# ---- design 1 ----
### Metal 2, design 1

Scale bar: 100 µm.
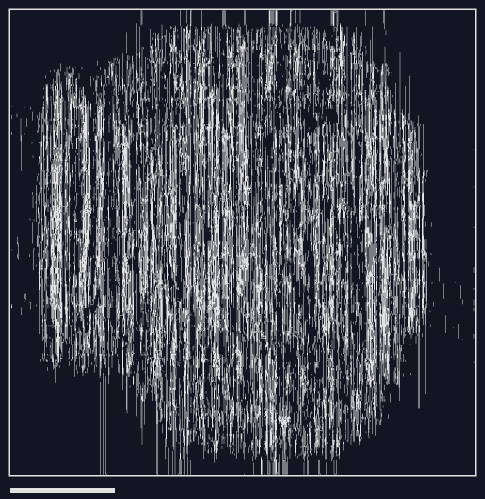

==> src/rtl/reg_file_pkg.sv <==
// reg_file_pkg: shared constants and types for the MIPS-style register file.
//   DATA_W   - register width in bits
//   ADDR_W   - register address width
//   NUM_REGS - number of architectural registers (2**ADDR_W)
//   ZERO_REG - address of the hardwired-zero register
package reg_file_pkg;

  localparam int DATA_W   = 32;
  localparam int ADDR_W   = 5;
  localparam int NUM_REGS = 2 ** ADDR_W;

  localparam logic [ADDR_W-1:0] ZERO_REG = 5'd0;

  typedef logic [ADDR_W-1:0] reg_addr_t;
  typedef logic [DATA_W-1:0] reg_data_t;

endpackage

==> src/rtl/reg_file_rd_port.sv <==
// reg_file_rd_port: one combinational read port of the register file.
// Selects the addressed register, forces register 0 to read zero and
// forces zero while the file is in reset.
// Optional feature (macro REG_FILE_BYPASS_EN): write-through forwarding,
// the port returns the write data of a same-cycle write to the same
// register instead of the stored contents.
// Ports:
//   rst   in   reset, forces the output to zero
//   rn    in   read address
//   regs  in   storage array of the register file
//   wrEn  in   a qualified write is pending this cycle (RegWrite && WN!=0)
//   wn    in   write address
//   wd    in   write data
//   rd    out  read data
module reg_file_rd_port #(
  parameter int DATA_W = reg_file_pkg::DATA_W,
  parameter int ADDR_W = reg_file_pkg::ADDR_W
) (
  input  logic              rst,
  input  logic [ADDR_W-1:0] rn,
  input  logic [DATA_W-1:0] regs [2**ADDR_W],
  input  logic              wrEn,
  input  logic [ADDR_W-1:0] wn,
  input  logic [DATA_W-1:0] wd,
  output logic [DATA_W-1:0] rd
);

  localparam logic [ADDR_W-1:0] ZERO_ADDR = '0;

`ifndef REG_FILE_BYPASS_EN
  // Write-side inputs only matter when forwarding is built in.
  logic unusedBypass;
  assign unusedBypass = ^{wrEn, wn, wd};
`endif

  always_comb begin
    rd = regs[rn];
    if (rn == ZERO_ADDR) begin
      rd = '0;
    end
`ifdef REG_FILE_BYPASS_EN
    // wrEn already excludes register 0, so r0 can never be forwarded.
    else if (wrEn && (wn == rn)) begin
      rd = wd;
    end
`endif
    // Reset overrides forwarding so the outputs read zero throughout reset.
    if (rst) begin
      rd = '0;
    end
  end

endmodule

==> src/rtl/reg_file.sv <==
// reg_file: MIPS-style general-purpose register file.
// 2**ADDR_W registers of DATA_W bits, two combinational read ports and one
// write port clocked on the rising edge of clk. Register 0 reads zero.
// Optional feature (macro REG_FILE_BYPASS_EN): write-through forwarding
// from the write port to both read ports in the same cycle.
// Ports:
//   clk       in   system clock, writes on rising edge
//   rst       in   asynchronous active-high reset, clears every register
//   RegWrite  in   write enable
//   RN1, RN2  in   read addresses
//   WN        in   write address
//   WD        in   write data
//   RD1, RD2  out  read data
module reg_file #(
  parameter int DATA_W = reg_file_pkg::DATA_W,
  parameter int ADDR_W = reg_file_pkg::ADDR_W
) (
  input  logic              clk,
  input  logic              rst,
  input  logic              RegWrite,
  input  logic [ADDR_W-1:0] RN1,
  input  logic [ADDR_W-1:0] RN2,
  input  logic [ADDR_W-1:0] WN,
  input  logic [DATA_W-1:0] WD,
  output logic [DATA_W-1:0] RD1,
  output logic [DATA_W-1:0] RD2
);

  localparam int NUM_REGS = 2 ** ADDR_W;

  logic [DATA_W-1:0] regs [NUM_REGS];
  logic              wrEn;

  // An X on WN makes this compare X, which the if below treats as false,
  // so an unknown write address never corrupts storage.
  assign wrEn = RegWrite && (WN != '0);

  always_ff @(posedge clk or posedge rst) begin
    if (rst) begin
      for (int i = 0; i < NUM_REGS; i++) begin
        regs[i] <= '0;
      end
    end else if (wrEn) begin
      regs[WN] <= WD;
    end
  end

  reg_file_rd_port #(
    .DATA_W(DATA_W),
    .ADDR_W(ADDR_W)
  ) rdPort1 (
    .rst (rst),
    .rn  (RN1),
    .regs(regs),
    .wrEn(wrEn),
    .wn  (WN),
    .wd  (WD),
    .rd  (RD1)
  );

  reg_file_rd_port #(
    .DATA_W(DATA_W),
    .ADDR_W(ADDR_W)
  ) rdPort2 (
    .rst (rst),
    .rn  (RN2),
    .regs(regs),
    .wrEn(wrEn),
    .wn  (WN),
    .wd  (WD),
    .rd  (RD2)
  );

endmodule

==> config.mk <==
export PLATFORM = sky130hd
export DESIGN_NAME = reg_file
export DESIGN_NICKNAME = d
export VERILOG_FILES = /design/src/rtl/reg_file_pkg.sv /design/src/rtl/reg_file_rd_port.sv /design/src/rtl/reg_file.sv
export SDC_FILE = /design/constraint.sdc
export NUM_CORES = 2
export LEC_CHECK = 0
export CAP_MARGIN = 20
export CORE_MARGIN = 10
export CORE_UTILIZATION = 30
export CTS_CLUSTER_DIAMETER = 30
export DETAILED_ROUTE_END_ITERATION = 7
export PLACE_DENSITY = 0.43
export RECOVER_POWER = 100
export SYNTH_ARGS = -nofsm -noshare
export SYNTH_HDL_FRONTEND = slang
export SYNTH_HIERARCHICAL = 1
export SYNTH_SLANG_ARGS = --single-unit
==> constraint.sdc <==
create_clock -name clk -period 47 [get_ports clk]
set_input_delay 9.4 -clock clk [delete_from_list [all_inputs] [get_ports clk]]
set_output_delay 9.4 -clock clk [all_outputs]
set_load 0.03 [all_outputs]
# ---- design 2 ----
## src/rtl/lookupfib_arbiter.sv

```systemverilog
// rtl/lookupfib_arbiter.sv - round-robin sequencer sharing one lookupfib among NPORT requesters; stats under LOOKUPFIB_ARB_STATS_EN
module lookupfib_arbiter #(
   parameter int          NPORT   = 4,
   parameter logic [15:0] TIMEOUT = 16'd64
) (
   input  logic          sys_clk,
   input  logic          sys_rst_n,
   input  logic [3:0]    cli_req,
   input  logic [127:0]  cli_ip,
   output logic [3:0]    cli_ack,
   output logic [31:0]   rsp_dest_ip,
   output logic [47:0]   rsp_src_mac,
   output logic [47:0]   rsp_dest_mac,
   output logic [3:0]    rsp_forward_port,
   output logic          rsp_timeout,
   output logic          fib_req,
   output logic [31:0]   fib_search_ip,
   input  logic          fib_ack,
   input  logic [31:0]   fib_dest_ip,
   input  logic [47:0]   fib_src_mac,
   input  logic [47:0]   fib_dest_mac,
   input  logic [3:0]    fib_forward_port,
   output logic [63:0]   stat_grant_cnt,
   output logic [15:0]   stat_timeout_cnt
);
   typedef enum logic [1:0] {S_IDLE, S_ISSUE, S_WAIT, S_DONE} state_t;

   localparam logic [3:0]  PORT_MASK = 4'((1 << NPORT) - 1);
   localparam logic [1:0]  LAST_PORT = 2'(NPORT - 1);
   localparam logic [15:0] TMO_LAST  = TIMEOUT - 16'd1;

   state_t      state_q, state_d;
   logic [1:0]  rr_q, rr_d;
   logic [1:0]  grant_q, grant_d;
   logic [3:0]  mask_q, mask_d;
   logic [15:0] tmo_cnt_q, tmo_cnt_d;
   logic [3:0]  cli_ack_q, cli_ack_d;
   logic [31:0] rsp_dest_ip_q, rsp_dest_ip_d;
   logic [47:0] rsp_src_mac_q, rsp_src_mac_d;
   logic [47:0] rsp_dest_mac_q, rsp_dest_mac_d;
   logic [3:0]  rsp_forward_port_q, rsp_forward_port_d;
   logic        rsp_timeout_q, rsp_timeout_d;
   logic        fib_req_q, fib_req_d;
   logic [31:0] fib_search_ip_q, fib_search_ip_d;

   logic [3:0]  eligible;
   logic [1:0]  pick;
   logic        found;
   logic [2:0]  idx;

   // first eligible requester at or above the rr pointer, wrapping at NPORT
   always_comb begin
      eligible = cli_req & ~mask_q & PORT_MASK;
      pick     = rr_q;
      found    = 1'b0;
      idx      = 3'd0;
      for (int i = 0; i < NPORT; i++) begin
         idx = {1'b0, rr_q} + 3'(i);
         if (idx >= 3'(NPORT)) idx = idx - 3'(NPORT);
         if (!found && eligible[idx[1:0]]) begin
            found = 1'b1;
            pick  = idx[1:0];
         end
      end
   end

   // sequencer next-state and registered-output values
   always_comb begin
      state_d            = state_q;
      rr_d               = rr_q;
      grant_d            = grant_q;
      mask_d             = mask_q;
      tmo_cnt_d          = tmo_cnt_q;
      cli_ack_d          = 4'd0;
      fib_req_d          = 1'b0;
      fib_search_ip_d    = 32'd0;
      rsp_dest_ip_d      = rsp_dest_ip_q;
      rsp_src_mac_d      = rsp_src_mac_q;
      rsp_dest_mac_d     = rsp_dest_mac_q;
      rsp_forward_port_d = rsp_forward_port_q;
      rsp_timeout_d      = rsp_timeout_q;
      case (state_q)
         S_IDLE: begin
            mask_d = 4'd0;
            if (found) begin
               grant_d         = pick;
               fib_req_d       = 1'b1;
               fib_search_ip_d = cli_ip[{pick, 5'd0} +: 32];
               state_d         = S_ISSUE;
            end
         end
         S_ISSUE: begin
            rr_d      = (grant_q == LAST_PORT) ? 2'd0 : grant_q + 2'd1;
            tmo_cnt_d = 16'd0;
            state_d   = S_WAIT;
         end
         S_WAIT: begin
            if (fib_ack) begin
               rsp_dest_ip_d      = fib_dest_ip;
               rsp_src_mac_d      = fib_src_mac;
               rsp_dest_mac_d     = fib_dest_mac;
               rsp_forward_port_d = fib_forward_port;
               rsp_timeout_d      = 1'b0;
               cli_ack_d          = 4'b0001 << grant_q;
               state_d            = S_DONE;
            end else if (tmo_cnt_q == TMO_LAST) begin
               rsp_dest_ip_d      = 32'd0;
               rsp_src_mac_d      = 48'd0;
               rsp_dest_mac_d     = 48'd0;
               rsp_forward_port_d = 4'd0;
               rsp_timeout_d      = 1'b1;
               cli_ack_d          = 4'b0001 << grant_q;
               state_d            = S_DONE;
            end else begin
               tmo_cnt_d = tmo_cnt_q + 16'd1;
            end
         end
         S_DONE: begin
            mask_d  = 4'b0001 << grant_q;
            state_d = S_IDLE;
         end
         default: state_d = S_IDLE;
      endcase
   end

   // state and output registers
   always_ff @(posedge sys_clk or negedge sys_rst_n) begin
      if (!sys_rst_n) begin
         state_q            <= S_IDLE;
         rr_q               <= 2'd0;
         grant_q            <= 2'd0;
         mask_q             <= 4'd0;
         tmo_cnt_q          <= 16'd0;
         cli_ack_q          <= 4'd0;
         rsp_dest_ip_q      <= 32'd0;
         rsp_src_mac_q      <= 48'd0;
         rsp_dest_mac_q     <= 48'd0;
         rsp_forward_port_q <= 4'd0;
         rsp_timeout_q      <= 1'b0;
         fib_req_q          <= 1'b0;
         fib_search_ip_q    <= 32'd0;
      end else begin
         state_q            <= state_d;
         rr_q               <= rr_d;
         grant_q            <= grant_d;
         mask_q             <= mask_d;
         tmo_cnt_q          <= tmo_cnt_d;
         cli_ack_q          <= cli_ack_d;
         rsp_dest_ip_q      <= rsp_dest_ip_d;
         rsp_src_mac_q      <= rsp_src_mac_d;
         rsp_dest_mac_q     <= rsp_dest_mac_d;
         rsp_forward_port_q <= rsp_forward_port_d;
         rsp_timeout_q      <= rsp_timeout_d;
         fib_req_q          <= fib_req_d;
         fib_search_ip_q    <= fib_search_ip_d;
      end
   end

   assign cli_ack          = cli_ack_q;
   assign rsp_dest_ip      = rsp_dest_ip_q;
   assign rsp_src_mac      = rsp_src_mac_q;
   assign rsp_dest_mac     = rsp_dest_mac_q;
   assign rsp_forward_port = rsp_forward_port_q;
   assign rsp_timeout      = rsp_timeout_q;
   assign fib_req          = fib_req_q;
   assign fib_search_ip    = fib_search_ip_q;

`ifdef LOOKUPFIB_ARB_STATS_EN
   logic [63:0] grant_cnt_q, grant_cnt_d;
   logic [15:0] timeout_cnt_q, timeout_cnt_d;
   logic        timeout_evt;

   // saturating per-requester grant and timeout counters
   always_comb begin
      grant_cnt_d   = grant_cnt_q;
      timeout_cnt_d = timeout_cnt_q;
      timeout_evt   = (state_q == S_WAIT) && !fib_ack && (tmo_cnt_q == TMO_LAST);
      if ((state_q == S_ISSUE) && (grant_cnt_q[{grant_q, 4'd0} +: 16] != 16'hFFFF))
         grant_cnt_d[{grant_q, 4'd0} +: 16] = grant_cnt_q[{grant_q, 4'd0} +: 16] + 16'd1;
      if (timeout_evt && (timeout_cnt_q != 16'hFFFF))
         timeout_cnt_d = timeout_cnt_q + 16'd1;
   end

   // counter registers
   always_ff @(posedge sys_clk or negedge sys_rst_n) begin
      if (!sys_rst_n) begin
         grant_cnt_q   <= 64'd0;
         timeout_cnt_q <= 16'd0;
      end else begin
         grant_cnt_q   <= grant_cnt_d;
         timeout_cnt_q <= timeout_cnt_d;
      end
   end

   assign stat_grant_cnt   = grant_cnt_q;
   assign stat_timeout_cnt = timeout_cnt_q;
`else
   assign stat_grant_cnt   = 64'd0;
   assign stat_timeout_cnt = 16'd0;
`endif

endmodule

```

## config.mk

```make
export PLATFORM = sky130hd
export DESIGN_NAME = lookupfib_arbiter
export DESIGN_NICKNAME = d
export VERILOG_FILES = /design/src/rtl/lookupfib_arbiter.sv
export SDC_FILE = /design/constraint.sdc
export NUM_CORES = 1
export LEC_CHECK = 0
export CAP_MARGIN = 10
export CORE_AREA = 2 2 199 201
export DETAILED_ROUTE_END_ITERATION = 10
export DIE_AREA = 0 0 201 203
export GPL_ROUTABILITY_DRIVEN = 0
export SLEW_MARGIN = 10
export SYNTH_ARGS = -nofsm -noshare
export SYNTH_HDL_FRONTEND = slang
export SYNTH_SLANG_ARGS = --single-unit
```

## constraint.sdc

```tcl
create_clock -name sys_clk -period 2.8 [get_ports sys_clk]
set_input_delay 0.56 -clock sys_clk [delete_from_list [all_inputs] [get_ports sys_clk]]
set_output_delay 0.56 -clock sys_clk [all_outputs]
set_load 0.01 [all_outputs]
```

### Placement by cell class, design 1

Scale bar: 100 µm. Fill, decap, tap and diode cells in gray.
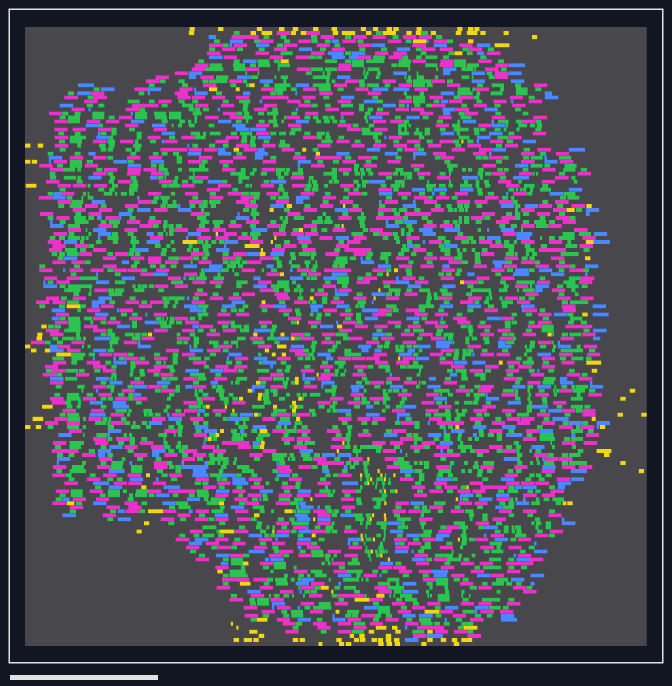
legend:
  all other logic:
    color: green
    cells: 2545
  flops:
    color: magenta
    cells: 992
  clock drivers and dummy loads:
    color: blue
    cells: 529
  other buffers and delay cells:
    color: yellow
    cells: 234

## Picture notes: 'Metal 2' of design 1
share of all routed wire: 49%
nets with wire on the layer: 3729
Vias: 36700
routing usage on met2: 0.339
WL final: 200000 µm

==> GITHUB_STEP_SUMMARY, design 1 <==
### Yosys + OpenROAD results

| Metric | Value |
|---|---|
| Critical path peak fanout | 56 |
| Post-route DRC | 0 |
| Peak Freq | 0.0302 GHz |
| P_comb | 0.488 mW |
| Fin. max-slew vios | 2385 |
| Worst r2r path cells | 1 |
| Vias per inst | 5.53 |
| Failing checks | capacitance limit, slew limit |
| Max VDD drop | 0.0385 mV |
| Post-cts sizing count | 0 |
| Seq area share | 0.372 |
| Max cap viols | 59 |
| Least-Margin Pin Slew | 9670 ps |
| Status | finished, violations left |
| CP max stage delay | 3900 ps |
| P_int | 2.78 mW |
| Worst path arrival time | 23720 ps |
| Final Power | 3.69 mW |
| Top cells excl fill/tap | 992 x dfrtp_1, 895 x mux2_2, 558 x mux2i_1, 316 x clkbuf_16, 196 x mux4_2 |
| Clock buffer count | 412 |
| Tool warnings | 41 |
| Wire per inst | 30.2 µm |
| NonClk Buf Share | 0.0337 |
| Critical-path top delay cell | clkbuf_1 |
| Die width | 441 µm |
| Die area | 195000 µm² |
| Hold_buf cts | 0 |
| Starting density of the core | 0.302 |
| Final Core Density | 0.378 |
| CP Capture Point | RD1[22] |
| Largest net degree at the start of global routing | 178 |
| Buffers, non-clock | 234 |
| # port buffers | 113 |
| Largest registers | regs x992 |
| Reg power frac | 0.311 |
| Core region area | 176000 µm² |
| Pwr top | the clock network |
| GR peak layer | met2 |
| Wire length of the first global-routing pass | 287000 µm |
| Global route overflow | 0 |
| Layout area overhead | 25.3% |
| Clk power | 2.05 mW |
| Hold_sp | regs[63] |
| Clk_skew | 0 ps |
### Placement by cell class, design 2

Scale bar: 50 µm. Fill, decap, tap and diode cells in gray.
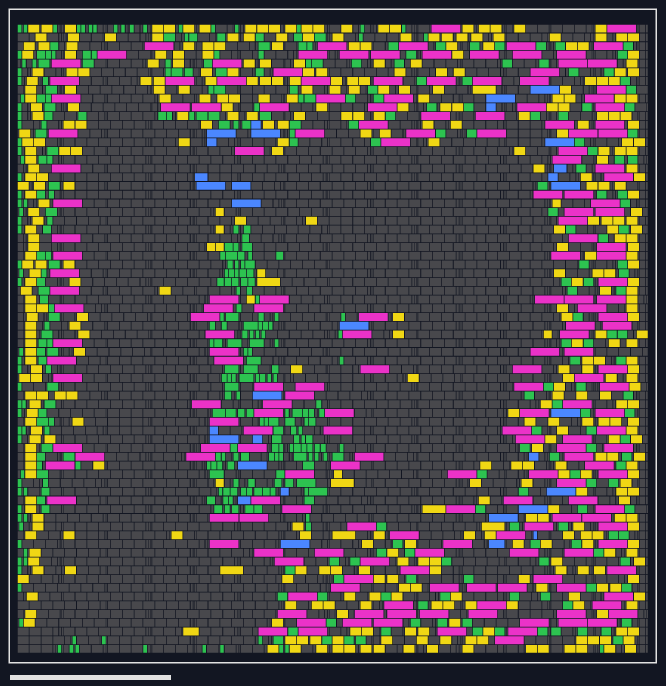
legend:
  all other logic:
    color: green
    cells: 454
  flops:
    color: magenta
    cells: 196
  clock drivers and dummy loads:
    color: blue
    cells: 31
  other buffers and delay cells:
    color: yellow
    cells: 453

==> GITHUB_STEP_SUMMARY, design 2 <==
### Yosys + OpenROAD results

| Metric | Value |
|---|---|
| Clk_skew | 10.3 ps |
| Library cells used by synthesis | 43 |
| Ys flop type | dfrtp_1 |
| Clk power | 2.39 mW |
| Syn avg cell area | 12.1 µm² |
| CTS H-tree depth | 4 |
| Core region area | 38500 µm² |
| Starting density of the core | 0.221 |
| Wire per inst | 17.7 µm |
| Metal3 WL | 2150 µm |
| Vias | 7115 |
| Commonest Layout Cell | clkdlybuf4s50_1 |
| Pre-CTS WS | 43.0 ps |
| Adder share | 0.0132 |
| Fin area | 13800 µm² |
| M1 wire length | 11500 µm |
| Tool warnings | 34 |
| Number of global-route vias before repair | 7151 |
| Vias per inst | 4.30 |
| DRT Pass-1 Iters | 4 |
| Clk root buf | clkbuf_16 |
| CP delay by family, top | AND-OR/OR-AND gates |
| Flop area | 4900 µm² |
| Final Non-Filler Cells | 1653 |
| PnR worst setup slack | 260 ps |
| Status | finished, final reports clean |
| Clk Latency, worst-skew pair | 440 ps |
| Placed instance count | 1621 |
| Clk cell area share | 0.0407 |
| Final Hold Viols | 0 |
| Global-route track usage on met1 | 0.160 |
| Peak Freq | 0.394 GHz |
| Cell leakage power | 5.87 nW |
| Worst hold path class | input port to async pin |
| Mux area share | 0.0401 |
| Hold WS | 61.7 ps |
| Max clock buf depth | 2 |
| Post-Synth XOR/XNOR Area | 0.00309 |
| Simple share | 0.0429 |
| P_int | 8.79 mW |
| Die width | 201 µm |
| Hpwl dp | 22200 µm |
| Met2 Wirelength | 15100 µm |
| Max VDD drop | 0.336 mV |
| Clock buffer count | 19 |
| Cells after synthesis | 701 |
| Worst Setup SP | tmo_cnt_q[13] |
| Largest net degree at the start of global routing | 105 |
| P_comb | 6.33 mW |
| Final Power | 13.4 mW |
| Yosys aoi share | 0.218 |
| P_sw | 4.58 mW |
| PwrDens | 971 nW/µm² |
| Buffers, non-clock | 453 |
| Non-clk invs | 14 |
| GRT met3 Usage | 0.0398 |
| Mi-comb count | 440 |

# ---- design 3 ----
File: src/rtl/lvda_timing_pkg.sv
// Shared types and sizing helpers for the LVDA timing-phase generator.
package lvda_timing_pkg;

  typedef enum logic [1:0] {
    IDLE   = 2'd0,
    ACTIVE = 2'd1,
    GAP    = 2'd2
  } state_t;

  // Down-counter width: enough for the longer of phase and gap, plus one bit.
  function automatic int unsigned cnt_width(input int unsigned phase_len,
                                            input int unsigned gap_len);
    int unsigned m;
    m = 1;
    if (phase_len > m) m = phase_len;
    if (gap_len > m) m = gap_len;
    return $unsigned($clog2(m)) + 1;
  endfunction

  // Phase index width; never narrower than one bit.
  function automatic int unsigned idx_width(input int unsigned num_phases);
    return (num_phases > 1) ? $unsigned($clog2(num_phases)) : 1;
  endfunction

endpackage

File: src/rtl/lvda_phase_drv.sv
// Replicated driver bank: FANOUT independent flops carrying one phase.
module lvda_phase_drv #(
  parameter int unsigned FANOUT = 8
) (
  input  logic              clk,
  input  logic              rst_n,
  input  logic              d,
  output logic [FANOUT-1:0] q
);

  for (genvar c = 0; c < FANOUT; c++) begin : g_copy
    (* keep *) logic copy;

    // One separately kept flop per driver copy.
    always_ff @(posedge clk or negedge rst_n) begin
      if (!rst_n) copy <= 1'b0;
      else        copy <= d;
    end

    assign q[c] = copy;
  end

endmodule

File: src/rtl/lvda_phase_gen.sv
// LVDA timing-phase generator: sequences W/X/Y/Z-style phases with dead time,
// run/stop, resync and a cycle strobe. Optional single-step via macro STEP_EN.
module lvda_phase_gen
  import lvda_timing_pkg::*;
#(
  parameter int unsigned NUM_PHASES = 4,
  parameter int unsigned FANOUT     = 8,
  parameter int unsigned PHASE_LEN  = 4,
  parameter int unsigned GAP_LEN    = 1
) (
  input  logic                               SIM_CLK,
  input  logic                               SIM_RST,
  input  logic                               RUN,
  input  logic                               SYNC,
`ifdef STEP_EN
  input  logic                               STEP,
`endif
  output logic [NUM_PHASES*FANOUT-1:0]       PHASE,
  output logic [idx_width(NUM_PHASES)-1:0]   PHASE_IDX,
  output logic                               CYCLE_STB,
  output logic                               BUSY
);

  localparam int unsigned CW = cnt_width(PHASE_LEN, GAP_LEN);
  localparam int unsigned IW = idx_width(NUM_PHASES);
  localparam logic [CW-1:0] PHASE_LOAD = CW'(PHASE_LEN - 1);
  localparam logic [CW-1:0] GAP_LOAD   = (GAP_LEN > 0) ? CW'(GAP_LEN - 1) : CW'(0);
  localparam logic [IW-1:0] LAST_IDX   = IW'(NUM_PHASES - 1);

  state_t          state, state_n;
  logic [CW-1:0]   cnt, cnt_n;
  logic [IW-1:0]   idx, idx_n;
  logic            stb, stb_n;
  logic            busy;
  logic            sync_gap, sync_gap_n;
  logic            start;
  logic            end_gap;
  logic            wrap;
  logic [NUM_PHASES-1:0] phase_n;

`ifdef STEP_EN
  assign start = RUN | STEP;
`else
  assign start = RUN;
`endif

  assign wrap = (idx == LAST_IDX);

  // State, counter, index and status registers.
  always_ff @(posedge SIM_CLK or negedge SIM_RST) begin
    if (!SIM_RST) begin
      state    <= IDLE;
      cnt      <= '0;
      idx      <= '0;
      stb      <= 1'b0;
      busy     <= 1'b0;
      sync_gap <= 1'b0;
    end else begin
      state    <= state_n;
      cnt      <= cnt_n;
      idx      <= idx_n;
      stb      <= stb_n;
      busy     <= (state_n != IDLE);
      sync_gap <= sync_gap_n;
    end
  end

  // Next-state logic; a resync gap suppresses the strobe on its wrap.
  always_comb begin
    state_n    = state;
    cnt_n      = cnt;
    idx_n      = idx;
    stb_n      = 1'b0;
    sync_gap_n = sync_gap;
    end_gap    = 1'b0;
    phase_n    = '0;

    if (SYNC) begin
      state_n    = GAP;
      cnt_n      = GAP_LOAD;
      idx_n      = LAST_IDX;
      sync_gap_n = 1'b1;
    end else begin
      case (state)
        IDLE: begin
          if (start) begin
            state_n = ACTIVE;
            cnt_n   = PHASE_LOAD;
          end
        end
        ACTIVE: begin
          if (cnt != '0) begin
            cnt_n = cnt - CW'(1);
          end else if (GAP_LEN > 0) begin
            state_n = GAP;
            cnt_n   = GAP_LOAD;
          end else begin
            end_gap = 1'b1;
          end
        end
        GAP: begin
          if (cnt != '0) cnt_n = cnt - CW'(1);
          else           end_gap = 1'b1;
        end
        default: begin
          state_n = IDLE;
          cnt_n   = '0;
        end
      endcase

      if (end_gap) begin
        idx_n      = wrap ? '0 : idx + IW'(1);
        stb_n      = wrap & ~sync_gap;
        sync_gap_n = 1'b0;
        state_n    = RUN ? ACTIVE : IDLE;
        cnt_n      = RUN ? PHASE_LOAD : '0;
      end
    end

    for (int unsigned p = 0; p < NUM_PHASES; p++) begin
      phase_n[p] = (state_n == ACTIVE) && (idx_n == IW'(p));
    end
  end

  for (genvar p = 0; p < NUM_PHASES; p++) begin : g_phase
    lvda_phase_drv #(.FANOUT(FANOUT)) u_drv (
      .clk   (SIM_CLK),
      .rst_n (SIM_RST),
      .d     (phase_n[p]),
      .q     (PHASE[p*FANOUT +: FANOUT])
    );
  end

  assign PHASE_IDX = idx;
  assign CYCLE_STB = stb;
  assign BUSY      = busy;

endmodule

File: config.mk
export PLATFORM = sky130hd
export DESIGN_NAME = lvda_phase_gen
export DESIGN_NICKNAME = d
export VERILOG_FILES = /design/src/rtl/lvda_timing_pkg.sv /design/src/rtl/lvda_phase_drv.sv /design/src/rtl/lvda_phase_gen.sv
export SDC_FILE = /design/constraint.sdc
export NUM_CORES = 1
export LEC_CHECK = 0
export CAP_MARGIN = 20
export CORE_MARGIN = 4
export CORE_UTILIZATION = 46
export DETAILED_ROUTE_END_ITERATION = 8
export PLACE_DENSITY = 0.87
export SLEW_MARGIN = 20
export SYNTH_ARGS = -nofsm -noshare
export SYNTH_HDL_FRONTEND = slang
export SYNTH_HIERARCHICAL = 1
export SYNTH_SLANG_ARGS = --single-unit
export TNS_END_PERCENT = 1
File: constraint.sdc
create_clock -name SIM_CLK -period 2.2 [get_ports SIM_CLK]
set_clock_uncertainty 0.2 [all_clocks]
set_input_delay 0.44 -clock SIM_CLK [delete_from_list [all_inputs] [get_ports SIM_CLK]]
set_output_delay 0.44 -clock SIM_CLK [all_outputs]
set_load 0.005 [all_outputs]
# ---- design 4 ----
==> config.mk <==
export PLATFORM = sky130hd
export DESIGN_NAME = sevenseg_scan_decoder
export DESIGN_NICKNAME = d
export VERILOG_FILES = /design/src/rtl/sevenseg_scan_decoder.sv
export SDC_FILE = /design/constraint.sdc
export NUM_CORES = 1
export LEC_CHECK = 0
export ABC_CLOCK_PERIOD_IN_PS = 3500
export CORE_UTILIZATION = 30
export CTS_CLUSTER_SIZE = 10
export DETAILED_ROUTE_END_ITERATION = 8
export SYNTH_ARGS = -nofsm -noshare
export SYNTH_HDL_FRONTEND = slang
export SYNTH_SLANG_ARGS = --single-unit
==> constraint.sdc <==
create_clock -name clk_i -period 3.5 [get_ports clk_i]
set_clock_uncertainty 0.2 [all_clocks]
set_input_delay 1.05 -clock clk_i [delete_from_list [all_inputs] [get_ports clk_i]]
set_output_delay 1.05 -clock clk_i [all_outputs]
set_load 0.01 [all_outputs]
==> src/rtl/sevenseg_scan_decoder.sv <==
// Reads a multiplexed active-low seven-segment bus back into hex nibbles, capturing
// each digit once per dwell after a stability window. Optional SEVENSEG_ERR_CNT_EN adds err_cnt_o.
module sevenseg_scan_decoder #(
  parameter int DIGITS        = 4,
  parameter int STABLE_CYCLES = 16
) (
  input  logic                  clk_i,
  input  logic                  rst_ni,
  input  logic [DIGITS-1:0]     an_i,
  input  logic [6:0]            ca_to_cg_i,
  input  logic                  clr_i,
  output logic [4*DIGITS-1:0]   value_o,
  output logic [DIGITS-1:0]     dig_valid_o,
  output logic [DIGITS-1:0]     err_o,
  output logic                  frame_done_o
`ifdef SEVENSEG_ERR_CNT_EN
  ,
  output logic [7:0]            err_cnt_o
`endif
);

  localparam int          IDX_W    = (DIGITS > 1) ? $clog2(DIGITS) : 1;
  localparam int          BUS_W    = DIGITS + 7;
  localparam logic [15:0] CNT_LAST = 16'(STABLE_CYCLES - 1);

  typedef enum logic [1:0] {IDLE, TRACK, CAPTURE, HOLD} state_e;

  // Returns {exactly_one_low, index_of_low_bit}.
  function automatic logic [IDX_W:0] find_low(input logic [DIGITS-1:0] an);
    logic [3:0]       n_low;
    logic [IDX_W-1:0] idx;
    n_low = '0;
    idx   = '0;
    for (int i = 0; i < DIGITS; i++) begin
      if (!an[i]) begin
        n_low = n_low + 4'd1;
        idx   = IDX_W'(i);
      end
    end
    return {(n_low == 4'd1), idx};
  endfunction

  // Returns {legal, nibble}; blank and unknown patterns come back as not legal.
  function automatic logic [4:0] decode(input logic [6:0] p);
    case (p)
      7'b0000001: decode = 5'h10;
      7'b1001111: decode = 5'h11;
      7'b0010010: decode = 5'h12;
      7'b0000110: decode = 5'h13;
      7'b1001100: decode = 5'h14;
      7'b0100100: decode = 5'h15;
      7'b0100000: decode = 5'h16;
      7'b0001111: decode = 5'h17;
      7'b0000000: decode = 5'h18;
      7'b0000100: decode = 5'h19;
      7'b0001000: decode = 5'h1A;
      7'b1100000: decode = 5'h1B;
      7'b0110001: decode = 5'h1C;
      7'b1000010: decode = 5'h1D;
      7'b0110000: decode = 5'h1E;
      7'b0111000: decode = 5'h1F;
      default:    decode = 5'h00;
    endcase
  endfunction

  logic [DIGITS-1:0]   an_s1_q, an_s2_q;
  logic [6:0]          seg_s1_q, seg_s2_q;
  logic [BUS_W-1:0]    prev_q;
  state_e              state_q, state_d;
  logic [15:0]         cnt_q, cnt_d;
  logic [4*DIGITS-1:0] value_q, value_d;
  logic [DIGITS-1:0]   valid_q, valid_d;
  logic [DIGITS-1:0]   err_q, err_d;
  logic [DIGITS-1:0]   mask_q, mask_d;
  logic                fd_q, fd_d;
`ifdef SEVENSEG_ERR_CNT_EN
  logic [7:0]          errcnt_q, errcnt_d;
`endif

  logic [IDX_W:0]   cur_low, cap_low;
  logic [IDX_W-1:0] cap_idx;
  logic [4:0]       glyph;
  logic             change, cur_ok, cap_blank;

  // The capture source is the previous sample, which TRACK has already proven stable.
  assign cur_low   = find_low(an_s2_q);
  assign cur_ok    = cur_low[IDX_W];
  assign cap_low   = find_low(prev_q[BUS_W-1:7]);
  assign cap_idx   = cap_low[IDX_W-1:0];
  assign glyph     = decode(prev_q[6:0]);
  assign cap_blank = (prev_q[6:0] == 7'h7F);
  assign change    = ({an_s2_q, seg_s2_q} != prev_q);

  // NOTE: every _d gets its default first, so no path through this block can infer a latch.
  always_comb begin
    state_d  = state_q;
    cnt_d    = cnt_q;
    value_d  = value_q;
    valid_d  = valid_q;
    err_d    = err_q;
    mask_d   = mask_q;
    fd_d     = 1'b0;
`ifdef SEVENSEG_ERR_CNT_EN
    errcnt_d = errcnt_q;
`endif
    case (state_q)
      IDLE: begin
        if (cur_ok) begin
          cnt_d   = '0;
          state_d = TRACK;
        end
      end
      TRACK: begin
        if (change || !cur_ok) begin
          cnt_d   = '0;
          state_d = IDLE;
        end else begin
          cnt_d = cnt_q + 16'd1;
          if (cnt_d == CNT_LAST) state_d = CAPTURE;
        end
      end
      CAPTURE: begin
        if (glyph[4]) begin
          value_d[{cap_idx, 2'b00} +: 4] = glyph[3:0];
          valid_d[cap_idx] = 1'b1;
          err_d[cap_idx]   = 1'b0;
          mask_d[cap_idx]  = 1'b1;
          if (&mask_d) begin
            mask_d = '0;
            fd_d   = 1'b1;
          end
        end else if (!cap_blank) begin
          err_d[cap_idx] = 1'b1;
`ifdef SEVENSEG_ERR_CNT_EN
          if (errcnt_q != 8'hFF) errcnt_d = errcnt_q + 8'd1;
`endif
        end
        state_d = change ? IDLE : HOLD;
      end
      HOLD: begin
        if (change) state_d = IDLE;
      end
      default: state_d = IDLE;
    endcase

    if (clr_i) begin
      value_d  = '0;
      valid_d  = '0;
      err_d    = '0;
      mask_d   = '0;
      fd_d     = 1'b0;
      cnt_d    = '0;
      state_d  = IDLE;
`ifdef SEVENSEG_ERR_CNT_EN
      errcnt_d = '0;
`endif
    end
  end

  // NOTE: sequential state uses <= so every flop samples pre-edge values.
  always_ff @(posedge clk_i or negedge rst_ni) begin
    if (!rst_ni) begin
      an_s1_q  <= '0;
      an_s2_q  <= '0;
      seg_s1_q <= '0;
      seg_s2_q <= '0;
      prev_q   <= '0;
      state_q  <= IDLE;
      cnt_q    <= '0;
      value_q  <= '0;
      valid_q  <= '0;
      err_q    <= '0;
      mask_q   <= '0;
      fd_q     <= 1'b0;
`ifdef SEVENSEG_ERR_CNT_EN
      errcnt_q <= '0;
`endif
    end else begin
      an_s1_q  <= an_i;
      an_s2_q  <= an_s1_q;
      seg_s1_q <= ca_to_cg_i;
      seg_s2_q <= seg_s1_q;
      prev_q   <= {an_s2_q, seg_s2_q};
      state_q  <= state_d;
      cnt_q    <= cnt_d;
      value_q  <= value_d;
      valid_q  <= valid_d;
      err_q    <= err_d;
      mask_q   <= mask_d;
      fd_q     <= fd_d;
`ifdef SEVENSEG_ERR_CNT_EN
      errcnt_q <= errcnt_d;
`endif
    end
  end

  assign value_o      = value_q;
  assign dig_valid_o  = valid_q;
  assign err_o        = err_q;
  assign frame_done_o = fd_q;
`ifdef SEVENSEG_ERR_CNT_EN
  assign err_cnt_o    = errcnt_q;
`endif

endmodule
# ---- design 5 ----
===== src/rtl/wb_gpio.sv =====
// Wishbone B4 pipelined GPIO peripheral: per-pin direction, synchronised input readback,
// atomic SET/CLR/TOGGLE on the output register and sticky edge interrupts.
module wb_gpio #(
  parameter int unsigned N           = 32,
  parameter int unsigned SYNC_STAGES = 2,
  parameter logic [N-1:0] OUT_RESET  = '0
) (
  input  logic         clk,
  input  logic         rst,
  input  logic         i_wb_cyc,
  input  logic         i_wb_stb,
  input  logic         i_wb_we,
  input  logic [3:0]   i_wb_sel,
  input  logic [11:2]  i_wb_adr,
  input  logic [31:0]  i_wb_dat,
  output logic [31:0]  o_wb_dat,
  output logic         o_wb_ack,
  output logic         o_wb_stall,
  output logic         o_wb_err,
  input  logic [N-1:0] i_gpio,
  output logic [N-1:0] o_gpio,
  output logic [N-1:0] o_gpio_oe,
  output logic         o_irq
);

  localparam logic [9:0] A_DOUT = 10'd0;
  localparam logic [9:0] A_DIN  = 10'd1;
  localparam logic [9:0] A_DIR  = 10'd2;
  localparam logic [9:0] A_EN   = 10'd3;
  localparam logic [9:0] A_RISE = 10'd4;
  localparam logic [9:0] A_FALL = 10'd5;
  localparam logic [9:0] A_STAT = 10'd6;
  localparam logic [9:0] A_SET  = 10'd7;
  localparam logic [9:0] A_CLR  = 10'd8;
  localparam logic [9:0] A_TOG  = 10'd9;
  localparam logic [2:0] WARM_DONE = 3'(SYNC_STAGES + 1);

  logic [N-1:0] r_out, r_dir, r_en, r_rise, r_fall, r_stat, r_prev;
  logic [N-1:0] r_sync [SYNC_STAGES];
  logic [2:0]   r_warm;
  logic         r_ack, r_irq;
  logic [31:0]  r_dat;

  logic         w_req, w_wr;
  logic [31:0]  w_bm, w_wd, w_rd;
  logic [N-1:0] w_bmn, w_wdn, w_sync, w_edge, w_clr;
  logic         w_unused_hi;

  assign w_req  = i_wb_cyc & i_wb_stb;
  assign w_wr   = w_req & i_wb_we;
  assign w_bm   = {{8{i_wb_sel[3]}}, {8{i_wb_sel[2]}}, {8{i_wb_sel[1]}}, {8{i_wb_sel[0]}}};
  assign w_wd   = i_wb_dat & w_bm;
  assign w_bmn  = N'(w_bm);
  assign w_wdn  = N'(w_wd);
  assign w_unused_hi = ^w_wd;
  assign w_sync = r_sync[SYNC_STAGES-1];
  assign w_clr  = (w_wr && i_wb_adr == A_STAT) ? w_wdn : '0;

  // Edges are masked until the chain and prev hold real post-reset pin values.
  assign w_edge = (r_warm == WARM_DONE)
                ? ((w_sync & ~r_prev & r_rise) | (~w_sync & r_prev & r_fall)) : '0;

  always_comb begin
    w_rd = '0;
    case (i_wb_adr)
      A_DOUT:  w_rd = 32'(r_out);
      A_DIN:   w_rd = 32'(w_sync);
      A_DIR:   w_rd = 32'(r_dir);
      A_EN:    w_rd = 32'(r_en);
      A_RISE:  w_rd = 32'(r_rise);
      A_FALL:  w_rd = 32'(r_fall);
      A_STAT:  w_rd = 32'(r_stat);
      default: w_rd = '0;
    endcase
  end

  always_ff @(posedge clk or posedge rst) begin
    if (rst) begin
      r_out  <= OUT_RESET;
      r_dir  <= '0;
      r_en   <= '0;
      r_rise <= '0;
      r_fall <= '0;
      r_stat <= '0;
      r_prev <= '0;
      for (int unsigned i = 0; i < SYNC_STAGES; i++) r_sync[i] <= '0;
      r_warm <= '0;
      r_ack  <= 1'b0;
      r_irq  <= 1'b0;
      r_dat  <= '0;
    end else begin
      r_ack <= w_req;
      r_dat <= (w_req && !i_wb_we) ? w_rd : '0;
      r_irq <= |(r_stat & r_en);

      r_sync[0] <= i_gpio;
      for (int unsigned i = 1; i < SYNC_STAGES; i++) r_sync[i] <= r_sync[i-1];
      r_prev <= w_sync;
      if (r_warm != WARM_DONE) r_warm <= r_warm + 3'd1;

      // A new edge overrides a W1C of the same bit in the same cycle.
      r_stat <= (r_stat & ~w_clr) | w_edge;

      if (w_wr) begin
        case (i_wb_adr)
          A_DOUT:  r_out  <= (r_out  & ~w_bmn) | w_wdn;
          A_DIR:   r_dir  <= (r_dir  & ~w_bmn) | w_wdn;
          A_EN:    r_en   <= (r_en   & ~w_bmn) | w_wdn;
          A_RISE:  r_rise <= (r_rise & ~w_bmn) | w_wdn;
          A_FALL:  r_fall <= (r_fall & ~w_bmn) | w_wdn;
          A_SET:   r_out  <= r_out | w_wdn;
          A_CLR:   r_out  <= r_out & ~w_wdn;
          A_TOG:   r_out  <= r_out ^ w_wdn;
          default: ;
        endcase
      end
    end
  end

  assign o_wb_dat   = r_dat;
  assign o_wb_ack   = r_ack;
  assign o_wb_stall = 1'b0;
  assign o_wb_err   = 1'b0;
  assign o_gpio     = r_out;
  assign o_gpio_oe  = r_dir;
  assign o_irq      = r_irq;

endmodule


===== config.mk =====
export PLATFORM = sky130hd
export DESIGN_NAME = wb_gpio
export DESIGN_NICKNAME = d
export VERILOG_FILES = /design/src/rtl/wb_gpio.sv
export SDC_FILE = /design/constraint.sdc
export NUM_CORES = 1
export LEC_CHECK = 0
export CORE_MARGIN = 10
export CORE_UTILIZATION = 50
export DETAILED_ROUTE_END_ITERATION = 16
export PLACE_DENSITY = 0.73
export SYNTH_ARGS = -nofsm -noshare
export SYNTH_HDL_FRONTEND = slang
export SYNTH_SLANG_ARGS = --single-unit

===== constraint.sdc =====
create_clock -name clk -period 13.6 [get_ports clk]
set_input_delay 2.72 -clock clk [delete_from_list [all_inputs] [get_ports clk]]
set_output_delay 2.72 -clock clk [all_outputs]
set_load 0.005 [all_outputs]

# ---- design 6 ----
**config.mk**
```make
export PLATFORM = sky130hd
export DESIGN_NAME = key_event_decoder
export DESIGN_NICKNAME = d
export VERILOG_FILES = /design/src/rtl/key_event_decoder.sv
export SDC_FILE = /design/constraint.sdc
export NUM_CORES = 1
export LEC_CHECK = 0
export CORE_UTILIZATION = 32
export CTS_CLUSTER_SIZE = 40
export DETAILED_ROUTE_END_ITERATION = 16
export PLACE_DENSITY = 0.48
export SLEW_MARGIN = 5
export SYNTH_ARGS = -nofsm -noshare
export SYNTH_HDL_FRONTEND = slang
export SYNTH_SLANG_ARGS = --single-unit
```
**constraint.sdc**
```tcl
create_clock -name clk -period 2.6 [get_ports clk]
set_input_delay 0.26 -clock clk [delete_from_list [all_inputs] [get_ports clk]]
set_output_delay 0.26 -clock clk [all_outputs]
set_load 0.03 [all_outputs]
```
**src/rtl/key_event_decoder.sv**
```systemverilog
// Turns a debounced active-low button level into single/double click,
// long-press and auto-repeat events, each a registered one-cycle pulse.
module key_event_decoder #(
  parameter int unsigned LONG_CYC   = 50_000_000,
  parameter int unsigned DBL_CYC    = 15_000_000,
  parameter int unsigned REPEAT_CYC = 10_000_000,
  parameter int unsigned CNT_W      = 26
) (
  input  logic       clk,
  input  logic       rst,
  input  logic       key_db_n,
  output logic       single_click,
  output logic       double_click,
  output logic       long_press,
  output logic       repeat_tick,
  output logic       evt_valid,
  output logic [1:0] evt_code,
  output logic       busy
);

  typedef enum logic [2:0] {
    IDLE   = 3'd0,
    PRESS1 = 3'd1,
    WAIT2  = 3'd2,
    PRESS2 = 3'd3,
    HOLD   = 3'd4
  } state_t;

  localparam logic [1:0] CODE_SINGLE = 2'b00;
  localparam logic [1:0] CODE_DOUBLE = 2'b01;
  localparam logic [1:0] CODE_LONG   = 2'b10;
  localparam logic [1:0] CODE_REPEAT = 2'b11;

  localparam logic [CNT_W-1:0] LONG_LAST = CNT_W'(LONG_CYC - 1);
  localparam logic [CNT_W-1:0] DBL_LAST  = CNT_W'(DBL_CYC - 1);
  // REPEAT_CYC of 0 turns repeat off; keep the terminal count well-defined anyway
  localparam logic [CNT_W-1:0] REP_LAST  =
    (REPEAT_CYC == 0) ? '0 : CNT_W'(REPEAT_CYC - 1);
  localparam logic [CNT_W-1:0] CNT_ONE   = CNT_W'(1);

  state_t           state_q;
  logic [CNT_W-1:0] cnt_q;
  logic             single_q, double_q, long_q, repeat_q, valid_q, busy_q;
  logic [1:0]       code_q;

  always_ff @(posedge clk) begin
    if (rst) begin
      state_q  <= IDLE;
      cnt_q    <= '0;
      single_q <= 1'b0;
      double_q <= 1'b0;
      long_q   <= 1'b0;
      repeat_q <= 1'b0;
      valid_q  <= 1'b0;
      code_q   <= CODE_SINGLE;
      busy_q   <= 1'b0;
    end else begin
      single_q <= 1'b0;
      double_q <= 1'b0;
      long_q   <= 1'b0;
      repeat_q <= 1'b0;
      valid_q  <= 1'b0;
      case (state_q)
        IDLE: begin
          if (!key_db_n) begin
            state_q <= PRESS1;
            cnt_q   <= '0;
            busy_q  <= 1'b1;
          end
        end
        PRESS1: begin
          // key edges take priority over the timeout on the same cycle
          if (key_db_n) begin
            state_q <= WAIT2;
            cnt_q   <= '0;
          end else if (cnt_q == LONG_LAST) begin
            state_q <= HOLD;
            cnt_q   <= '0;
            long_q  <= 1'b1;
            valid_q <= 1'b1;
            code_q  <= CODE_LONG;
          end else begin
            cnt_q <= cnt_q + CNT_ONE;
          end
        end
        WAIT2: begin
          if (!key_db_n) begin
            state_q <= PRESS2;
            cnt_q   <= '0;
          end else if (cnt_q == DBL_LAST) begin
            state_q  <= IDLE;
            cnt_q    <= '0;
            single_q <= 1'b1;
            valid_q  <= 1'b1;
            code_q   <= CODE_SINGLE;
            busy_q   <= 1'b0;
          end else begin
            cnt_q <= cnt_q + CNT_ONE;
          end
        end
        PRESS2: begin
          if (key_db_n) begin
            state_q  <= IDLE;
            cnt_q    <= '0;
            double_q <= 1'b1;
            valid_q  <= 1'b1;
            code_q   <= CODE_DOUBLE;
            busy_q   <= 1'b0;
          end
        end
        HOLD: begin
          if (key_db_n) begin
            state_q <= IDLE;
            cnt_q   <= '0;
            busy_q  <= 1'b0;
          end else if (REPEAT_CYC != 0) begin
            if (cnt_q == REP_LAST) begin
              cnt_q    <= '0;
              repeat_q <= 1'b1;
              valid_q  <= 1'b1;
              code_q   <= CODE_REPEAT;
            end else begin
              cnt_q <= cnt_q + CNT_ONE;
            end
          end
        end
        default: begin
          state_q <= IDLE;
          cnt_q   <= '0;
          busy_q  <= 1'b0;
        end
      endcase
    end
  end

  assign single_click = single_q;
  assign double_click = double_q;
  assign long_press   = long_q;
  assign repeat_tick  = repeat_q;
  assign evt_valid    = valid_q;
  assign evt_code     = code_q;
  assign busy         = busy_q;

endmodule
```

==> gallery <==
Cell placement.
panel A
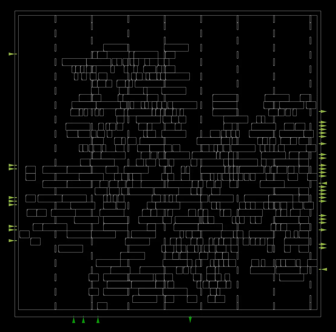
panel B
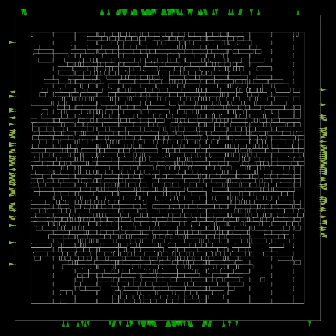
panel C
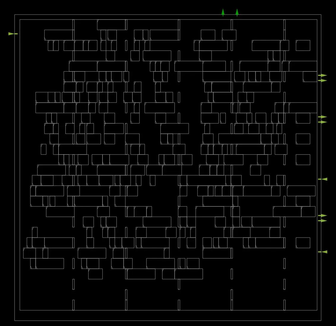
panel D
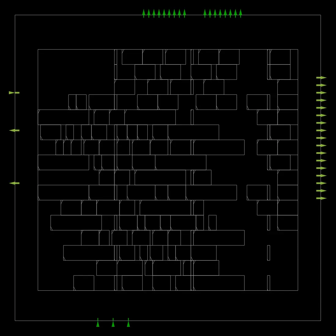
Panel C is design 6.
Panel A is design 4.
Panel D is design 3.
Panel B is design 5.
The one with the fewest sequential cells is panel D.
The one with the fewest cells is panel D.

### Metal 2, design 4

Scale bar: 20 µm.
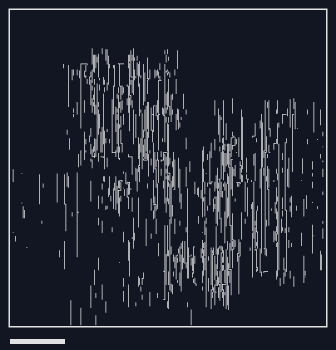
wire length on this layer: 3620 µm
main direction: vertical
nets with wire on the layer: 357
longest straight run: 51.0 µm

==> GITHUB_STEP_SUMMARY, design 4 <==
### Yosys + OpenROAD results

| Metric | Value |
|---|---|
| Met2 Wirelength | 3620 µm |
| Final Core Density | 0.376 |
| Global-route track usage on met1 | 0.188 |
| Critical R2R Launch | an_s2_q[0] |
| CP max stage delay | 400 ps |
| Async set-reset flop share out of synthesis | 1.00 |
| Register area share after synthesis | 0.514 |
| Hold Path Sink | an_s2_q[1] |
| Pre-CTS WS | 190 ps |
| Core region area | 12600 µm² |
| CP Capture Point | cnt_q[11] |
| DRT Pass-1 Iters | 4 |
| Critical-path cell list | inv_1 -> ha_1 -> nand2b_1 -> and2_1 -> ha_1 -> xor2_1 -> o22ai_1 -> a21oi_2 -> nor4b_4 -> buf_4 -> a21o_2 -> a22o_1 |
| Ys flop type | dfrtp_1 |
| # port buffers | 38 |
| Worst r2r path cells | 12 |
| R2R Path End | cnt_q[11] |
| Post-DRT Antenna Nets | 0 |
| Yosys aoi share | 0.157 |
| Status | finished, final reports clean |
| Peak Freq | 0.329 GHz |
| Leading area contributor after synthesis | dfrtp_1 |
| Top Metal Used | met4 |
| P_sw | 0.478 mW |
| PnR worst setup slack | 463 ps |
| ANT cells | 0 |
| Adder share | 0.0161 |
| Vias per inst | 4.94 |
| Mapped Nets | 407 |
| Crit Path Category | flop to flop |
| Detailed Route Iter0 Violations | 178 |
| Total GRT Usage | 0.131 |
| Worst R2R Setup Slack | 460 ps |
| Cell area after synthesis | 3900 µm² |
| GRT met3 Usage | 0.0335 |
| TritonCTS buffer count | 9 |
| Commonest Layout Cell | dfrtp_1 |
| Initial antenna violation count | 0 |
| Setup TNS | 0 ps |
| P_comb | 0.128 mW |
| Share of cells above drive strength 1 | 0.0911 |
| Cell mode on critical path | ha_1 |
| Clk slew on worst S/H paths | 60 ps |
| Max VDD drop | 0.242 mV |
| Fin crit share | 0.868 |
| Row count | 41 |
| Postcts setup bufs | 0 |
| Comb area leader | simple AND/OR/NAND/NOR gates |
| Post-Place Cell Area | 4450 µm² |
| Max cap viols | 0 |
| Die area | 13400 µm² |
| Flop Count | 80 |
| Biggest area cells | dfrtp_1 51%, o21ai_0 3.5%, a21oi_1 3.2% |
| Vias | 2963 |
| Final Power | 2.03 mW |
| Ports | 39 |
| Top cells by count | 80 x dfrtp_1, 27 x nor2_1, 27 x o21ai_0 |
| Routing usage on met2 | 0.193 |
| Logic area | 1740 µm² |
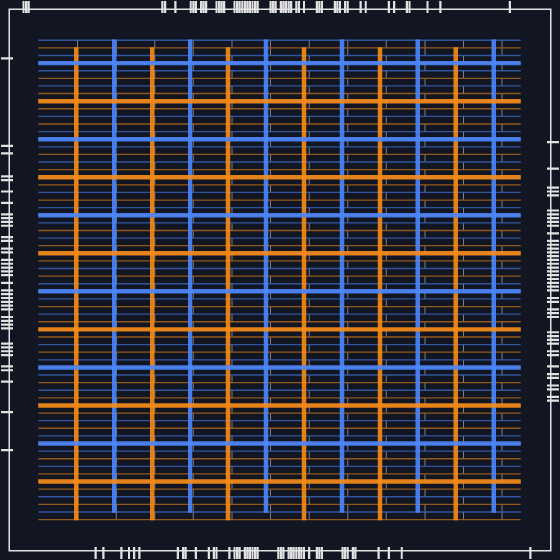
*Power grid, design 5*
Pins as bars on the die edge. Tap cells in gray.
legend:
  VDD:
    color: blue
  VSS:
    color: orange
rows: 63
signal pins: 183
met5 straps: 12
tap cells: 390
met4 straps: 12
die width: 193 µm
core region area: 29600 µm²
Die Y: 193 µm

==> GITHUB_STEP_SUMMARY, design 5 <==
### Yosys + OpenROAD results

| Metric | Value |
|---|---|
| Hold WS | 346 ps |
| Simple share | 0.106 |
| Initial antenna violation count | 0 |
| Combinational fraction of the cell area | 0.360 |
| GR peak layer | met2 |
| Registers, synthesis | 325 |
| Setup TNS | 0 ps |
| Crit Path Category | input port to flop |
| Final Critical Period | 5700 ps |
| RD Place Congestion | 0.891 |
| Final Hold Viols | 0 |
| Vias | 12000 |
| Critical-path top delay cell | or4b_1 |
| Post-route DRC | 0 |
| Starting density of the core | 0.507 |
| Top area contributor share | 0.543 |
| NonClk Buf Share | 0.106 |
| Clk power | 0.936 mW |
| CP delay by family, top | simple AND/OR/NAND/NOR gates |
| Final Core Density | 0.618 |
| Logic pwr share | 0.064 |
| Top-count cell post-synth | dfrtp_1 |
| Post-Synth XOR/XNOR Area | 0.000585 |
| Relative slew margins | 0.0495 |
| WHS Path Cells | 0 |
| Critical Path RT | 14000 ps |
| Seq group | 0.994 mW |
| Top cells excl fill/tap | 325 x dfrtp_1, 178 x clkdlybuf4s50_1, 177 x nand2_1, 150 x mux2_2, 121 x o21ai_0 |
| Global-route track usage on met1 | 0.339 |
| Clk Latency, worst-skew pair | 520 ps |
| Clock power share | 0.454 |
| Max cap viols | 0 |
| Async set-reset flop share out of synthesis | 1.00 |
| Layout area overhead | 22.0% |
| Mi-comb count | 887 |
| Flop area | 8130 µm² |
| Leading cell kind | flip-flops and latches |
| Final Power | 2.06 mW |
| Buffers, non-clock | 198 |
| Non-clk invs | 3 |
| Register area share after synthesis | 0.543 |
| Pwr top | registers |
| P_comb | 0.133 mW |
| Final setup fails | 0 |
| Leading area contributor after synthesis | dfrtp_1 |
| Vias per inst | 6.41 |
| GRT met3 Usage | 0.0561 |
| Post-Place Cell Area | 17100 µm² |
| Hold_sp | r_sync[43] |
| Critical path peak fanout | 24 |
| Postcts setup bufs | 0 |
| Clk cell area share | 0.0616 |
| Clk root buf | clkbuf_16 |
| Hold Path Sink | w_sync[11] |
| Fin. max-slew vios | 0 |
| Number of global-route vias before repair | 12100 |
| Clk slew on worst S/H paths | 60 ps |
| Syn avg cell area | 11.6 µm² |
| Commonest Layout Cell | dfrtp_1 |
| Status | finished, final reports clean |
| R2R Path End | r_warm[1] |
| Top cells by count | 325 x dfrtp_1, 177 x nand2_1, 150 x mux2_2 |
| Tool warnings | 28 |
| Routing usage on met2 | 0.386 |
| Ys flop type | dfrtp_1 |
| CP max stage delay | 890 ps |
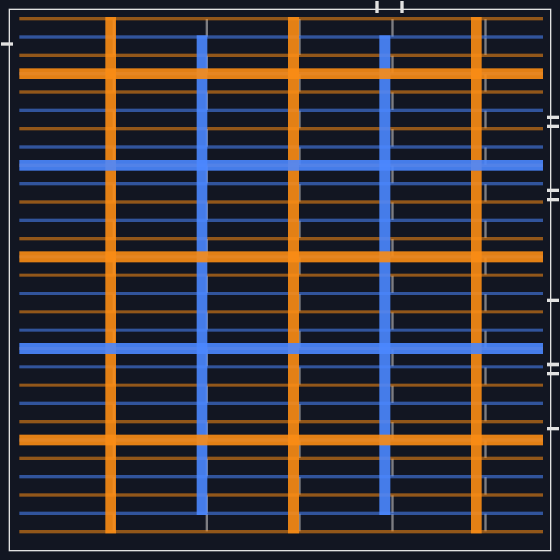
*Power grid, design 6*
Pins as bars on the die edge. Tap cells in gray.
legend:
  VDD:
    color: blue
  VSS:
    color: orange
met1 rails: 29
signal pins: 11
met5 straps: 5
tap cells: 75
met4 straps: 5

==> GITHUB_STEP_SUMMARY, design 6 <==
### Yosys + OpenROAD results

| Metric | Value |
|---|---|
| CP Capture Type | flop |
| Global route overflow | 0 |
| WL final | 5130 µm |
| Clk cell area share | 0.0492 |
| Critical-path top delay cell | or4_1 |
| Hold_buf cts | 0 |
| Leading cell kind | combinational gates |
| Status | finished, final reports clean |
| Biggest area cells | dfxtp_1 38%, nor2_1 7.1%, nand2_1 6.0% |
| Top Metal Used | met4 |
| Setup TNS | 0 ps |
| Starting density of the core | 0.330 |
| CTS H-tree depth | 2 |
| Met2 Wirelength | 2460 µm |
| Cells after synthesis | 242 |
| Post-synth tally of flip-flops with integrated enable | 0 |
| Fin area | 2440 µm² |
| Detailed Route Iter0 Violations | 66 |
| Postcts setup bufs | 0 |
| PnR worst setup slack | 178 ps |
| Share of cells above drive strength 1 | 0.147 |
| Ys flop type | dfxtp_1 |
| Top cells by count | 37 x dfxtp_1, 37 x nor2_1, 31 x nand2_1 |
| Seq area share | 0.304 |
| Flop Count | 37 |
| Yosys aoi share | 0.140 |
| Post-cts sizing count | 0 |
| CTS tree | built |
| GRT met3 Usage | 0.0318 |
| Async set-reset flop share out of synthesis | 0 |
| Adder share | 0.00640 |
| GR peak layer | met2 |
| Pwr top | registers |
| Fill cells | 603 |
| Final net count | 281 |
| Core region area | 5920 µm² |
| Initial antenna violation count | 0 |
| Critical R2R Launch | cnt_q[9] |
| Worst Setup SP | cnt_q[9] |
| Hold_sp | evt_code[1] |
| Syn avg cell area | 8.08 µm² |
| CP max stage delay | 500 ps |
| Top cells excl fill/tap | 37 x nor2_1, 37 x dfxtp_1, 31 x nand2_1, 25 x buf_4 |
| Final setup fails | 0 |
### Placement by cell class, design 3

Scale bar: 20 µm. Fill, decap, tap and diode cells in gray.
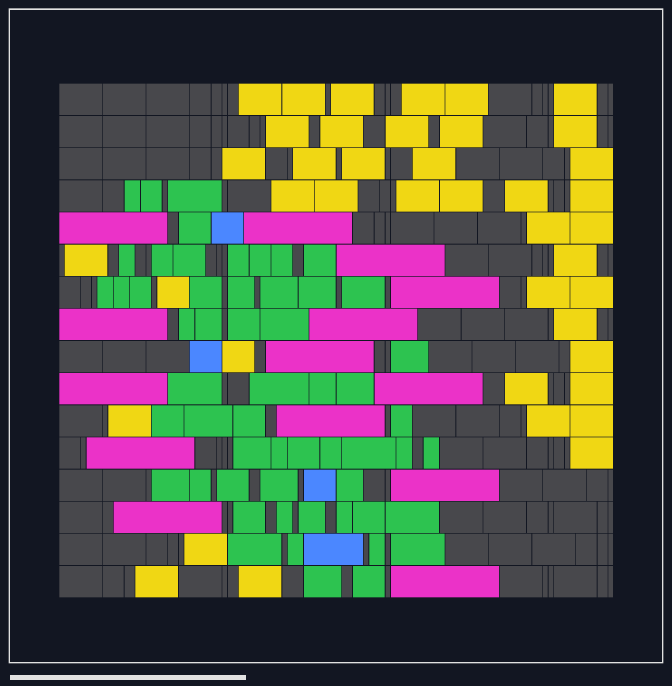
legend:
  flops:
    color: magenta
    cells: 14
  other buffers and delay cells:
    color: yellow
    cells: 41
  all other logic:
    color: green
    cells: 56
  clock drivers and dummy loads:
    color: blue
    cells: 4

### Power grid, design 3

Pins as bars on the die edge. Tap cells in gray.
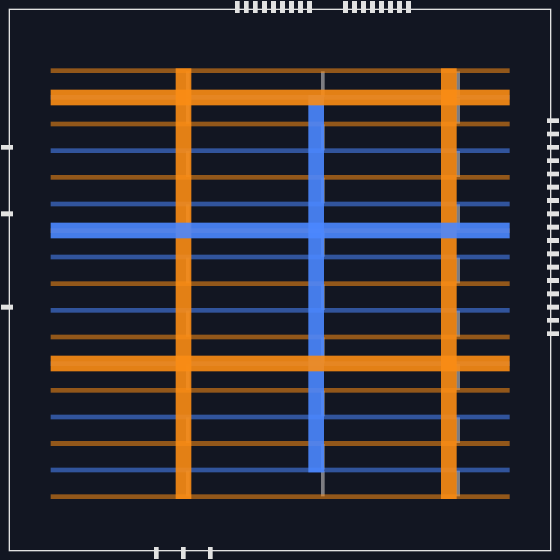
legend:
  VDD:
    color: blue
  VSS:
    color: orange
met5 straps: 3
tap cells: 27
met4 straps: 3
met1 rails: 17

==> GITHUB_STEP_SUMMARY, design 3 <==
### Yosys + OpenROAD results

| Metric | Value |
|---|---|
| CTS tree | built |
| Final Hold Viols | 0 |
| WHS Path Cells | 1 |
| Relative slew margins | 0.586 |
| Layout area overhead | 20.0% |
| Global route overflow | 0 |
| Fill cells | 166 |
| Pre-CTS WS | 195 ps |
| Buffers, non-clock | 41 |
| Top Metal Used | met4 |
| Critical-path cell list | inv_1 -> ha_1 -> nand2b_4 -> a2111o_1 -> clkinv_2 -> o31a_1 |
| Ports | 40 |
| TritonCTS buffer count | 3 |
| Hold_sp | sync_gap |
| Final Non-Filler Cells | 142 |
| Routing usage on met2 | 0.228 |
| GRT met3 Usage | 0.0268 |
| Worst path arrival time | 1980 ps |
| Clk Latency, worst-skew pair | 280 ps |
| Logic area | 387 µm² |
| Crit Path Category | flop to flop |
| Largest register FFs | 4 |
| Status | finished, final reports clean |
| Max cap viols | 0 |
| Vias per inst | 5.23 |
| Worst hold path class | flop to flop |
| Placed instance count | 138 |
| Die area | 3040 µm² |
| Die Y | 55.2 µm |
| Buf+Inv Stages, Crit Path | 2 |
| Worst R2R Setup Slack | 250 ps |
| Syn avg cell area | 9.57 µm² |
| Hpwl dp | 1460 µm |
| Vias | 742 |
| ANT cells | 0 |
| CP max stage delay | 490 ps |
| CP Capture Point | g_phase[3].u_drv/g_copy[2].copy |
| Mapped Nets | 114 |
| Seq group | 0.486 mW |
| Reg power frac | 0.304 |
| Clock power share | 0.119 |
| Final Power | 1.60 mW |
| PwrDens | 1300 nW/µm² |
| Cell leakage power | 0.502 nW |
| Core region area | 2040 µm² |
| Final Core Density | 0.602 |
| Final Critical Period | 1950 ps |
| Initial antenna violation count | 0 |
| Peak Freq | 0.512 GHz |
| Tool warnings | 27 |
| Clk slew on worst S/H paths | 90 ps |
| Max VDD drop | 0.672 mV |

# ---- design 7 ----
$ cat config.mk
export PLATFORM = sky130hd
export DESIGN_NAME = dmem_dump_tx
export DESIGN_NICKNAME = d
export VERILOG_FILES = /design/src/rtl/dmem_dump_tx.sv
export SDC_FILE = /design/constraint.sdc
export NUM_CORES = 1
export LEC_CHECK = 0
export ABC_AREA = 1
export CORE_AREA = 3 3 153 118
export CTS_BUF_LIST = sky130_fd_sc_hd__clkbuf_4
export CTS_CLUSTER_DIAMETER = 200
export DETAILED_ROUTE_END_ITERATION = 12
export DIE_AREA = 0 0 156 121
export SYNTH_ARGS = -nofsm -noshare
export SYNTH_HDL_FRONTEND = slang
export SYNTH_SLANG_ARGS = --single-unit
$ cat constraint.sdc
create_clock -name clk -period 2 [get_ports clk]
set_input_delay 0.6 -clock clk [delete_from_list [all_inputs] [get_ports clk]]
set_output_delay 0.6 -clock clk [all_outputs]
set_load 0.01 [all_outputs]
$ cat src/rtl/dmem_dump_tx.sv
// Reads a range of data-memory words on a second read port and streams
// each word off-chip as four UART 8N1 frames, least-significant byte first.
module dmem_dump_tx #(
  parameter int unsigned CLKS_PER_BIT = 4,
  parameter int unsigned CNT_W        = 8
) (
  input  logic             clk,
  input  logic             reset,
  input  logic             start,
  input  logic [31:0]      base_addr,
  input  logic [CNT_W-1:0] word_count,
  output logic [31:0]      mem_addr,
  input  logic [31:0]      mem_rdata,
  output logic             tx,
  output logic             busy,
  output logic             done
);

  typedef enum logic [2:0] {
    S_IDLE,
    S_FETCH,
    S_START_BIT,
    S_DATA_BITS,
    S_STOP_BIT,
    S_FINISH
  } state_t;

  localparam logic [15:0]      LP_TC      = 16'(CLKS_PER_BIT - 1);
  localparam logic [CNT_W-1:0] LP_CNT_ONE = CNT_W'(1);

  state_t           r_state;
  state_t           w_next;

  logic [31:0]      r_addr;
  logic [CNT_W-1:0] r_remaining;
  logic [31:0]      r_word;
  logic [7:0]       r_shift;
  logic [15:0]      r_clk_cnt;
  logic [2:0]       r_bit_cnt;
  logic [1:0]       r_byte_idx;

  logic             w_tick;
  logic             w_last_byte;
  logic             w_last_word;
  logic [7:0]       w_byte;

  assign w_tick      = (r_clk_cnt == LP_TC);
  assign w_last_byte = (r_byte_idx == 2'd3);
  // Remaining is at least one while transmitting, so "minus one is zero" is "equals one".
  assign w_last_word = (r_remaining == LP_CNT_ONE);

  always_comb begin
    w_byte = r_word[7:0];
    case (r_byte_idx)
      2'd0: w_byte = r_word[7:0];
      2'd1: w_byte = r_word[15:8];
      2'd2: w_byte = r_word[23:16];
      2'd3: w_byte = r_word[31:24];
      default: w_byte = r_word[7:0];
    endcase
  end

  always_ff @(posedge clk or negedge reset) begin
    if (!reset) begin
      r_state <= S_IDLE;
    end else begin
      r_state <= w_next;
    end
  end

  always_comb begin
    w_next   = r_state;
    tx       = 1'b1;
    busy     = 1'b1;
    done     = 1'b0;
    mem_addr = r_addr;
    case (r_state)
      S_IDLE: begin
        busy     = 1'b0;
        mem_addr = '0;
        if (start) begin
          w_next = (word_count == '0) ? S_FINISH : S_FETCH;
        end
      end
      S_FETCH: begin
        w_next = S_START_BIT;
      end
      S_START_BIT: begin
        tx = 1'b0;
        if (w_tick) begin
          w_next = S_DATA_BITS;
        end
      end
      S_DATA_BITS: begin
        tx = r_shift[0];
        if (w_tick && (r_bit_cnt == 3'd7)) begin
          w_next = S_STOP_BIT;
        end
      end
      S_STOP_BIT: begin
        if (w_tick) begin
          if (!w_last_byte) begin
            w_next = S_START_BIT;
          end else if (w_last_word) begin
            w_next = S_FINISH;
          end else begin
            w_next = S_FETCH;
          end
        end
      end
      S_FINISH: begin
        busy   = 1'b0;
        done   = 1'b1;
        w_next = S_IDLE;
      end
      default: begin
        w_next = S_IDLE;
      end
    endcase
  end

  always_ff @(posedge clk or negedge reset) begin
    if (!reset) begin
      r_addr      <= '0;
      r_remaining <= '0;
      r_word      <= '0;
      r_shift     <= '0;
      r_clk_cnt   <= '0;
      r_bit_cnt   <= '0;
      r_byte_idx  <= '0;
    end else begin
      case (r_state)
        S_IDLE: begin
          r_clk_cnt <= '0;
          if (start) begin
            r_addr      <= base_addr;
            r_remaining <= word_count;
          end
        end
        S_FETCH: begin
          r_word     <= mem_rdata;
          r_byte_idx <= '0;
          r_clk_cnt  <= '0;
        end
        S_START_BIT: begin
          if (w_tick) begin
            r_clk_cnt <= '0;
            r_shift   <= w_byte;
            r_bit_cnt <= '0;
          end else begin
            r_clk_cnt <= r_clk_cnt + 16'd1;
          end
        end
        S_DATA_BITS: begin
          if (w_tick) begin
            r_clk_cnt <= '0;
            r_shift   <= {1'b0, r_shift[7:1]};
            r_bit_cnt <= r_bit_cnt + 3'd1;
          end else begin
            r_clk_cnt <= r_clk_cnt + 16'd1;
          end
        end
        S_STOP_BIT: begin
          if (w_tick) begin
            r_clk_cnt <= '0;
            if (!w_last_byte) begin
              r_byte_idx <= r_byte_idx + 2'd1;
            end else begin
              r_remaining <= r_remaining - LP_CNT_ONE;
              r_addr      <= r_addr + 32'd1;
            end
          end else begin
            r_clk_cnt <= r_clk_cnt + 16'd1;
          end
        end
        S_FINISH: begin
          r_clk_cnt <= '0;
        end
        default: begin
          r_clk_cnt <= '0;
        end
      endcase
    end
  end

endmodule

# ---- design 8 ----
### config.mk
export PLATFORM = sky130hd
export DESIGN_NAME = ex_muldiv
export DESIGN_NICKNAME = d
export VERILOG_FILES = /design/src/rtl/cpu_types_pkg.sv /design/src/rtl/ex_muldiv.sv
export SDC_FILE = /design/constraint.sdc
export NUM_CORES = 1
export LEC_CHECK = 0
export CAP_MARGIN = 20
export CORE_MARGIN = 1.5
export CORE_UTILIZATION = 58
export DETAILED_ROUTE_END_ITERATION = 12
export GPL_ROUTABILITY_DRIVEN = 0
export MAX_ROUTING_LAYER = met4
export PLACE_DENSITY = 0.79
export SETUP_SLACK_MARGIN = 0.02
export SLEW_MARGIN = 20
export SYNTH_ARGS = -nofsm -noshare
export SYNTH_HDL_FRONTEND = slang
export SYNTH_SLANG_ARGS = --single-unit
### constraint.sdc
create_clock -name CLK -period 6.15 [get_ports CLK]
set_input_delay 1.845 -clock CLK [delete_from_list [all_inputs] [get_ports CLK]]
set_output_delay 1.845 -clock CLK [all_outputs]
set_load 0.05 [all_outputs]
### src/rtl/cpu_types_pkg.sv
// Shared CPU type definitions: multiply/divide opcodes and the muldiv sequencer states.
package cpu_types_pkg;

    typedef enum logic [1:0] {
        MULT  = 2'd0,
        MULTU = 2'd1,
        DIV   = 2'd2,
        DIVU  = 2'd3
    } muldiv_op_t;

    typedef enum logic [1:0] {
        IDLE = 2'd0,
        RUN  = 2'd1,
        FIX  = 2'd2
    } muldiv_state_t;

    function automatic logic is_signed_op(input muldiv_op_t op);
        return (op == MULT) || (op == DIV);
    endfunction

    function automatic logic is_div_op(input muldiv_op_t op);
        return (op == DIV) || (op == DIVU);
    endfunction

endpackage

### src/rtl/ex_muldiv.sv
// Iterative MULT/MULTU/DIV/DIVU unit with architectural HI/LO, one bit per cycle on
// sign-stripped magnitudes, signs restored in a final FIX cycle.
module ex_muldiv
    import cpu_types_pkg::*;
#(
    parameter int WORD_W = 32
) (
    input  logic              CLK,
    input  logic              RST,
    input  logic              start,
    input  muldiv_op_t        op,
    input  logic [WORD_W-1:0] rdat1,
    input  logic [WORD_W-1:0] rdat2,
    input  logic              flush,
    input  logic              wen_hi,
    input  logic              wen_lo,
    input  logic [WORD_W-1:0] wdat,
    output logic              busy,
    output logic              done,
    output logic [WORD_W-1:0] hi_out,
    output logic [WORD_W-1:0] lo_out
);

    localparam int CNT_W = $clog2(WORD_W);

    muldiv_state_t       r_state;
    muldiv_op_t          r_op;
    logic [WORD_W-1:0]   r_a;      // multiplicand / divisor magnitude
    logic [WORD_W-1:0]   r_b;      // multiplier / dividend magnitude (raw rs on divide-by-zero)
    logic [2*WORD_W-1:0] r_acc;
    logic [CNT_W-1:0]    r_cnt;
    logic                r_sign_q;
    logic                r_sign_r;
    logic                r_div0;
    logic                r_done;
    logic [WORD_W-1:0]   r_hi;
    logic [WORD_W-1:0]   r_lo;

    logic                w_neg1;
    logic                w_neg2;
    logic [WORD_W-1:0]   w_mag1;
    logic [WORD_W-1:0]   w_mag2;
    logic                w_div_zero;
    logic                w_is_div;
    logic [WORD_W:0]     w_lhs;
    logic [WORD_W:0]     w_rhs;
    logic                w_sub;
    logic [WORD_W:0]     w_sum;
    logic [WORD_W-1:0]   w_rem_next;
    logic                w_qbit;
    logic [2*WORD_W-1:0] w_prod;
    logic [WORD_W-1:0]   w_quo;
    logic [WORD_W-1:0]   w_rem;

    assign w_neg1     = is_signed_op(op) && rdat1[WORD_W-1];
    assign w_neg2     = is_signed_op(op) && rdat2[WORD_W-1];
    assign w_mag1     = w_neg1 ? (~rdat1 + 1'b1) : rdat1;
    assign w_mag2     = w_neg2 ? (~rdat2 + 1'b1) : rdat2;
    assign w_div_zero = is_div_op(op) && (rdat2 == '0);
    assign w_is_div   = is_div_op(r_op);

    // One shared WORD_W+1 adder: add-if-bit for multiply, trial subtract for divide.
    always_comb begin
        w_lhs = '0;
        w_rhs = '0;
        w_sub = 1'b0;
        if (w_is_div) begin
            w_lhs = {r_acc[2*WORD_W-1:WORD_W], r_b[WORD_W-1]};
            w_rhs = {1'b0, r_a};
            w_sub = 1'b1;
        end else begin
            w_lhs = {1'b0, r_acc[2*WORD_W-1:WORD_W]};
            w_rhs = r_b[0] ? {1'b0, r_a} : '0;
        end
    end

    assign w_sum      = w_lhs + (w_sub ? ~w_rhs : w_rhs) + {{WORD_W{1'b0}}, w_sub};
    assign w_qbit     = ~w_sum[WORD_W];
    assign w_rem_next = w_qbit ? w_sum[WORD_W-1:0] : w_lhs[WORD_W-1:0];

    assign w_prod = r_sign_q ? (~r_acc + 1'b1) : r_acc;
    assign w_quo  = r_sign_q ? (~r_acc[WORD_W-1:0] + 1'b1) : r_acc[WORD_W-1:0];
    assign w_rem  = r_sign_r ? (~r_acc[2*WORD_W-1:WORD_W] + 1'b1) : r_acc[2*WORD_W-1:WORD_W];

    always_ff @(posedge CLK) begin
        if (RST) begin
            r_state  <= IDLE;
            r_op     <= MULT;
            r_a      <= '0;
            r_b      <= '0;
            r_acc    <= '0;
            r_cnt    <= '0;
            r_sign_q <= 1'b0;
            r_sign_r <= 1'b0;
            r_div0   <= 1'b0;
            r_done   <= 1'b0;
            r_hi     <= '0;
            r_lo     <= '0;
        end else begin
            r_done <= 1'b0;
            case (r_state)
                IDLE: begin
                    if (wen_hi) r_hi <= wdat;
                    if (wen_lo) r_lo <= wdat;
                    if (start && !flush) begin
                        r_op     <= op;
                        r_a      <= w_mag2;
                        r_b      <= w_div_zero ? rdat1 : w_mag1;
                        r_sign_q <= w_neg1 ^ w_neg2;
                        r_sign_r <= w_neg1;
                        r_div0   <= w_div_zero;
                        r_acc    <= '0;
                        r_cnt    <= '0;
                        r_state  <= RUN;
                    end
                end
                RUN: begin
                    if (flush) begin
                        r_state <= IDLE;
                    end else begin
                        if (w_is_div) begin
                            r_acc <= {w_rem_next, r_acc[WORD_W-2:0], w_qbit};
                            if (!r_div0) r_b <= {r_b[WORD_W-2:0], 1'b0};
                        end else begin
                            r_acc <= {w_sum, r_acc[WORD_W-1:1]};
                            r_b   <= {1'b0, r_b[WORD_W-1:1]};
                        end
                        r_cnt <= r_cnt + 1'b1;
                        if (r_cnt == CNT_W'(WORD_W - 1)) r_state <= FIX;
                    end
                end
                FIX: begin
                    r_state <= IDLE;
                    if (!flush) begin
                        r_done <= 1'b1;
                        if (!w_is_div) begin
                            r_hi <= w_prod[2*WORD_W-1:WORD_W];
                            r_lo <= w_prod[WORD_W-1:0];
                        end else if (r_div0) begin
                            r_hi <= r_b;
                            r_lo <= '1;
                        end else begin
                            r_hi <= w_rem;
                            r_lo <= w_quo;
                        end
                    end
                end
                default: r_state <= IDLE;
            endcase
        end
    end

    assign busy   = (r_state != IDLE);
    assign done   = r_done;
    assign hi_out = r_hi;
    assign lo_out = r_lo;

endmodule

# ---- design 9 ----
===== config.mk =====
export PLATFORM = sky130hd
export DESIGN_NAME = uart_tx_serializer
export DESIGN_NICKNAME = d
export VERILOG_FILES = /design/src/rtl/uart_pkg.sv /design/src/rtl/uart_baud_gen.sv /design/src/rtl/uart_tx_serializer.sv
export SDC_FILE = /design/constraint.sdc
export NUM_CORES = 1
export LEC_CHECK = 0
export CAP_MARGIN = 40
export CELL_PAD_IN_SITES_DETAIL_PLACEMENT = 2
export CELL_PAD_IN_SITES_GLOBAL_PLACEMENT = 2
export CORE_MARGIN = 4
export CORE_UTILIZATION = 35
export CTS_CLUSTER_DIAMETER = 60
export DETAILED_ROUTE_END_ITERATION = 16
export PLACE_DENSITY_LB_ADDON = 0.1
export SLEW_MARGIN = 20
export SYNTH_ARGS = -nofsm -noshare
export SYNTH_HDL_FRONTEND = slang
export SYNTH_SLANG_ARGS = --single-unit

===== constraint.sdc =====
create_clock -name rd_clk -period 3.2 [get_ports rd_clk]
set_input_delay 0.64 -clock rd_clk [delete_from_list [all_inputs] [get_ports rd_clk]]
set_output_delay 0.64 -clock rd_clk [all_outputs]
set_load 0.02 [all_outputs]

===== src/rtl/uart_pkg.sv =====
// rtl/uart_pkg.sv - shared UART types, line levels and parity-select encoding
package uart_pkg;

    typedef enum logic [2:0] {
        ST_IDLE,
        ST_FETCH,
        ST_LOAD,
        ST_START,
        ST_DATA,
        ST_PARITY,
        ST_STOP
    } uart_tx_state_e;

    localparam logic UART_IDLE_LVL  = 1'b1;
    localparam logic UART_START_LVL = 1'b0;

    typedef enum logic {
        UART_PAR_EVEN = 1'b0,
        UART_PAR_ODD  = 1'b1
    } uart_par_sel_e;

    // Parity line level from the XOR of all data bits and the selected sense.
    function automatic logic uart_par_bit(input logic data_xor, input uart_par_sel_e sel);
        return data_xor ^ logic'(sel);
    endfunction

endpackage


===== src/rtl/uart_baud_gen.sv =====
// rtl/uart_baud_gen.sv - bit-period counter producing a one-cycle bit_end pulse
module uart_baud_gen #(
    parameter int DIV_W = 16
) (
    input  logic             clk,
    input  logic             rst,
    input  logic             en,
    input  logic             load,
    input  logic [DIV_W-1:0] div,
    output logic             bit_end
);

    logic [DIV_W-1:0] cnt_q;
    logic [DIV_W-1:0] last_cnt;

    // A divisor of zero behaves exactly like one.
    assign last_cnt = (div == '0) ? '0 : div - DIV_W'(1);
    assign bit_end  = en && (cnt_q == last_cnt);

    always_ff @(posedge clk or posedge rst) begin
        if (rst) begin
            cnt_q <= '0;
        end else if (load || !en || bit_end) begin
            cnt_q <= '0;
        end else begin
            cnt_q <= cnt_q + DIV_W'(1);
        end
    end

endmodule


===== src/rtl/uart_tx_serializer.sv =====
// rtl/uart_tx_serializer.sv - FIFO-fed UART transmit engine, LSB-first framing
module uart_tx_serializer
    import uart_pkg::*;
#(
    parameter int WIDTH = 8,
    parameter int DIV_W = 16
) (
    input  logic             rd_clk,
    input  logic             rst,
    input  logic             fifo_empty,
    input  logic [WIDTH-1:0] fifo_data,
    output logic             rd_en,
    input  logic [DIV_W-1:0] baud_div,
    input  logic             par_en,
    input  logic             par_odd,
    input  logic             stop2,
    output logic             tx,
    output logic             busy
);

    localparam int CNT_W = $clog2(WIDTH + 1);
    localparam logic [CNT_W-1:0] LAST_BIT = CNT_W'(WIDTH - 1);

    uart_tx_state_e   state_q;
    logic [WIDTH-1:0] shift_q;
    logic [CNT_W-1:0] bit_cnt_q;
    logic             par_acc_q;
    logic [DIV_W-1:0] div_q;
    logic             par_en_q;
    logic             par_odd_q;
    logic             stop2_q;
    logic             tx_q;
    logic             rd_en_q;
    logic             busy_q;

    logic             baud_en;
    logic             baud_load;
    logic             bit_end;

    assign baud_en   = (state_q == ST_START) || (state_q == ST_DATA) ||
                       (state_q == ST_PARITY) || (state_q == ST_STOP);
    assign baud_load = (state_q == ST_LOAD);

    uart_baud_gen #(.DIV_W(DIV_W)) u_baud (
        .clk     (rd_clk),
        .rst     (rst),
        .en      (baud_en),
        .load    (baud_load),
        .div     (div_q),
        .bit_end (bit_end)
    );

    // Outputs are set one cycle ahead so that tx/rd_en/busy come straight from flops.
    always_ff @(posedge rd_clk or posedge rst) begin
        if (rst) begin
            state_q   <= ST_IDLE;
            shift_q   <= '0;
            bit_cnt_q <= '0;
            par_acc_q <= 1'b0;
            div_q     <= '0;
            par_en_q  <= 1'b0;
            par_odd_q <= 1'b0;
            stop2_q   <= 1'b0;
            tx_q      <= UART_IDLE_LVL;
            rd_en_q   <= 1'b0;
            busy_q    <= 1'b0;
        end else begin
            rd_en_q <= 1'b0;
            case (state_q)
                ST_IDLE: begin
                    tx_q <= UART_IDLE_LVL;
                    if (!fifo_empty) begin
                        state_q <= ST_FETCH;
                        rd_en_q <= 1'b1;
                        busy_q  <= 1'b1;
                    end
                end
                ST_FETCH: begin
                    state_q <= ST_LOAD;
                end
                ST_LOAD: begin
                    shift_q   <= fifo_data;
                    div_q     <= baud_div;
                    par_en_q  <= par_en;
                    par_odd_q <= par_odd;
                    stop2_q   <= stop2;
                    par_acc_q <= 1'b0;
                    bit_cnt_q <= '0;
                    tx_q      <= UART_START_LVL;
                    state_q   <= ST_START;
                end
                ST_START: begin
                    if (bit_end) begin
                        tx_q    <= shift_q[0];
                        state_q <= ST_DATA;
                    end
                end
                ST_DATA: begin
                    if (bit_end) begin
                        par_acc_q <= par_acc_q ^ shift_q[0];
                        shift_q   <= shift_q >> 1;
                        if (bit_cnt_q == LAST_BIT) begin
                            bit_cnt_q <= '0;
                            if (par_en_q) begin
                                tx_q    <= uart_par_bit(par_acc_q ^ shift_q[0],
                                                        uart_par_sel_e'(par_odd_q));
                                state_q <= ST_PARITY;
                            end else begin
                                tx_q    <= UART_IDLE_LVL;
                                state_q <= ST_STOP;
                            end
                        end else begin
                            bit_cnt_q <= bit_cnt_q + CNT_W'(1);
                            tx_q      <= shift_q[1];
                        end
                    end
                end
                ST_PARITY: begin
                    if (bit_end) begin
                        tx_q    <= UART_IDLE_LVL;
                        state_q <= ST_STOP;
                    end
                end
                ST_STOP: begin
                    // bit_cnt_q doubles as the stop-bit counter for two-stop frames.
                    if (bit_end) begin
                        if (stop2_q && (bit_cnt_q == '0)) begin
                            bit_cnt_q <= CNT_W'(1);
                        end else begin
                            bit_cnt_q <= '0;
                            if (!fifo_empty) begin
                                state_q <= ST_FETCH;
                                rd_en_q <= 1'b1;
                            end else begin
                                state_q <= ST_IDLE;
                                busy_q  <= 1'b0;
                            end
                        end
                    end
                end
                default: begin
                    state_q <= ST_IDLE;
                    tx_q    <= UART_IDLE_LVL;
                    busy_q  <= 1'b0;
                end
            endcase
        end
    end

    assign tx    = tx_q;
    assign rd_en = rd_en_q;
    assign busy  = busy_q;

endmodule

### Power grid, design 7

Pins as bars on the die edge. Tap cells in gray.
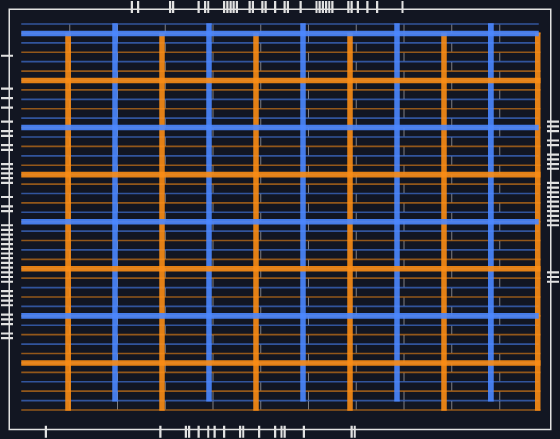
legend:
  VSS:
    color: orange
  VDD:
    color: blue
rows: 41
signal pins: 110
tap cells: 215
met4 straps: 11
Die Y: 121 µm
die width: 156 µm
core region area: 16700 µm²

==> GITHUB_STEP_SUMMARY, design 7 <==
### Yosys + OpenROAD results

| Metric | Value |
|---|---|
| Top area contributor share | 0.403 |
| Total GRT Usage | 0.196 |
| Leading area contributor after synthesis | dfrtp_1 |
| Fin. max-slew vios | 0 |
| Hold WS | 439 ps |
| Largest net degree at the start of global routing | 49 |
| Buf+Inv Stages, Crit Path | 4 |
| Status | finished, violations left |
| Tool warnings | 32 |
| Post-Place Cell Area | 7920 µm² |
| Yosys Warn Count | 0 |
| Worst r2r path cells | 11 |
| Layout area overhead | 31.3% |
| CP Capture Point | mem_addr[18] |
| CP Capture Type | primary output |
| Final Core Density | 0.509 |
| Biggest area cells | dfrtp_1 40%, nand2_1 18%, nor2_1 9.4% |
| NonClk Buf Share | 0.189 |
| Failing checks | setup timing |
| Seq area share | 0.307 |
| Number of global-route vias before repair | 5708 |
| Seq group | 2.16 mW |
| Final setup fails | 35 |
| Hold_buf cts | 1 |
| Clk slew on worst S/H paths | 190 ps |
| Clk cell area share | 0.0164 |
| Max clock buf depth | 2 |
| PnR worst setup slack | -330 ps |
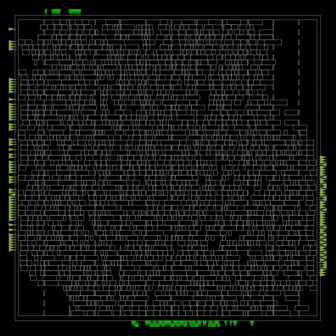
*Cell placement, design 8*
row count: 59
# Taps: 335
Flop Count: 204

==> GITHUB_STEP_SUMMARY, design 8 <==
### Yosys + OpenROAD results

| Metric | Value |
|---|---|
| Status | finished, final reports clean |
| Placed instance count | 2362 |
| Leading cell kind | combinational gates |
| Routing usage on met2 | 0.508 |
| Clk cell area share | 0.0434 |
| Fill cells | 2191 |
| Metal3 WL | 5290 µm |
| Cells after synthesis | 2025 |
| Top Metal Used | met4 |
| Buf+Inv Stages, Crit Path | 2 |
| CTS H-tree depth | 1 |
| M1 wire length | 20500 µm |
| Final Core Density | 0.685 |
| Cell mode on critical path | o21ai_0 |
| Post-route DRC | 0 |
| Cell leakage power | 6.59 nW |
| CP Capture Type | flop |
| Post-cts sizing count | 0 |
| Switching share of power | 0.307 |
| Hold WS | 454 ps |
| Post-Synth XOR/XNOR Area | 0.0988 |
| Ports | 170 |
| Flop area | 4090 µm² |
| Detailed Route Iter0 Violations | 2077 |
| Global-route track usage on met1 | 0.474 |
| Clk power | 1.41 mW |
| Final Hold Viols | 0 |
| Hold_buf cts | 0 |
| Async set-reset flop share out of synthesis | 0 |
| Critical-path top delay cell | dfxtp_4 |
| Logic area | 10500 µm² |
| Vias | 15800 |
| Adder share | 0.0315 |
| Critical path launch point type | flop |
| Least-Margin Pin Slew | 1160 ps |
| Critical path depth | 13 |
| Critical Path RT | 6500 ps |
| Post-synth tally of flip-flops with integrated enable | 0 |
| Yosys cell count | 2025 |
| Die area | 27400 µm² |
| Worst r2r path cells | 13 |
| Largest register FFs | 64 |
### Metal 2, design 9

Scale bar: 20 µm.
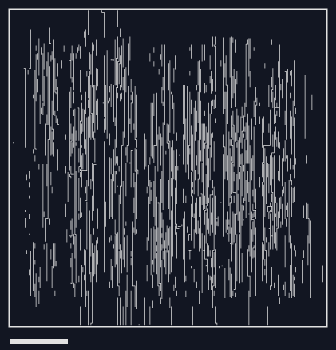
share of all routed wire: 52%
wire length on this layer: 6040 µm
main direction: vertical

### Cell placement, design 9

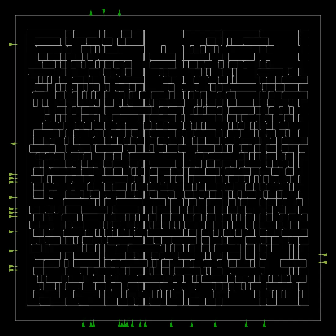
Seq area share: 0.302
Final Non-Filler Cells: 614
Flop Count: 54
# Taps: 133

==> GITHUB_STEP_SUMMARY, design 9 <==
### Yosys + OpenROAD results

| Metric | Value |
|---|---|
| Status | finished, violations left |
| Failing checks | setup timing |
| Leading area contributor after synthesis | dfrtp_1 |
| Comb area leader | simple AND/OR/NAND/NOR gates |
| Tool warnings | 29 |
| Registers, synthesis | 54 |
| Biggest area cells | dfrtp_1 37%, nand2_1 8.3%, nor2_1 5.0% |
| Logic area | 2150 µm² |
| CTS H-tree depth | 2 |
| Final Power | 3.48 mW |
| PnR worst setup slack | -39.7 ps |
| Simple share | 0.313 |
| TritonCTS buffer count | 5 |
| Critical-path cell list | inv_2 -> ha_4 -> nor4b_4 -> nand3_2 -> buf_6 -> mux2i_1 -> xor2_1 -> nand4_1 -> nor4_4 -> buf_4 -> a311oi_2 -> a221oi_2 -> o221a_1 |
| Die width | 109 µm |
| GRT met3 Usage | 0.0231 |
| Non-clk invs | 20 |
| Seq group | 1.14 mW |
| Clk root buf | clkbuf_8 |
| Final setup fails | 1 |
| Final Hold Viols | 0 |
| Critical path peak fanout | 5 |
| CP delay by family, top | simple AND/OR/NAND/NOR gates |
| Top cells by count | 78 x nand2_1, 53 x dfrtp_1, 47 x nor2_1 |
| Ys flop type | dfrtp_1 |
| Global route overflow | 0 |
| Crit Path Category | flop to flop |
| Pre-CTS WS | -115 ps |
| Final Critical Period | 3240 ps |
| Clk_skew | 16.8 ps |
| Clock power share | 0.146 |
| NonClk Buf Share | 0.138 |
| Async set-reset flop share out of synthesis | 1.00 |
| P_sw | 1.63 mW |
| Layout area overhead | 26.7% |
| Fill cells | 1129 |
| Clk cell area share | 0.0262 |
| Initial antenna violation count | 0 |
| Starting density of the core | 0.361 |
| Switching share of power | 0.467 |
| Buffers, non-clock | 69 |
| CTS tree | built |
| Critical R2R Launch | div_q[1] |

# ---- design 10 ----
### Clock distribution, design 10

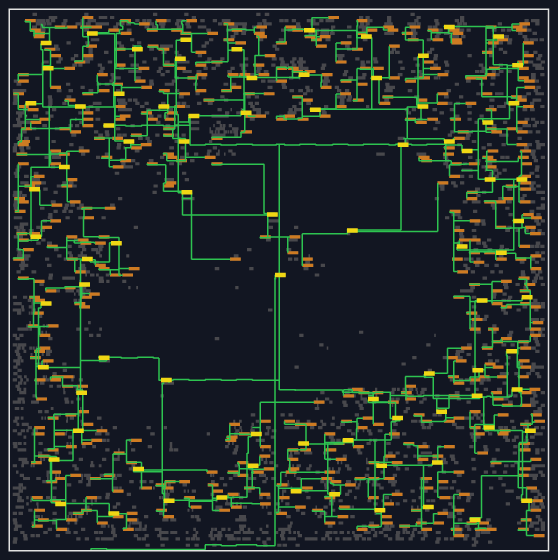

### src/rtl/kuz_dec_sched_if.sv
// Handshake bundle between the decryption scheduler, its requesters, the
// response sink and the decoder core.
interface kuz_dec_sched_if;
  logic         key_valid;
  logic [255:0] key;
  logic         key_ready;

  logic         req0_valid;
  logic [127:0] req0_word;
  logic         req0_ready;
  logic         req1_valid;
  logic [127:0] req1_word;
  logic         req1_ready;

  logic         resp_valid;
  logic [127:0] resp_word;
  logic         resp_id;
  logic         resp_err;
  logic         resp_ready;

  logic         core_read_key;
  logic [255:0] core_input_key;
  logic         core_ready;
  logic         core_read_word;
  logic [127:0] core_input_word;
  logic [127:0] core_output_word;
  logic         core_write;

  logic [15:0]  words_done;
  logic         err;

  // Scheduler side
  modport slave (
    input  key_valid, key, req0_valid, req0_word, req1_valid, req1_word,
           resp_ready, core_ready, core_output_word, core_write,
    output key_ready, req0_ready, req1_ready, resp_valid, resp_word,
           resp_id, resp_err, core_read_key, core_input_key,
           core_read_word, core_input_word, words_done, err
  );

  // Environment side (requesters, sink, core)
  modport master (
    output key_valid, key, req0_valid, req0_word, req1_valid, req1_word,
           resp_ready, core_ready, core_output_word, core_write,
    input  key_ready, req0_ready, req1_ready, resp_valid, resp_word,
           resp_id, resp_err, core_read_key, core_input_key,
           core_read_word, core_input_word, words_done, err
  );
endinterface

### src/rtl/kuz_dec_sched.sv
// Kuznyechik decryption scheduler: loads a key into the decoder core, then
// round-robin arbitrates two ciphertext requesters, runs one word at a time
// through the core and returns the plaintext with the requester id.
// Optional watchdog: define KUZ_SCHED_TIMEOUT_EN to bound core waits in
// KEY and WORD by TIMEOUT_CYCLES; otherwise err and resp_err stay 0.
module kuz_dec_sched #(
  parameter int unsigned TIMEOUT_CYCLES = 4096
) (
  input  logic           clk,
  input  logic           rst,
  kuz_dec_sched_if.slave bus
);

  typedef enum logic [2:0] {NOKEY, KEY, IDLE, WORD, RESP} state_t;

  state_t       state, state_nxt;
  logic         last_grant, grant, idle_open;
  logic         key_take, fire0, fire1, word_take, timeout;
  logic [255:0] key_q;
  logic [127:0] word_q, resp_word_q;
  logic         resp_id_q, resp_err_q, key_ready_q, err_q;
  logic [15:0]  words_done_q;

  if (TIMEOUT_CYCLES < 2) begin : g_timeout_check
    $error("kuz_dec_sched: TIMEOUT_CYCLES must be at least 2");
  end

  assign key_take  = ((state == NOKEY) || (state == IDLE)) && bus.key_valid;
  assign fire0     = bus.req0_valid && bus.req0_ready;
  assign fire1     = bus.req1_valid && bus.req1_ready;
  assign word_take = fire0 || fire1;

`ifdef KUZ_SCHED_TIMEOUT_EN
  logic [31:0] wait_cnt;

  // Watchdog expiry: last allowed cycle of a core wait passed with no answer
  always_comb begin
    timeout = (wait_cnt == 32'(TIMEOUT_CYCLES - 1)) &&
              (((state == KEY) && !bus.core_ready) ||
               ((state == WORD) && !bus.core_write));
  end

  // Wait counter: restarts on every state change, runs while in KEY or WORD
  always_ff @(posedge clk or posedge rst) begin
    if (rst) begin
      wait_cnt <= '0;
    end else if (state_nxt != state) begin
      wait_cnt <= '0;
    end else if ((state == KEY) || (state == WORD)) begin
      wait_cnt <= wait_cnt + 32'd1;
    end
  end
`else
  // No watchdog: core waits are unbounded
  always_comb begin
    timeout = 1'b0;
  end
`endif

  // Round-robin pick: a lone requester wins, a tie goes to the one not granted last
  always_comb begin
    if (bus.req0_valid && bus.req1_valid) begin
      grant = ~last_grant;
    end else begin
      grant = bus.req1_valid;
    end
  end

  // State register
  always_ff @(posedge clk or posedge rst) begin
    if (rst) begin
      state <= NOKEY;
    end else begin
      state <= state_nxt;
    end
  end

  // Next-state decode
  always_comb begin
    state_nxt = state;
    case (state)
      NOKEY: if (bus.key_valid) state_nxt = KEY;
      KEY: begin
        if (bus.core_ready)  state_nxt = IDLE;
        else if (timeout)    state_nxt = NOKEY;
      end
      IDLE: begin
        if (bus.key_valid)   state_nxt = KEY;
        else if (word_take)  state_nxt = WORD;
      end
      WORD: if (bus.core_write || timeout) state_nxt = RESP;
      RESP: if (bus.resp_ready) state_nxt = IDLE;
      default: state_nxt = NOKEY;
    endcase
  end

  // State-decoded handshake outputs; a pending key blocks word grants
  always_comb begin
    idle_open          = (state == IDLE) && !bus.key_valid;
    bus.req0_ready     = idle_open && !grant;
    bus.req1_ready     = idle_open && grant;
    bus.core_read_key  = (state == KEY);
    bus.core_read_word = (state == WORD);
    bus.resp_valid     = (state == RESP);
  end

  // Key, word and response registers plus completion/error bookkeeping
  always_ff @(posedge clk or posedge rst) begin
    if (rst) begin
      key_ready_q  <= 1'b0;
      key_q        <= '0;
      word_q       <= '0;
      resp_word_q  <= '0;
      resp_id_q    <= 1'b0;
      resp_err_q   <= 1'b0;
      last_grant   <= 1'b1;
      err_q        <= 1'b0;
      words_done_q <= '0;
    end else begin
      key_ready_q <= key_take;
      if (key_take) begin
        key_q <= bus.key;
      end
      if (word_take) begin
        word_q     <= fire1 ? bus.req1_word : bus.req0_word;
        resp_id_q  <= fire1;
        last_grant <= fire1;
      end
      if (state == WORD) begin
        if (bus.core_write) begin
          resp_word_q <= bus.core_output_word;
          resp_err_q  <= 1'b0;
        end else if (timeout) begin
          resp_word_q <= '0;
          resp_err_q  <= 1'b1;
        end
      end
      if (timeout) begin
        err_q <= 1'b1;
      end
      if ((state == RESP) && bus.resp_ready) begin
        words_done_q <= words_done_q + 16'd1;
      end
    end
  end

  assign bus.key_ready       = key_ready_q;
  assign bus.core_input_key  = key_q;
  assign bus.core_input_word = word_q;
  assign bus.resp_word       = resp_word_q;
  assign bus.resp_id         = resp_id_q;
  assign bus.resp_err        = resp_err_q;
  assign bus.words_done      = words_done_q;
  assign bus.err             = err_q;

endmodule

### src/flat_wrapper.sv
// flat-port wrapper written by rule: the top's interface ports become plain ports
module kuz_dec_sched_flat 
#(
  parameter int unsigned TIMEOUT_CYCLES = 4096
)
  (clk, rst, bus_key_valid, bus_key, bus_req0_valid, bus_req0_word, bus_req1_valid, bus_req1_word, bus_resp_ready, bus_core_ready, bus_core_output_word, bus_core_write, bus_key_ready, bus_req0_ready, bus_req1_ready, bus_resp_valid, bus_resp_word, bus_resp_id, bus_resp_err, bus_core_read_key, bus_core_input_key, bus_core_read_word, bus_core_input_word, bus_words_done, bus_err);
  kuz_dec_sched_if bus_i ();
  input  logic clk;
  input  logic rst;
  input wire logic [$bits(bus_i.key_valid)-1:0] bus_key_valid;
  input wire logic [$bits(bus_i.key)-1:0] bus_key;
  input wire logic [$bits(bus_i.req0_valid)-1:0] bus_req0_valid;
  input wire logic [$bits(bus_i.req0_word)-1:0] bus_req0_word;
  input wire logic [$bits(bus_i.req1_valid)-1:0] bus_req1_valid;
  input wire logic [$bits(bus_i.req1_word)-1:0] bus_req1_word;
  input wire logic [$bits(bus_i.resp_ready)-1:0] bus_resp_ready;
  input wire logic [$bits(bus_i.core_ready)-1:0] bus_core_ready;
  input wire logic [$bits(bus_i.core_output_word)-1:0] bus_core_output_word;
  input wire logic [$bits(bus_i.core_write)-1:0] bus_core_write;
  output wire logic [$bits(bus_i.key_ready)-1:0] bus_key_ready;
  output wire logic [$bits(bus_i.req0_ready)-1:0] bus_req0_ready;
  output wire logic [$bits(bus_i.req1_ready)-1:0] bus_req1_ready;
  output wire logic [$bits(bus_i.resp_valid)-1:0] bus_resp_valid;
  output wire logic [$bits(bus_i.resp_word)-1:0] bus_resp_word;
  output wire logic [$bits(bus_i.resp_id)-1:0] bus_resp_id;
  output wire logic [$bits(bus_i.resp_err)-1:0] bus_resp_err;
  output wire logic [$bits(bus_i.core_read_key)-1:0] bus_core_read_key;
  output wire logic [$bits(bus_i.core_input_key)-1:0] bus_core_input_key;
  output wire logic [$bits(bus_i.core_read_word)-1:0] bus_core_read_word;
  output wire logic [$bits(bus_i.core_input_word)-1:0] bus_core_input_word;
  output wire logic [$bits(bus_i.words_done)-1:0] bus_words_done;
  output wire logic [$bits(bus_i.err)-1:0] bus_err;
  assign bus_i.key_valid = bus_key_valid;
  assign bus_i.key = bus_key;
  assign bus_i.req0_valid = bus_req0_valid;
  assign bus_i.req0_word = bus_req0_word;
  assign bus_i.req1_valid = bus_req1_valid;
  assign bus_i.req1_word = bus_req1_word;
  assign bus_i.resp_ready = bus_resp_ready;
  assign bus_i.core_ready = bus_core_ready;
  assign bus_i.core_output_word = bus_core_output_word;
  assign bus_i.core_write = bus_core_write;
  assign bus_key_ready = bus_i.key_ready;
  assign bus_req0_ready = bus_i.req0_ready;
  assign bus_req1_ready = bus_i.req1_ready;
  assign bus_resp_valid = bus_i.resp_valid;
  assign bus_resp_word = bus_i.resp_word;
  assign bus_resp_id = bus_i.resp_id;
  assign bus_resp_err = bus_i.resp_err;
  assign bus_core_read_key = bus_i.core_read_key;
  assign bus_core_input_key = bus_i.core_input_key;
  assign bus_core_read_word = bus_i.core_read_word;
  assign bus_core_input_word = bus_i.core_input_word;
  assign bus_words_done = bus_i.words_done;
  assign bus_err = bus_i.err;
  kuz_dec_sched #(.TIMEOUT_CYCLES(TIMEOUT_CYCLES)) u_core (.clk(clk), .rst(rst), .bus(bus_i));
endmodule
### config.mk
export PLATFORM = sky130hd
export DESIGN_NAME = kuz_dec_sched_flat
export DESIGN_NICKNAME = d
export VERILOG_FILES = /design/src/rtl/kuz_dec_sched_if.sv /design/src/rtl/kuz_dec_sched.sv /design/src/flat_wrapper.sv
export SDC_FILE = /design/constraint.sdc
export NUM_CORES = 1
export LEC_CHECK = 0
export CELL_PAD_IN_SITES_DETAIL_PLACEMENT = 0
export CELL_PAD_IN_SITES_GLOBAL_PLACEMENT = 1
export CORE_AREA = 2 2 458 460
export CTS_CLUSTER_SIZE = 8
export DETAILED_ROUTE_END_ITERATION = 7
export DIE_AREA = 0 0 460 462
export PLACE_DENSITY_LB_ADDON = 0.1
export RECOVER_POWER = 50
export SYNTH_ARGS = -nofsm -noshare
export SYNTH_HDL_FRONTEND = slang
export SYNTH_SLANG_ARGS = --single-unit
### constraint.sdc
create_clock -name clk -period 19.43 [get_ports clk]
set_clock_uncertainty 0.1 [all_clocks]
set_input_delay 1.943 -clock clk [delete_from_list [all_inputs] [get_ports clk]]
set_output_delay 1.943 -clock clk [all_outputs]
set_load 0.005 [all_outputs]
# ---- design 11 ----
===== src/rtl/parallax_layer.sv =====
// One parallax skyline layer: LFSR-driven building heights, frame-rate horizontal
// scrolling in either direction, and a per-line vertical ramp of storeys.
module parallax_layer #(
    parameter int                LFSR_W     = 9,
    parameter int                TAP        = 4,
    parameter logic [LFSR_W-1:0] SEED       = '1,
    parameter int                HGT_BITS   = 4,
    parameter int                COL_LOG2   = 3,
    parameter int                EDGE_PX    = 2,
    parameter int                START_LINE = 116,
    parameter int                ROW_H      = 16,
    parameter int                ROOF_LINES = 2,
    parameter int                MAX_LEVEL  = 16,
    parameter int                SPEED_DIV  = 1
) (
    input  logic                             clk,
    input  logic                             rst_n,
    input  logic                             pix_en,
    input  logic                             line_strobe,
    input  logic                             frame_strobe,
    input  logic                             frame_clr,
    input  logic [9:0]                       ypos,
    input  logic                             scroll_en,
    input  logic                             scroll_dir,
    output logic                             hit,
    output logic                             edge_o,
    output logic [$clog2(MAX_LEVEL+1)-1:0]   level,
    output logic                             full
);

    localparam int LVL_W = $clog2(MAX_LEVEL + 1);
    localparam int ROW_W = (ROW_H > 1) ? $clog2(ROW_H) : 1;
    localparam int DIV_W = (SPEED_DIV > 1) ? $clog2(SPEED_DIV) : 1;
    localparam int CMP_W = ((HGT_BITS + 1) > LVL_W) ? (HGT_BITS + 1) : LVL_W;

    localparam logic [COL_LOG2-1:0] COL_LAST = '1;
    localparam logic [ROW_W-1:0]    ROW_LAST = ROW_W'(ROW_H - 1);
    localparam logic [DIV_W-1:0]    DIV_LAST = DIV_W'(SPEED_DIV - 1);
    localparam logic [LVL_W-1:0]    LVL_MAX  = LVL_W'(MAX_LEVEL);

    typedef enum logic [1:0] {
        ST_IDLE = 2'd0,
        ST_RUN  = 2'd1,
        ST_FULL = 2'd2
    } state_t;

    function automatic logic [LFSR_W-1:0] lfsr_fwd(input logic [LFSR_W-1:0] v);
        return {v[LFSR_W-2:0], v[LFSR_W-1] ^ v[TAP]};
    endfunction

    // Exact inverse of lfsr_fwd: the shifted-out bit is recovered from the feedback bit.
    function automatic logic [LFSR_W-1:0] lfsr_rev(input logic [LFSR_W-1:0] v);
        return {v[0] ^ v[TAP+1], v[LFSR_W-1:1]};
    endfunction

    logic [LFSR_W-1:0]   base_lfsr_q, base_lfsr_d;
    logic [LFSR_W-1:0]   line_lfsr_q, line_lfsr_d;
    logic [COL_LOG2-1:0] base_cnt_q,  base_cnt_d;
    logic [COL_LOG2-1:0] line_cnt_q,  line_cnt_d;
    logic [DIV_W-1:0]    div_cnt_q,   div_cnt_d;
    state_t              state_q,     state_d;
    logic [LVL_W-1:0]    level_q,     level_d;
    logic [ROW_W-1:0]    row_cnt_q,   row_cnt_d;
    logic                vborder_q,   vborder_d;
    logic                hit_q,       hit_d;
    logic                edge_q,      edge_d;
    logic                full_q,      full_d;
    logic                row_step_s;
    logic [HGT_BITS-1:0] height_s;

    // Frame-rate scroll of the base (left-of-screen) column position.
    always_comb begin
        base_lfsr_d = base_lfsr_q;
        base_cnt_d  = base_cnt_q;
        div_cnt_d   = div_cnt_q;
        if (frame_strobe && scroll_en) begin
            if (div_cnt_q == DIV_LAST) begin
                div_cnt_d = '0;
                if (!scroll_dir) begin
                    if (base_cnt_q == '0) begin
                        base_lfsr_d = lfsr_fwd(base_lfsr_q);
                    end else begin
                        base_lfsr_d = base_lfsr_q;
                    end
                    base_cnt_d = base_cnt_q + COL_LOG2'(1);
                end else begin
                    if (base_cnt_q == COL_LOG2'(1)) begin
                        base_lfsr_d = lfsr_rev(base_lfsr_q);
                    end else begin
                        base_lfsr_d = base_lfsr_q;
                    end
                    base_cnt_d = base_cnt_q - COL_LOG2'(1);
                end
            end else begin
                div_cnt_d = div_cnt_q + DIV_W'(1);
            end
        end else begin
            div_cnt_d = div_cnt_q;
        end
    end

    // Per-line restore from the base position, then walk across the visible pixels.
    always_comb begin
        line_lfsr_d = line_lfsr_q;
        line_cnt_d  = line_cnt_q;
        if (line_strobe) begin
            line_lfsr_d = base_lfsr_q;
            line_cnt_d  = base_cnt_q;
        end else if (pix_en) begin
            if (line_cnt_q == '0) begin
                line_lfsr_d = lfsr_fwd(line_lfsr_q);
            end else begin
                line_lfsr_d = line_lfsr_q;
            end
            line_cnt_d = line_cnt_q + COL_LOG2'(1);
        end else begin
            line_cnt_d = line_cnt_q;
        end
    end

    // Vertical ramp FSM: one row step per line once the start line has been seen.
    always_comb begin
        state_d    = state_q;
        level_d    = level_q;
        row_cnt_d  = row_cnt_q;
        vborder_d  = vborder_q;
        row_step_s = 1'b0;
        if (frame_clr) begin
            state_d   = ST_IDLE;
            level_d   = '0;
            row_cnt_d = ROW_LAST;
            vborder_d = 1'b0;
        end else if (line_strobe) begin
            case (state_q)
                ST_IDLE: begin
                    if (ypos == 10'(START_LINE)) begin
                        state_d    = ST_RUN;
                        row_step_s = 1'b1;
                    end else begin
                        state_d = ST_IDLE;
                    end
                end
                ST_RUN:  row_step_s = 1'b1;
                ST_FULL: row_step_s = 1'b1;
                default: state_d = ST_IDLE;
            endcase
            if (row_step_s) begin
                vborder_d = (row_cnt_q < ROW_W'(ROOF_LINES));
                if (row_cnt_q == '0) begin
                    row_cnt_d = ROW_LAST;
                    if (level_q != LVL_MAX) begin
                        level_d = level_q + LVL_W'(1);
                    end else begin
                        level_d = level_q;
                    end
                end else begin
                    row_cnt_d = row_cnt_q - ROW_W'(1);
                end
                if (level_d == LVL_MAX) begin
                    state_d = ST_FULL;
                end else begin
                    state_d = state_d;
                end
            end else begin
                vborder_d = vborder_q;
            end
        end else begin
            state_d = state_q;
        end
    end

    // Pixel classification against the current column height and storey count.
    always_comb begin
        height_s = line_lfsr_q[HGT_BITS-1:0];
        hit_d    = pix_en && (CMP_W'(height_s) < CMP_W'(level_q));
        edge_d   = hit_d && (vborder_q || (line_cnt_q < COL_LOG2'(EDGE_PX)));
        full_d   = (state_d == ST_FULL);
    end

    // State registers with synchronous active-low reset.
    always_ff @(posedge clk) begin
        if (!rst_n) begin
            base_lfsr_q <= SEED;
            line_lfsr_q <= SEED;
            base_cnt_q  <= COL_LAST;
            line_cnt_q  <= COL_LAST;
            div_cnt_q   <= '0;
            state_q     <= ST_IDLE;
            level_q     <= '0;
            row_cnt_q   <= ROW_LAST;
            vborder_q   <= 1'b0;
            hit_q       <= 1'b0;
            edge_q      <= 1'b0;
            full_q      <= 1'b0;
        end else begin
            base_lfsr_q <= base_lfsr_d;
            line_lfsr_q <= line_lfsr_d;
            base_cnt_q  <= base_cnt_d;
            line_cnt_q  <= line_cnt_d;
            div_cnt_q   <= div_cnt_d;
            state_q     <= state_d;
            level_q     <= level_d;
            row_cnt_q   <= row_cnt_d;
            vborder_q   <= vborder_d;
            hit_q       <= hit_d;
            edge_q      <= edge_d;
            full_q      <= full_d;
        end
    end

    assign hit    = hit_q;
    assign edge_o = edge_q;
    assign level  = level_q;
    assign full   = full_q;

endmodule


===== config.mk =====
export PLATFORM = sky130hd
export DESIGN_NAME = parallax_layer
export DESIGN_NICKNAME = d
export VERILOG_FILES = /design/src/rtl/parallax_layer.sv
export SDC_FILE = /design/constraint.sdc
export NUM_CORES = 1
export LEC_CHECK = 0
export ABC_CLOCK_PERIOD_IN_PS = 4700
export CAP_MARGIN = 20
export CORE_MARGIN = 1
export CORE_UTILIZATION = 45
export DETAILED_ROUTE_END_ITERATION = 10
export HOLD_SLACK_MARGIN = 0.12
export PLACE_DENSITY = 0.66
export SLEW_MARGIN = 10
export SYNTH_ARGS = -nofsm -noshare
export SYNTH_HDL_FRONTEND = slang
export SYNTH_SLANG_ARGS = --single-unit

===== constraint.sdc =====
create_clock -name clk -period 4.7 [get_ports clk]
set_clock_uncertainty 0.2 [all_clocks]
set_input_delay 0.94 -clock clk [delete_from_list [all_inputs] [get_ports clk]]
set_output_delay 0.94 -clock clk [all_outputs]
set_load 0.01 [all_outputs]

# ---- design 12 ----
## config.mk

```make
export PLATFORM = sky130hd
export DESIGN_NAME = jcnt_capture_sched
export DESIGN_NICKNAME = d
export VERILOG_FILES = /design/src/rtl/jcnt_sched_pkg.sv /design/src/rtl/jcnt_slot_timer.sv /design/src/rtl/jcnt_capture_sched.sv
export SDC_FILE = /design/constraint.sdc
export NUM_CORES = 1
export LEC_CHECK = 0
export CELL_PAD_IN_SITES_DETAIL_PLACEMENT = 0
export CELL_PAD_IN_SITES_GLOBAL_PLACEMENT = 1
export CORE_MARGIN = 1
export CORE_UTILIZATION = 41
export DETAILED_ROUTE_END_ITERATION = 10
export PLACE_DENSITY = 0.94
export SYNTH_ARGS = -nofsm -noshare
export SYNTH_HDL_FRONTEND = slang
export SYNTH_SLANG_ARGS = --single-unit
```

## constraint.sdc

```tcl
create_clock -name clk -period 15.15 [get_ports clk]
set_input_delay 2.2725 -clock clk [delete_from_list [all_inputs] [get_ports clk]]
set_output_delay 2.2725 -clock clk [all_outputs]
set_load 0.01 [all_outputs]
```

## src/rtl/jcnt_sched_pkg.sv

```systemverilog
// Johnson-code helpers shared by the slot timer and the capture scheduler.
// Codes are carried zero-padded to JW bits; n gives the active counter width.
package jcnt_sched_pkg;

    localparam int unsigned JW = 8;

    typedef logic [JW-1:0] jcode_t;

    function automatic jcode_t jc_next(input jcode_t code, input int unsigned n);
        return (code >> 1) | (jcode_t'(~code[0]) << (n - 1));
    endfunction

    // Rising half of the sequence fills from the MSB, falling half drains from it.
    function automatic int unsigned code_to_phase(input jcode_t code, input int unsigned n);
        jcode_t      top;
        int unsigned ones;
        top  = code >> (n - 1);
        ones = $countones(code);
        if (top[0])
            return ones;
        else if (ones == 0)
            return 0;
        else
            return 2 * n - ones;
    endfunction

    function automatic jcode_t phase_to_code(input int unsigned k, input int unsigned n);
        if (k <= n)
            return jcode_t'(((32'd1 << k) - 32'd1) << (n - k));
        else
            return jcode_t'((32'd1 << (2 * n - k)) - 32'd1);
    endfunction

    function automatic logic jc_legal(input jcode_t code, input int unsigned n);
        return phase_to_code(code_to_phase(code, n), n) == code;
    endfunction

endpackage

```

## src/rtl/jcnt_slot_timer.sv

```systemverilog
// Johnson slot counter: run gating, illegal-code recovery to 0 and a load port
// for skipping ahead. Decodes owner and first-phase flag from the current code.
module jcnt_slot_timer
    import jcnt_sched_pkg::*;
#(
    parameter int unsigned NREQ = 4,
    parameter int unsigned OW   = $clog2(NREQ)
) (
    input  logic            clk,
    input  logic            rst,
    input  logic            run,
    input  logic            load_en,
    input  logic [NREQ-1:0] load_code,
    output logic [NREQ-1:0] code,
    output logic [OW-1:0]   owner,
    output logic            first_phase,
    output logic            legal
);

    logic [NREQ-1:0] code_q;
    logic [NREQ-1:0] code_d;
    int unsigned     phase;

    always_comb begin
        legal       = jc_legal(jcode_t'(code_q), NREQ);
        phase       = code_to_phase(jcode_t'(code_q), NREQ);
        owner       = OW'(phase >> 1);
        first_phase = legal && (phase[0] == 1'b0);
        code_d      = code_q;
        if (run) begin
            if (!legal)
                code_d = '0;
            else if (load_en)
                code_d = load_code;
            else
                code_d = NREQ'(jc_next(jcode_t'(code_q), NREQ));
        end
    end

    always_ff @(posedge clk or posedge rst) begin
        if (rst)
            code_q <= '0;
        else
            code_q <= code_d;
    end

    assign code = code_q;

endmodule

```

## src/rtl/jcnt_capture_sched.sv

```systemverilog
// Slot-scheduled capture stage shared by NREQ requesters, one capture per slot.
// Define JCNT_SCHED_SKIP_EN for work-conserving mode (jump to next requesting slot).
module jcnt_capture_sched
    import jcnt_sched_pkg::*;
#(
    parameter int unsigned NREQ = 4,
    parameter int unsigned DW   = 4
) (
    input  logic                     clk,
    input  logic                     rst,
    input  logic                     run,
    input  logic [NREQ-1:0]          req,
    input  logic [NREQ*DW-1:0]       data_in,
    output logic [NREQ-1:0]          ack,
    output logic [DW-1:0]            data_out,
    output logic                     data_valid,
    output logic [$clog2(NREQ)-1:0]  src_id,
    output logic [NREQ-1:0]          jcnt_out
);

    localparam int unsigned OW = $clog2(NREQ);

    logic [OW-1:0]   owner;
    logic            first_phase;
    logic            legal;
    logic            load_en;
    logic [NREQ-1:0] load_code;
    logic            slot_used;
    logic            slot_used_d;
    logic            capture;
    logic [NREQ-1:0] ack_d;
    logic [DW-1:0]   word;

    jcnt_slot_timer #(
        .NREQ (NREQ),
        .OW   (OW)
    ) u_timer (
        .clk         (clk),
        .rst         (rst),
        .run         (run),
        .load_en     (load_en),
        .load_code   (load_code),
        .code        (jcnt_out),
        .owner       (owner),
        .first_phase (first_phase),
        .legal       (legal)
    );

    always_comb begin
        word = '0;
        for (int unsigned i = 0; i < NREQ; i++) begin
            if (owner == OW'(i))
                word = data_in[i*DW +: DW];
        end
        capture = run && legal && req[owner] && !slot_used;
        ack_d   = '0;
        if (capture)
            ack_d[owner] = 1'b1;
        // Leaving the slot (second phase, skip load or recovery) frees it for the next owner.
        slot_used_d = slot_used;
        if (run) begin
            if (!legal || load_en || !first_phase)
                slot_used_d = 1'b0;
            else if (capture)
                slot_used_d = 1'b1;
        end
    end

    always_comb begin
        load_en   = 1'b0;
        load_code = '0;
`ifdef JCNT_SCHED_SKIP_EN
        begin
            logic [OW-1:0] cand;
            cand = '0;
            if (run && legal && !capture) begin
                for (int unsigned d = 1; d < NREQ; d++) begin
                    cand = OW'((32'(owner) + d) % NREQ);
                    if (!load_en && req[cand]) begin
                        load_en   = 1'b1;
                        load_code = NREQ'(phase_to_code(32'(cand) * 2, NREQ));
                    end
                end
            end
        end
`endif
    end

    always_ff @(posedge clk or posedge rst) begin
        if (rst) begin
            slot_used  <= 1'b0;
            ack        <= '0;
            data_valid <= 1'b0;
            data_out   <= '0;
            src_id     <= '0;
        end else begin
            slot_used  <= slot_used_d;
            ack        <= ack_d;
            data_valid <= capture;
            if (capture) begin
                data_out <= word;
                src_id   <= owner;
            end
        end
    end

endmodule

```


## Gallery

Metal 2.
(a)
Scale bar: 20 µm.
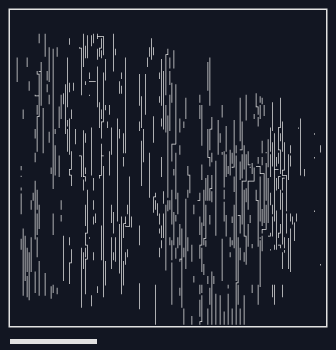
(b)
Scale bar: 100 µm.
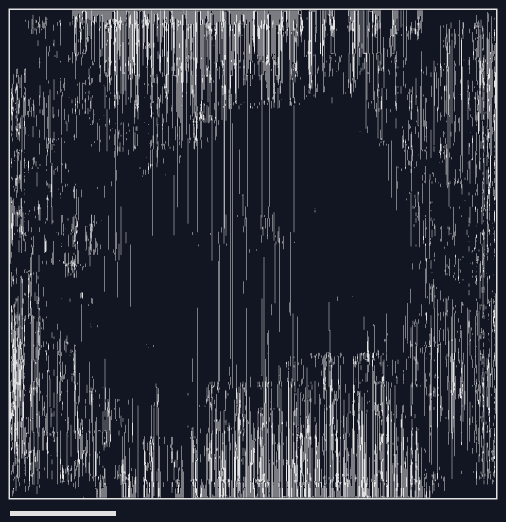
(c)
Scale bar: 20 µm.
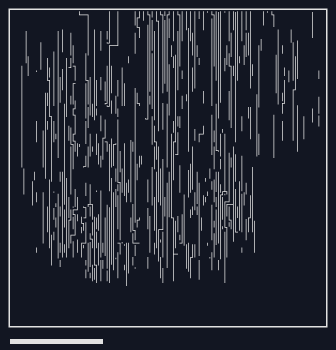
(b) is design 10.
(a) is design 11.
(c) is design 12.
Of these, largest die: (b)

### Placement by cell class, design 10

Scale bar: 100 µm. Fill, decap, tap and diode cells in gray.
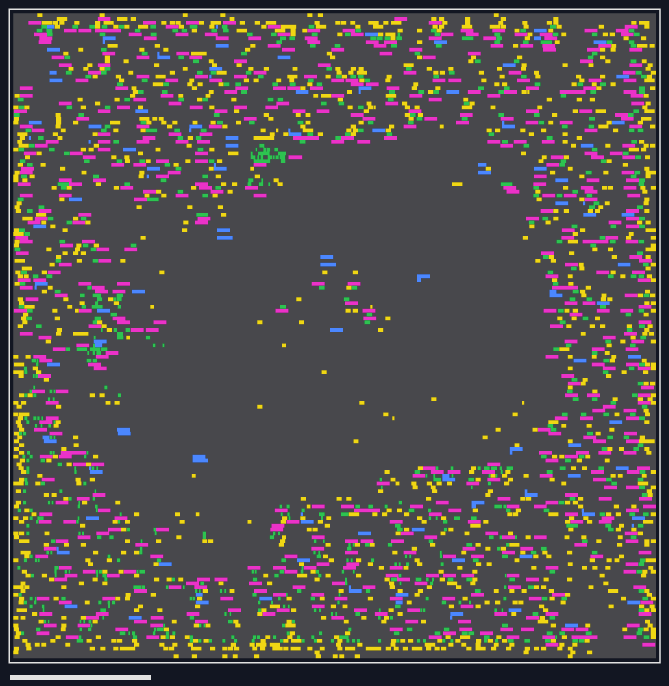
legend:
  all other logic:
    color: green
    cells: 846
  clock drivers and dummy loads:
    color: blue
    cells: 124
  other buffers and delay cells:
    color: yellow
    cells: 1201
  flops:
    color: magenta
    cells: 534

About 'Clock distribution' of design 10:
legend:
  clock wires:
    color: green
    length: 12200 µm
  cells driving clock nets:
    color: yellow
    count: 83
  flip-flops:
    color: orange
    count: 534
routed clock nets: 84
flops lie: spread over the die

==> GITHUB_STEP_SUMMARY, design 10 <==
### Yosys + OpenROAD results

| Metric | Value |
|---|---|
| Row count | 168 |
| Max cap viols | 9 |
| Failing checks | capacitance limit, slew limit |
| Wire per inst | 23.1 µm |
| Syn avg cell area | 14.0 µm² |
| Simple share | 0.0356 |
| Die area | 213000 µm² |
| Flop area | 13400 µm² |
| GR peak layer | met2 |
| Layout area overhead | 83.9% |
| Status | finished, violations left |
| Non-clk invs | 2 |
| Hold_sp | u_core.bus.core_input_word[107] |
| CP Capture Type | async pin |
| Critical path peak fanout | 74 |
| YS chip area | 20700 µm² |
| Post-DRT Antenna Nets | 0 |
| Fin. max-slew vios | 476 |
| Worst r2r path cells | 6 |
| Critical path launch point type | input port |
| Top-count cell post-synth | dfrtp_1 |
| PnR worst setup slack | 10750 ps |
| Tool warnings | 33 |
| Leading cell kind | flip-flops and latches |
| Registers, synthesis | 534 |
| Buffers, non-clock | 1201 |
| Final net count | 3315 |
### Cell placement, design 12

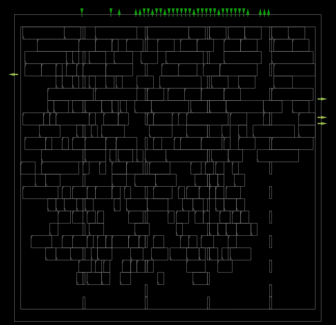
row count: 23
core region area: 4090 µm²
Flop Count: 16
# Taps: 50
Fill cells: 386

==> GITHUB_STEP_SUMMARY, design 12 <==
### Yosys + OpenROAD results

| Metric | Value |
|---|---|
| CTS sink cnt | 16 |
| Buffers, non-clock | 37 |
| RSZ-0062 raised after global routing | false |
| Routing usage on met2 | 0.337 |
| PnR worst setup slack | 8210 ps |
| Layout area overhead | 24.6% |
| Buf+Inv Stages, Crit Path | 3 |
| Flop area | 400 µm² |
| Clock buffer count | 4 |
| Critical path peak fanout | 23 |
| Async set-reset flop share out of synthesis | 1.00 |
| Yosys aoi share | 0.212 |
| Comb area leader | AND-OR/OR-AND gates |
| Largest net degree at the start of global routing | 24 |
| Mi-comb count | 158 |
| Max cap viols | 0 |
| Worst hold path class | flop to flop |
| Critical-path top delay cell | fa_1 |
| Critical path depth | 22 |
| Critical R2R Launch | u_timer.code[1] |
| CP Capture Type | flop |
| TritonCTS buffer count | 3 |
| Crit Path Category | flop to flop |
| CTS tree | built |
| Fin. max-slew vios | 0 |
| Relative slew margins | 0.450 |
| Final Critical Period | 6940 ps |
| Critical-path cell list | ha_1 -> inv_1 -> fa_1 -> ha_1 -> ha_1 -> or3b_1 -> nand2_1 -> inv_1 -> ha_1 -> ha_1 -> inv_1 -> o221ai_1 -> or2_2 -> ha_1 -> a21oi_1 -> o311ai_0 -> a211oi_1 -> a21oi_1 -> or3_1 -> nand4bb_4 -> nor3_4 -> mux2_2 |
| Initial antenna violation count | 0 |
| Adder share | 0.123 |
| Simple share | 0.201 |
| Final net count | 276 |
| Metal3 WL | 200 µm |
| Status | finished, final reports clean |
| Library cells used by synthesis | 56 |
| Syn avg cell area | 8.76 µm² |
### Power grid, design 11

Pins as bars on the die edge. Tap cells in gray.
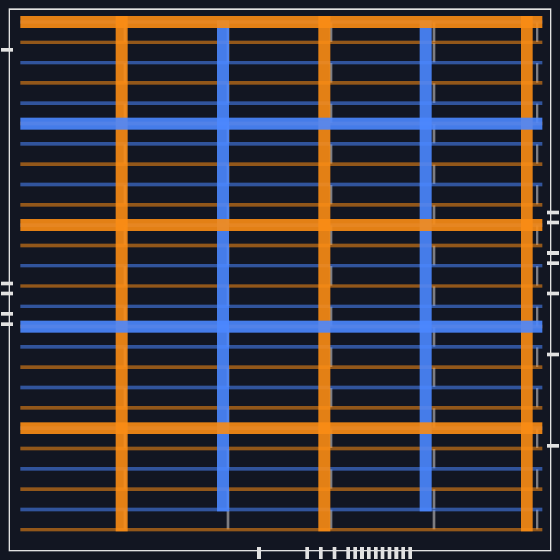
legend:
  VDD:
    color: blue
  VSS:
    color: orange
met1 rails: 26
rows: 25
signal pins: 26
met5 straps: 5
tap cells: 67

### Clock distribution, design 11

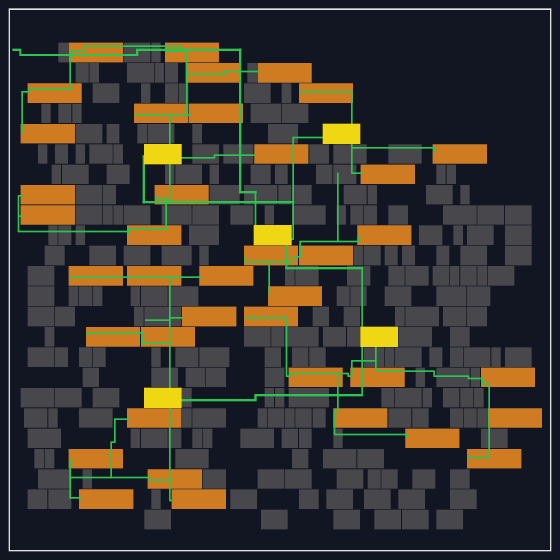
legend:
  flip-flops:
    color: orange
    count: 39
  cells driving clock nets:
    color: yellow
    count: 5
  clock wires:
    color: green
    length: 526 µm
flops lie: spread over the die
routed clock nets: 6
Clk Latency, worst-skew pair: 300 ps

==> GITHUB_STEP_SUMMARY, design 11 <==
### Yosys + OpenROAD results

| Metric | Value |
|---|---|
| Top Metal Used | met4 |
| Starting density of the core | 0.468 |
| Critical path peak fanout | 9 |
| Hold WS | 321 ps |
| DRT Pass-1 Iters | 4 |
| Cells after synthesis | 252 |
| Worst R2R Setup Slack | 2090 ps |
| Critical path launch point type | input port |
| Global-route track usage on met1 | 0.229 |
| Status | finished, final reports clean |
| Final net count | 308 |
| Adder share | 0.0899 |
| Tool warnings | 34 |
| Row count | 25 |
| M1 wire length | 2100 µm |
| Largest net degree at the start of global routing | 29 |
| CP delay by family, top | simple AND/OR/NAND/NOR gates |
| Wire per inst | 12.3 µm |
| Die area | 5230 µm² |
| PnR worst setup slack | 1770 ps |
| Routing usage on met2 | 0.290 |
| Top-count cell post-synth | dfxtp_1 |
| Critical R2R Launch | row_cnt_q[0] |
| Simple share | 0.202 |
| RSZ-0062 raised after global routing | false |
| Register area share after synthesis | 0.351 |
| CP max stage delay | 410 ps |
| Flop Count | 39 |
| Fill cells | 470 |


## Gallery

Power grid.
Pins as bars on the die edge. Tap cells in gray.
image #1
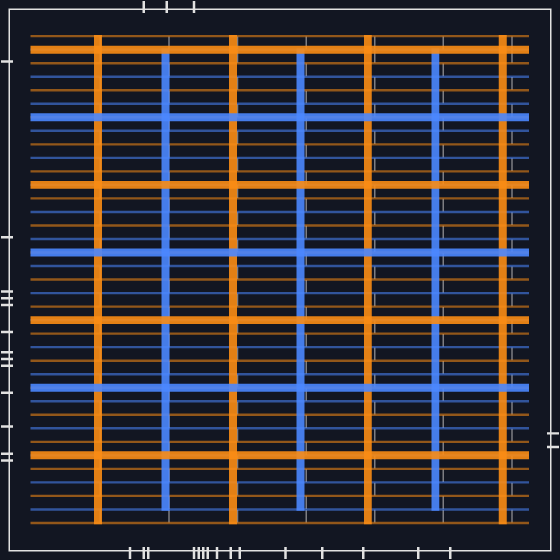
image #2
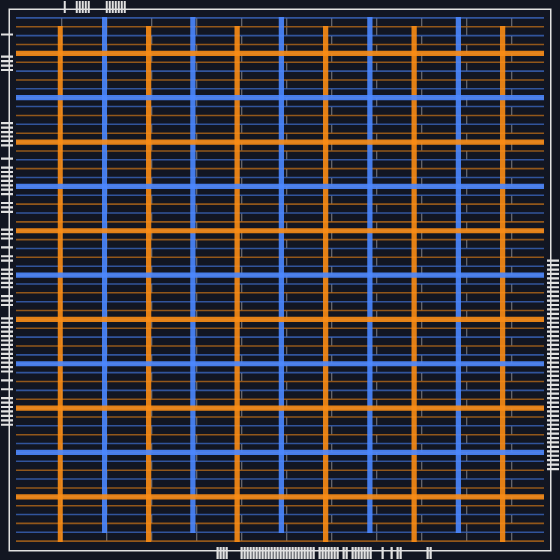
image #3
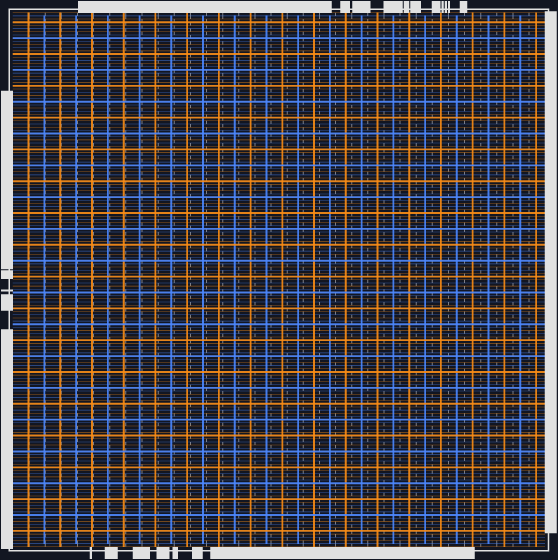
image #4
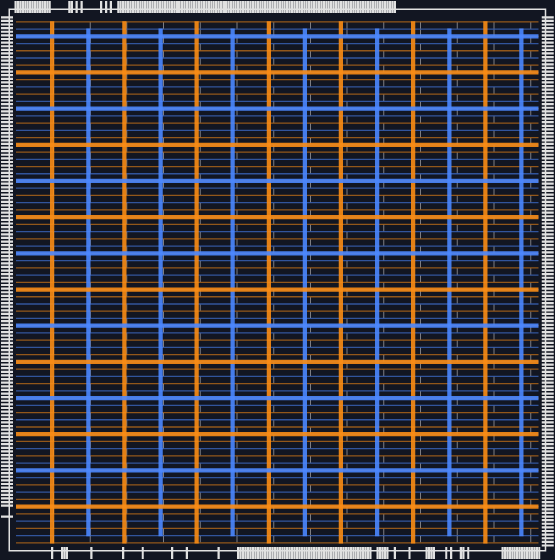
image #5
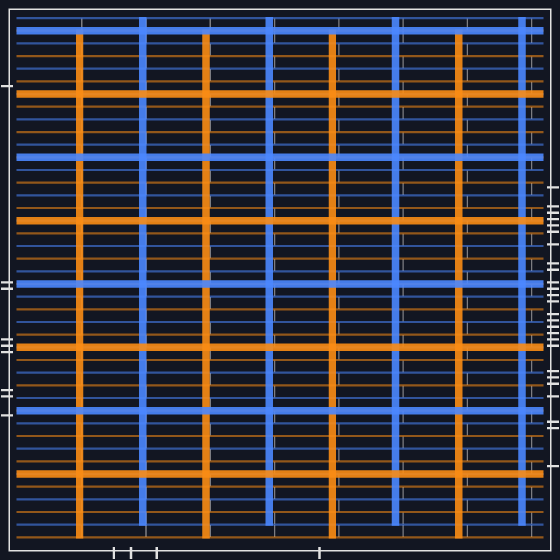
image #6
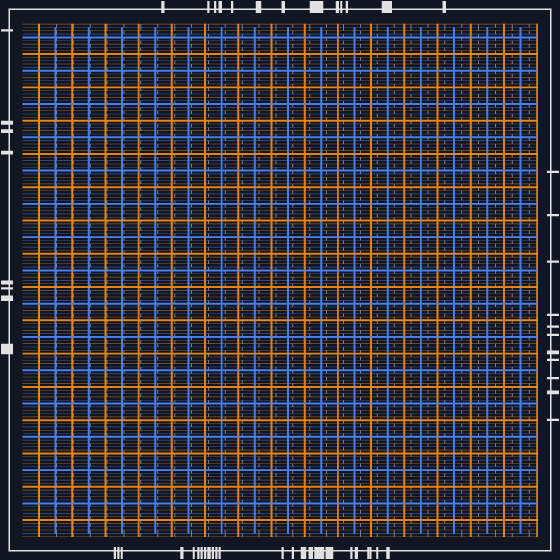
The one with the most pins is image #3.
design 1 -> image #6
design 10 -> image #3
design 2 -> image #4
design 9 -> image #1
design 4 -> image #5
design 8 -> image #2

Key to image #2:
legend:
  VDD:
    color: blue
  VSS:
    color: orange
rows: 59
tap cells: 335
signal pins: 170
met1 rails: 60
met5 straps: 11


==> notes/layouts.md <==
Pictures saved along the way, in no particular order.

Cell placement.
Plate I
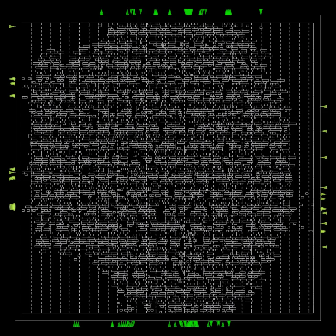
Plate II
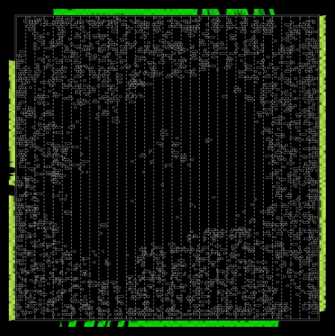
Plate III
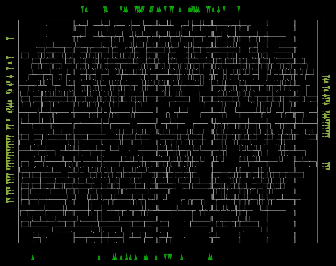
Plate IV
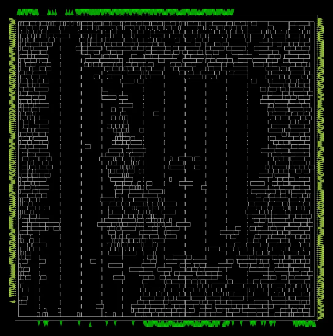
Plate V
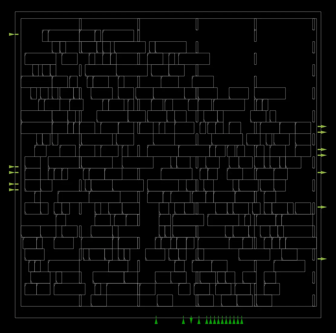
Plate III is design 7.
Plate I is design 1.
Plate IV is design 2.
Plate V is design 11.
Plate II is design 10.
Of these, most cells: Plate I
Of these, most sequential cells: Plate I

Power and IR drop assume default switching activity.
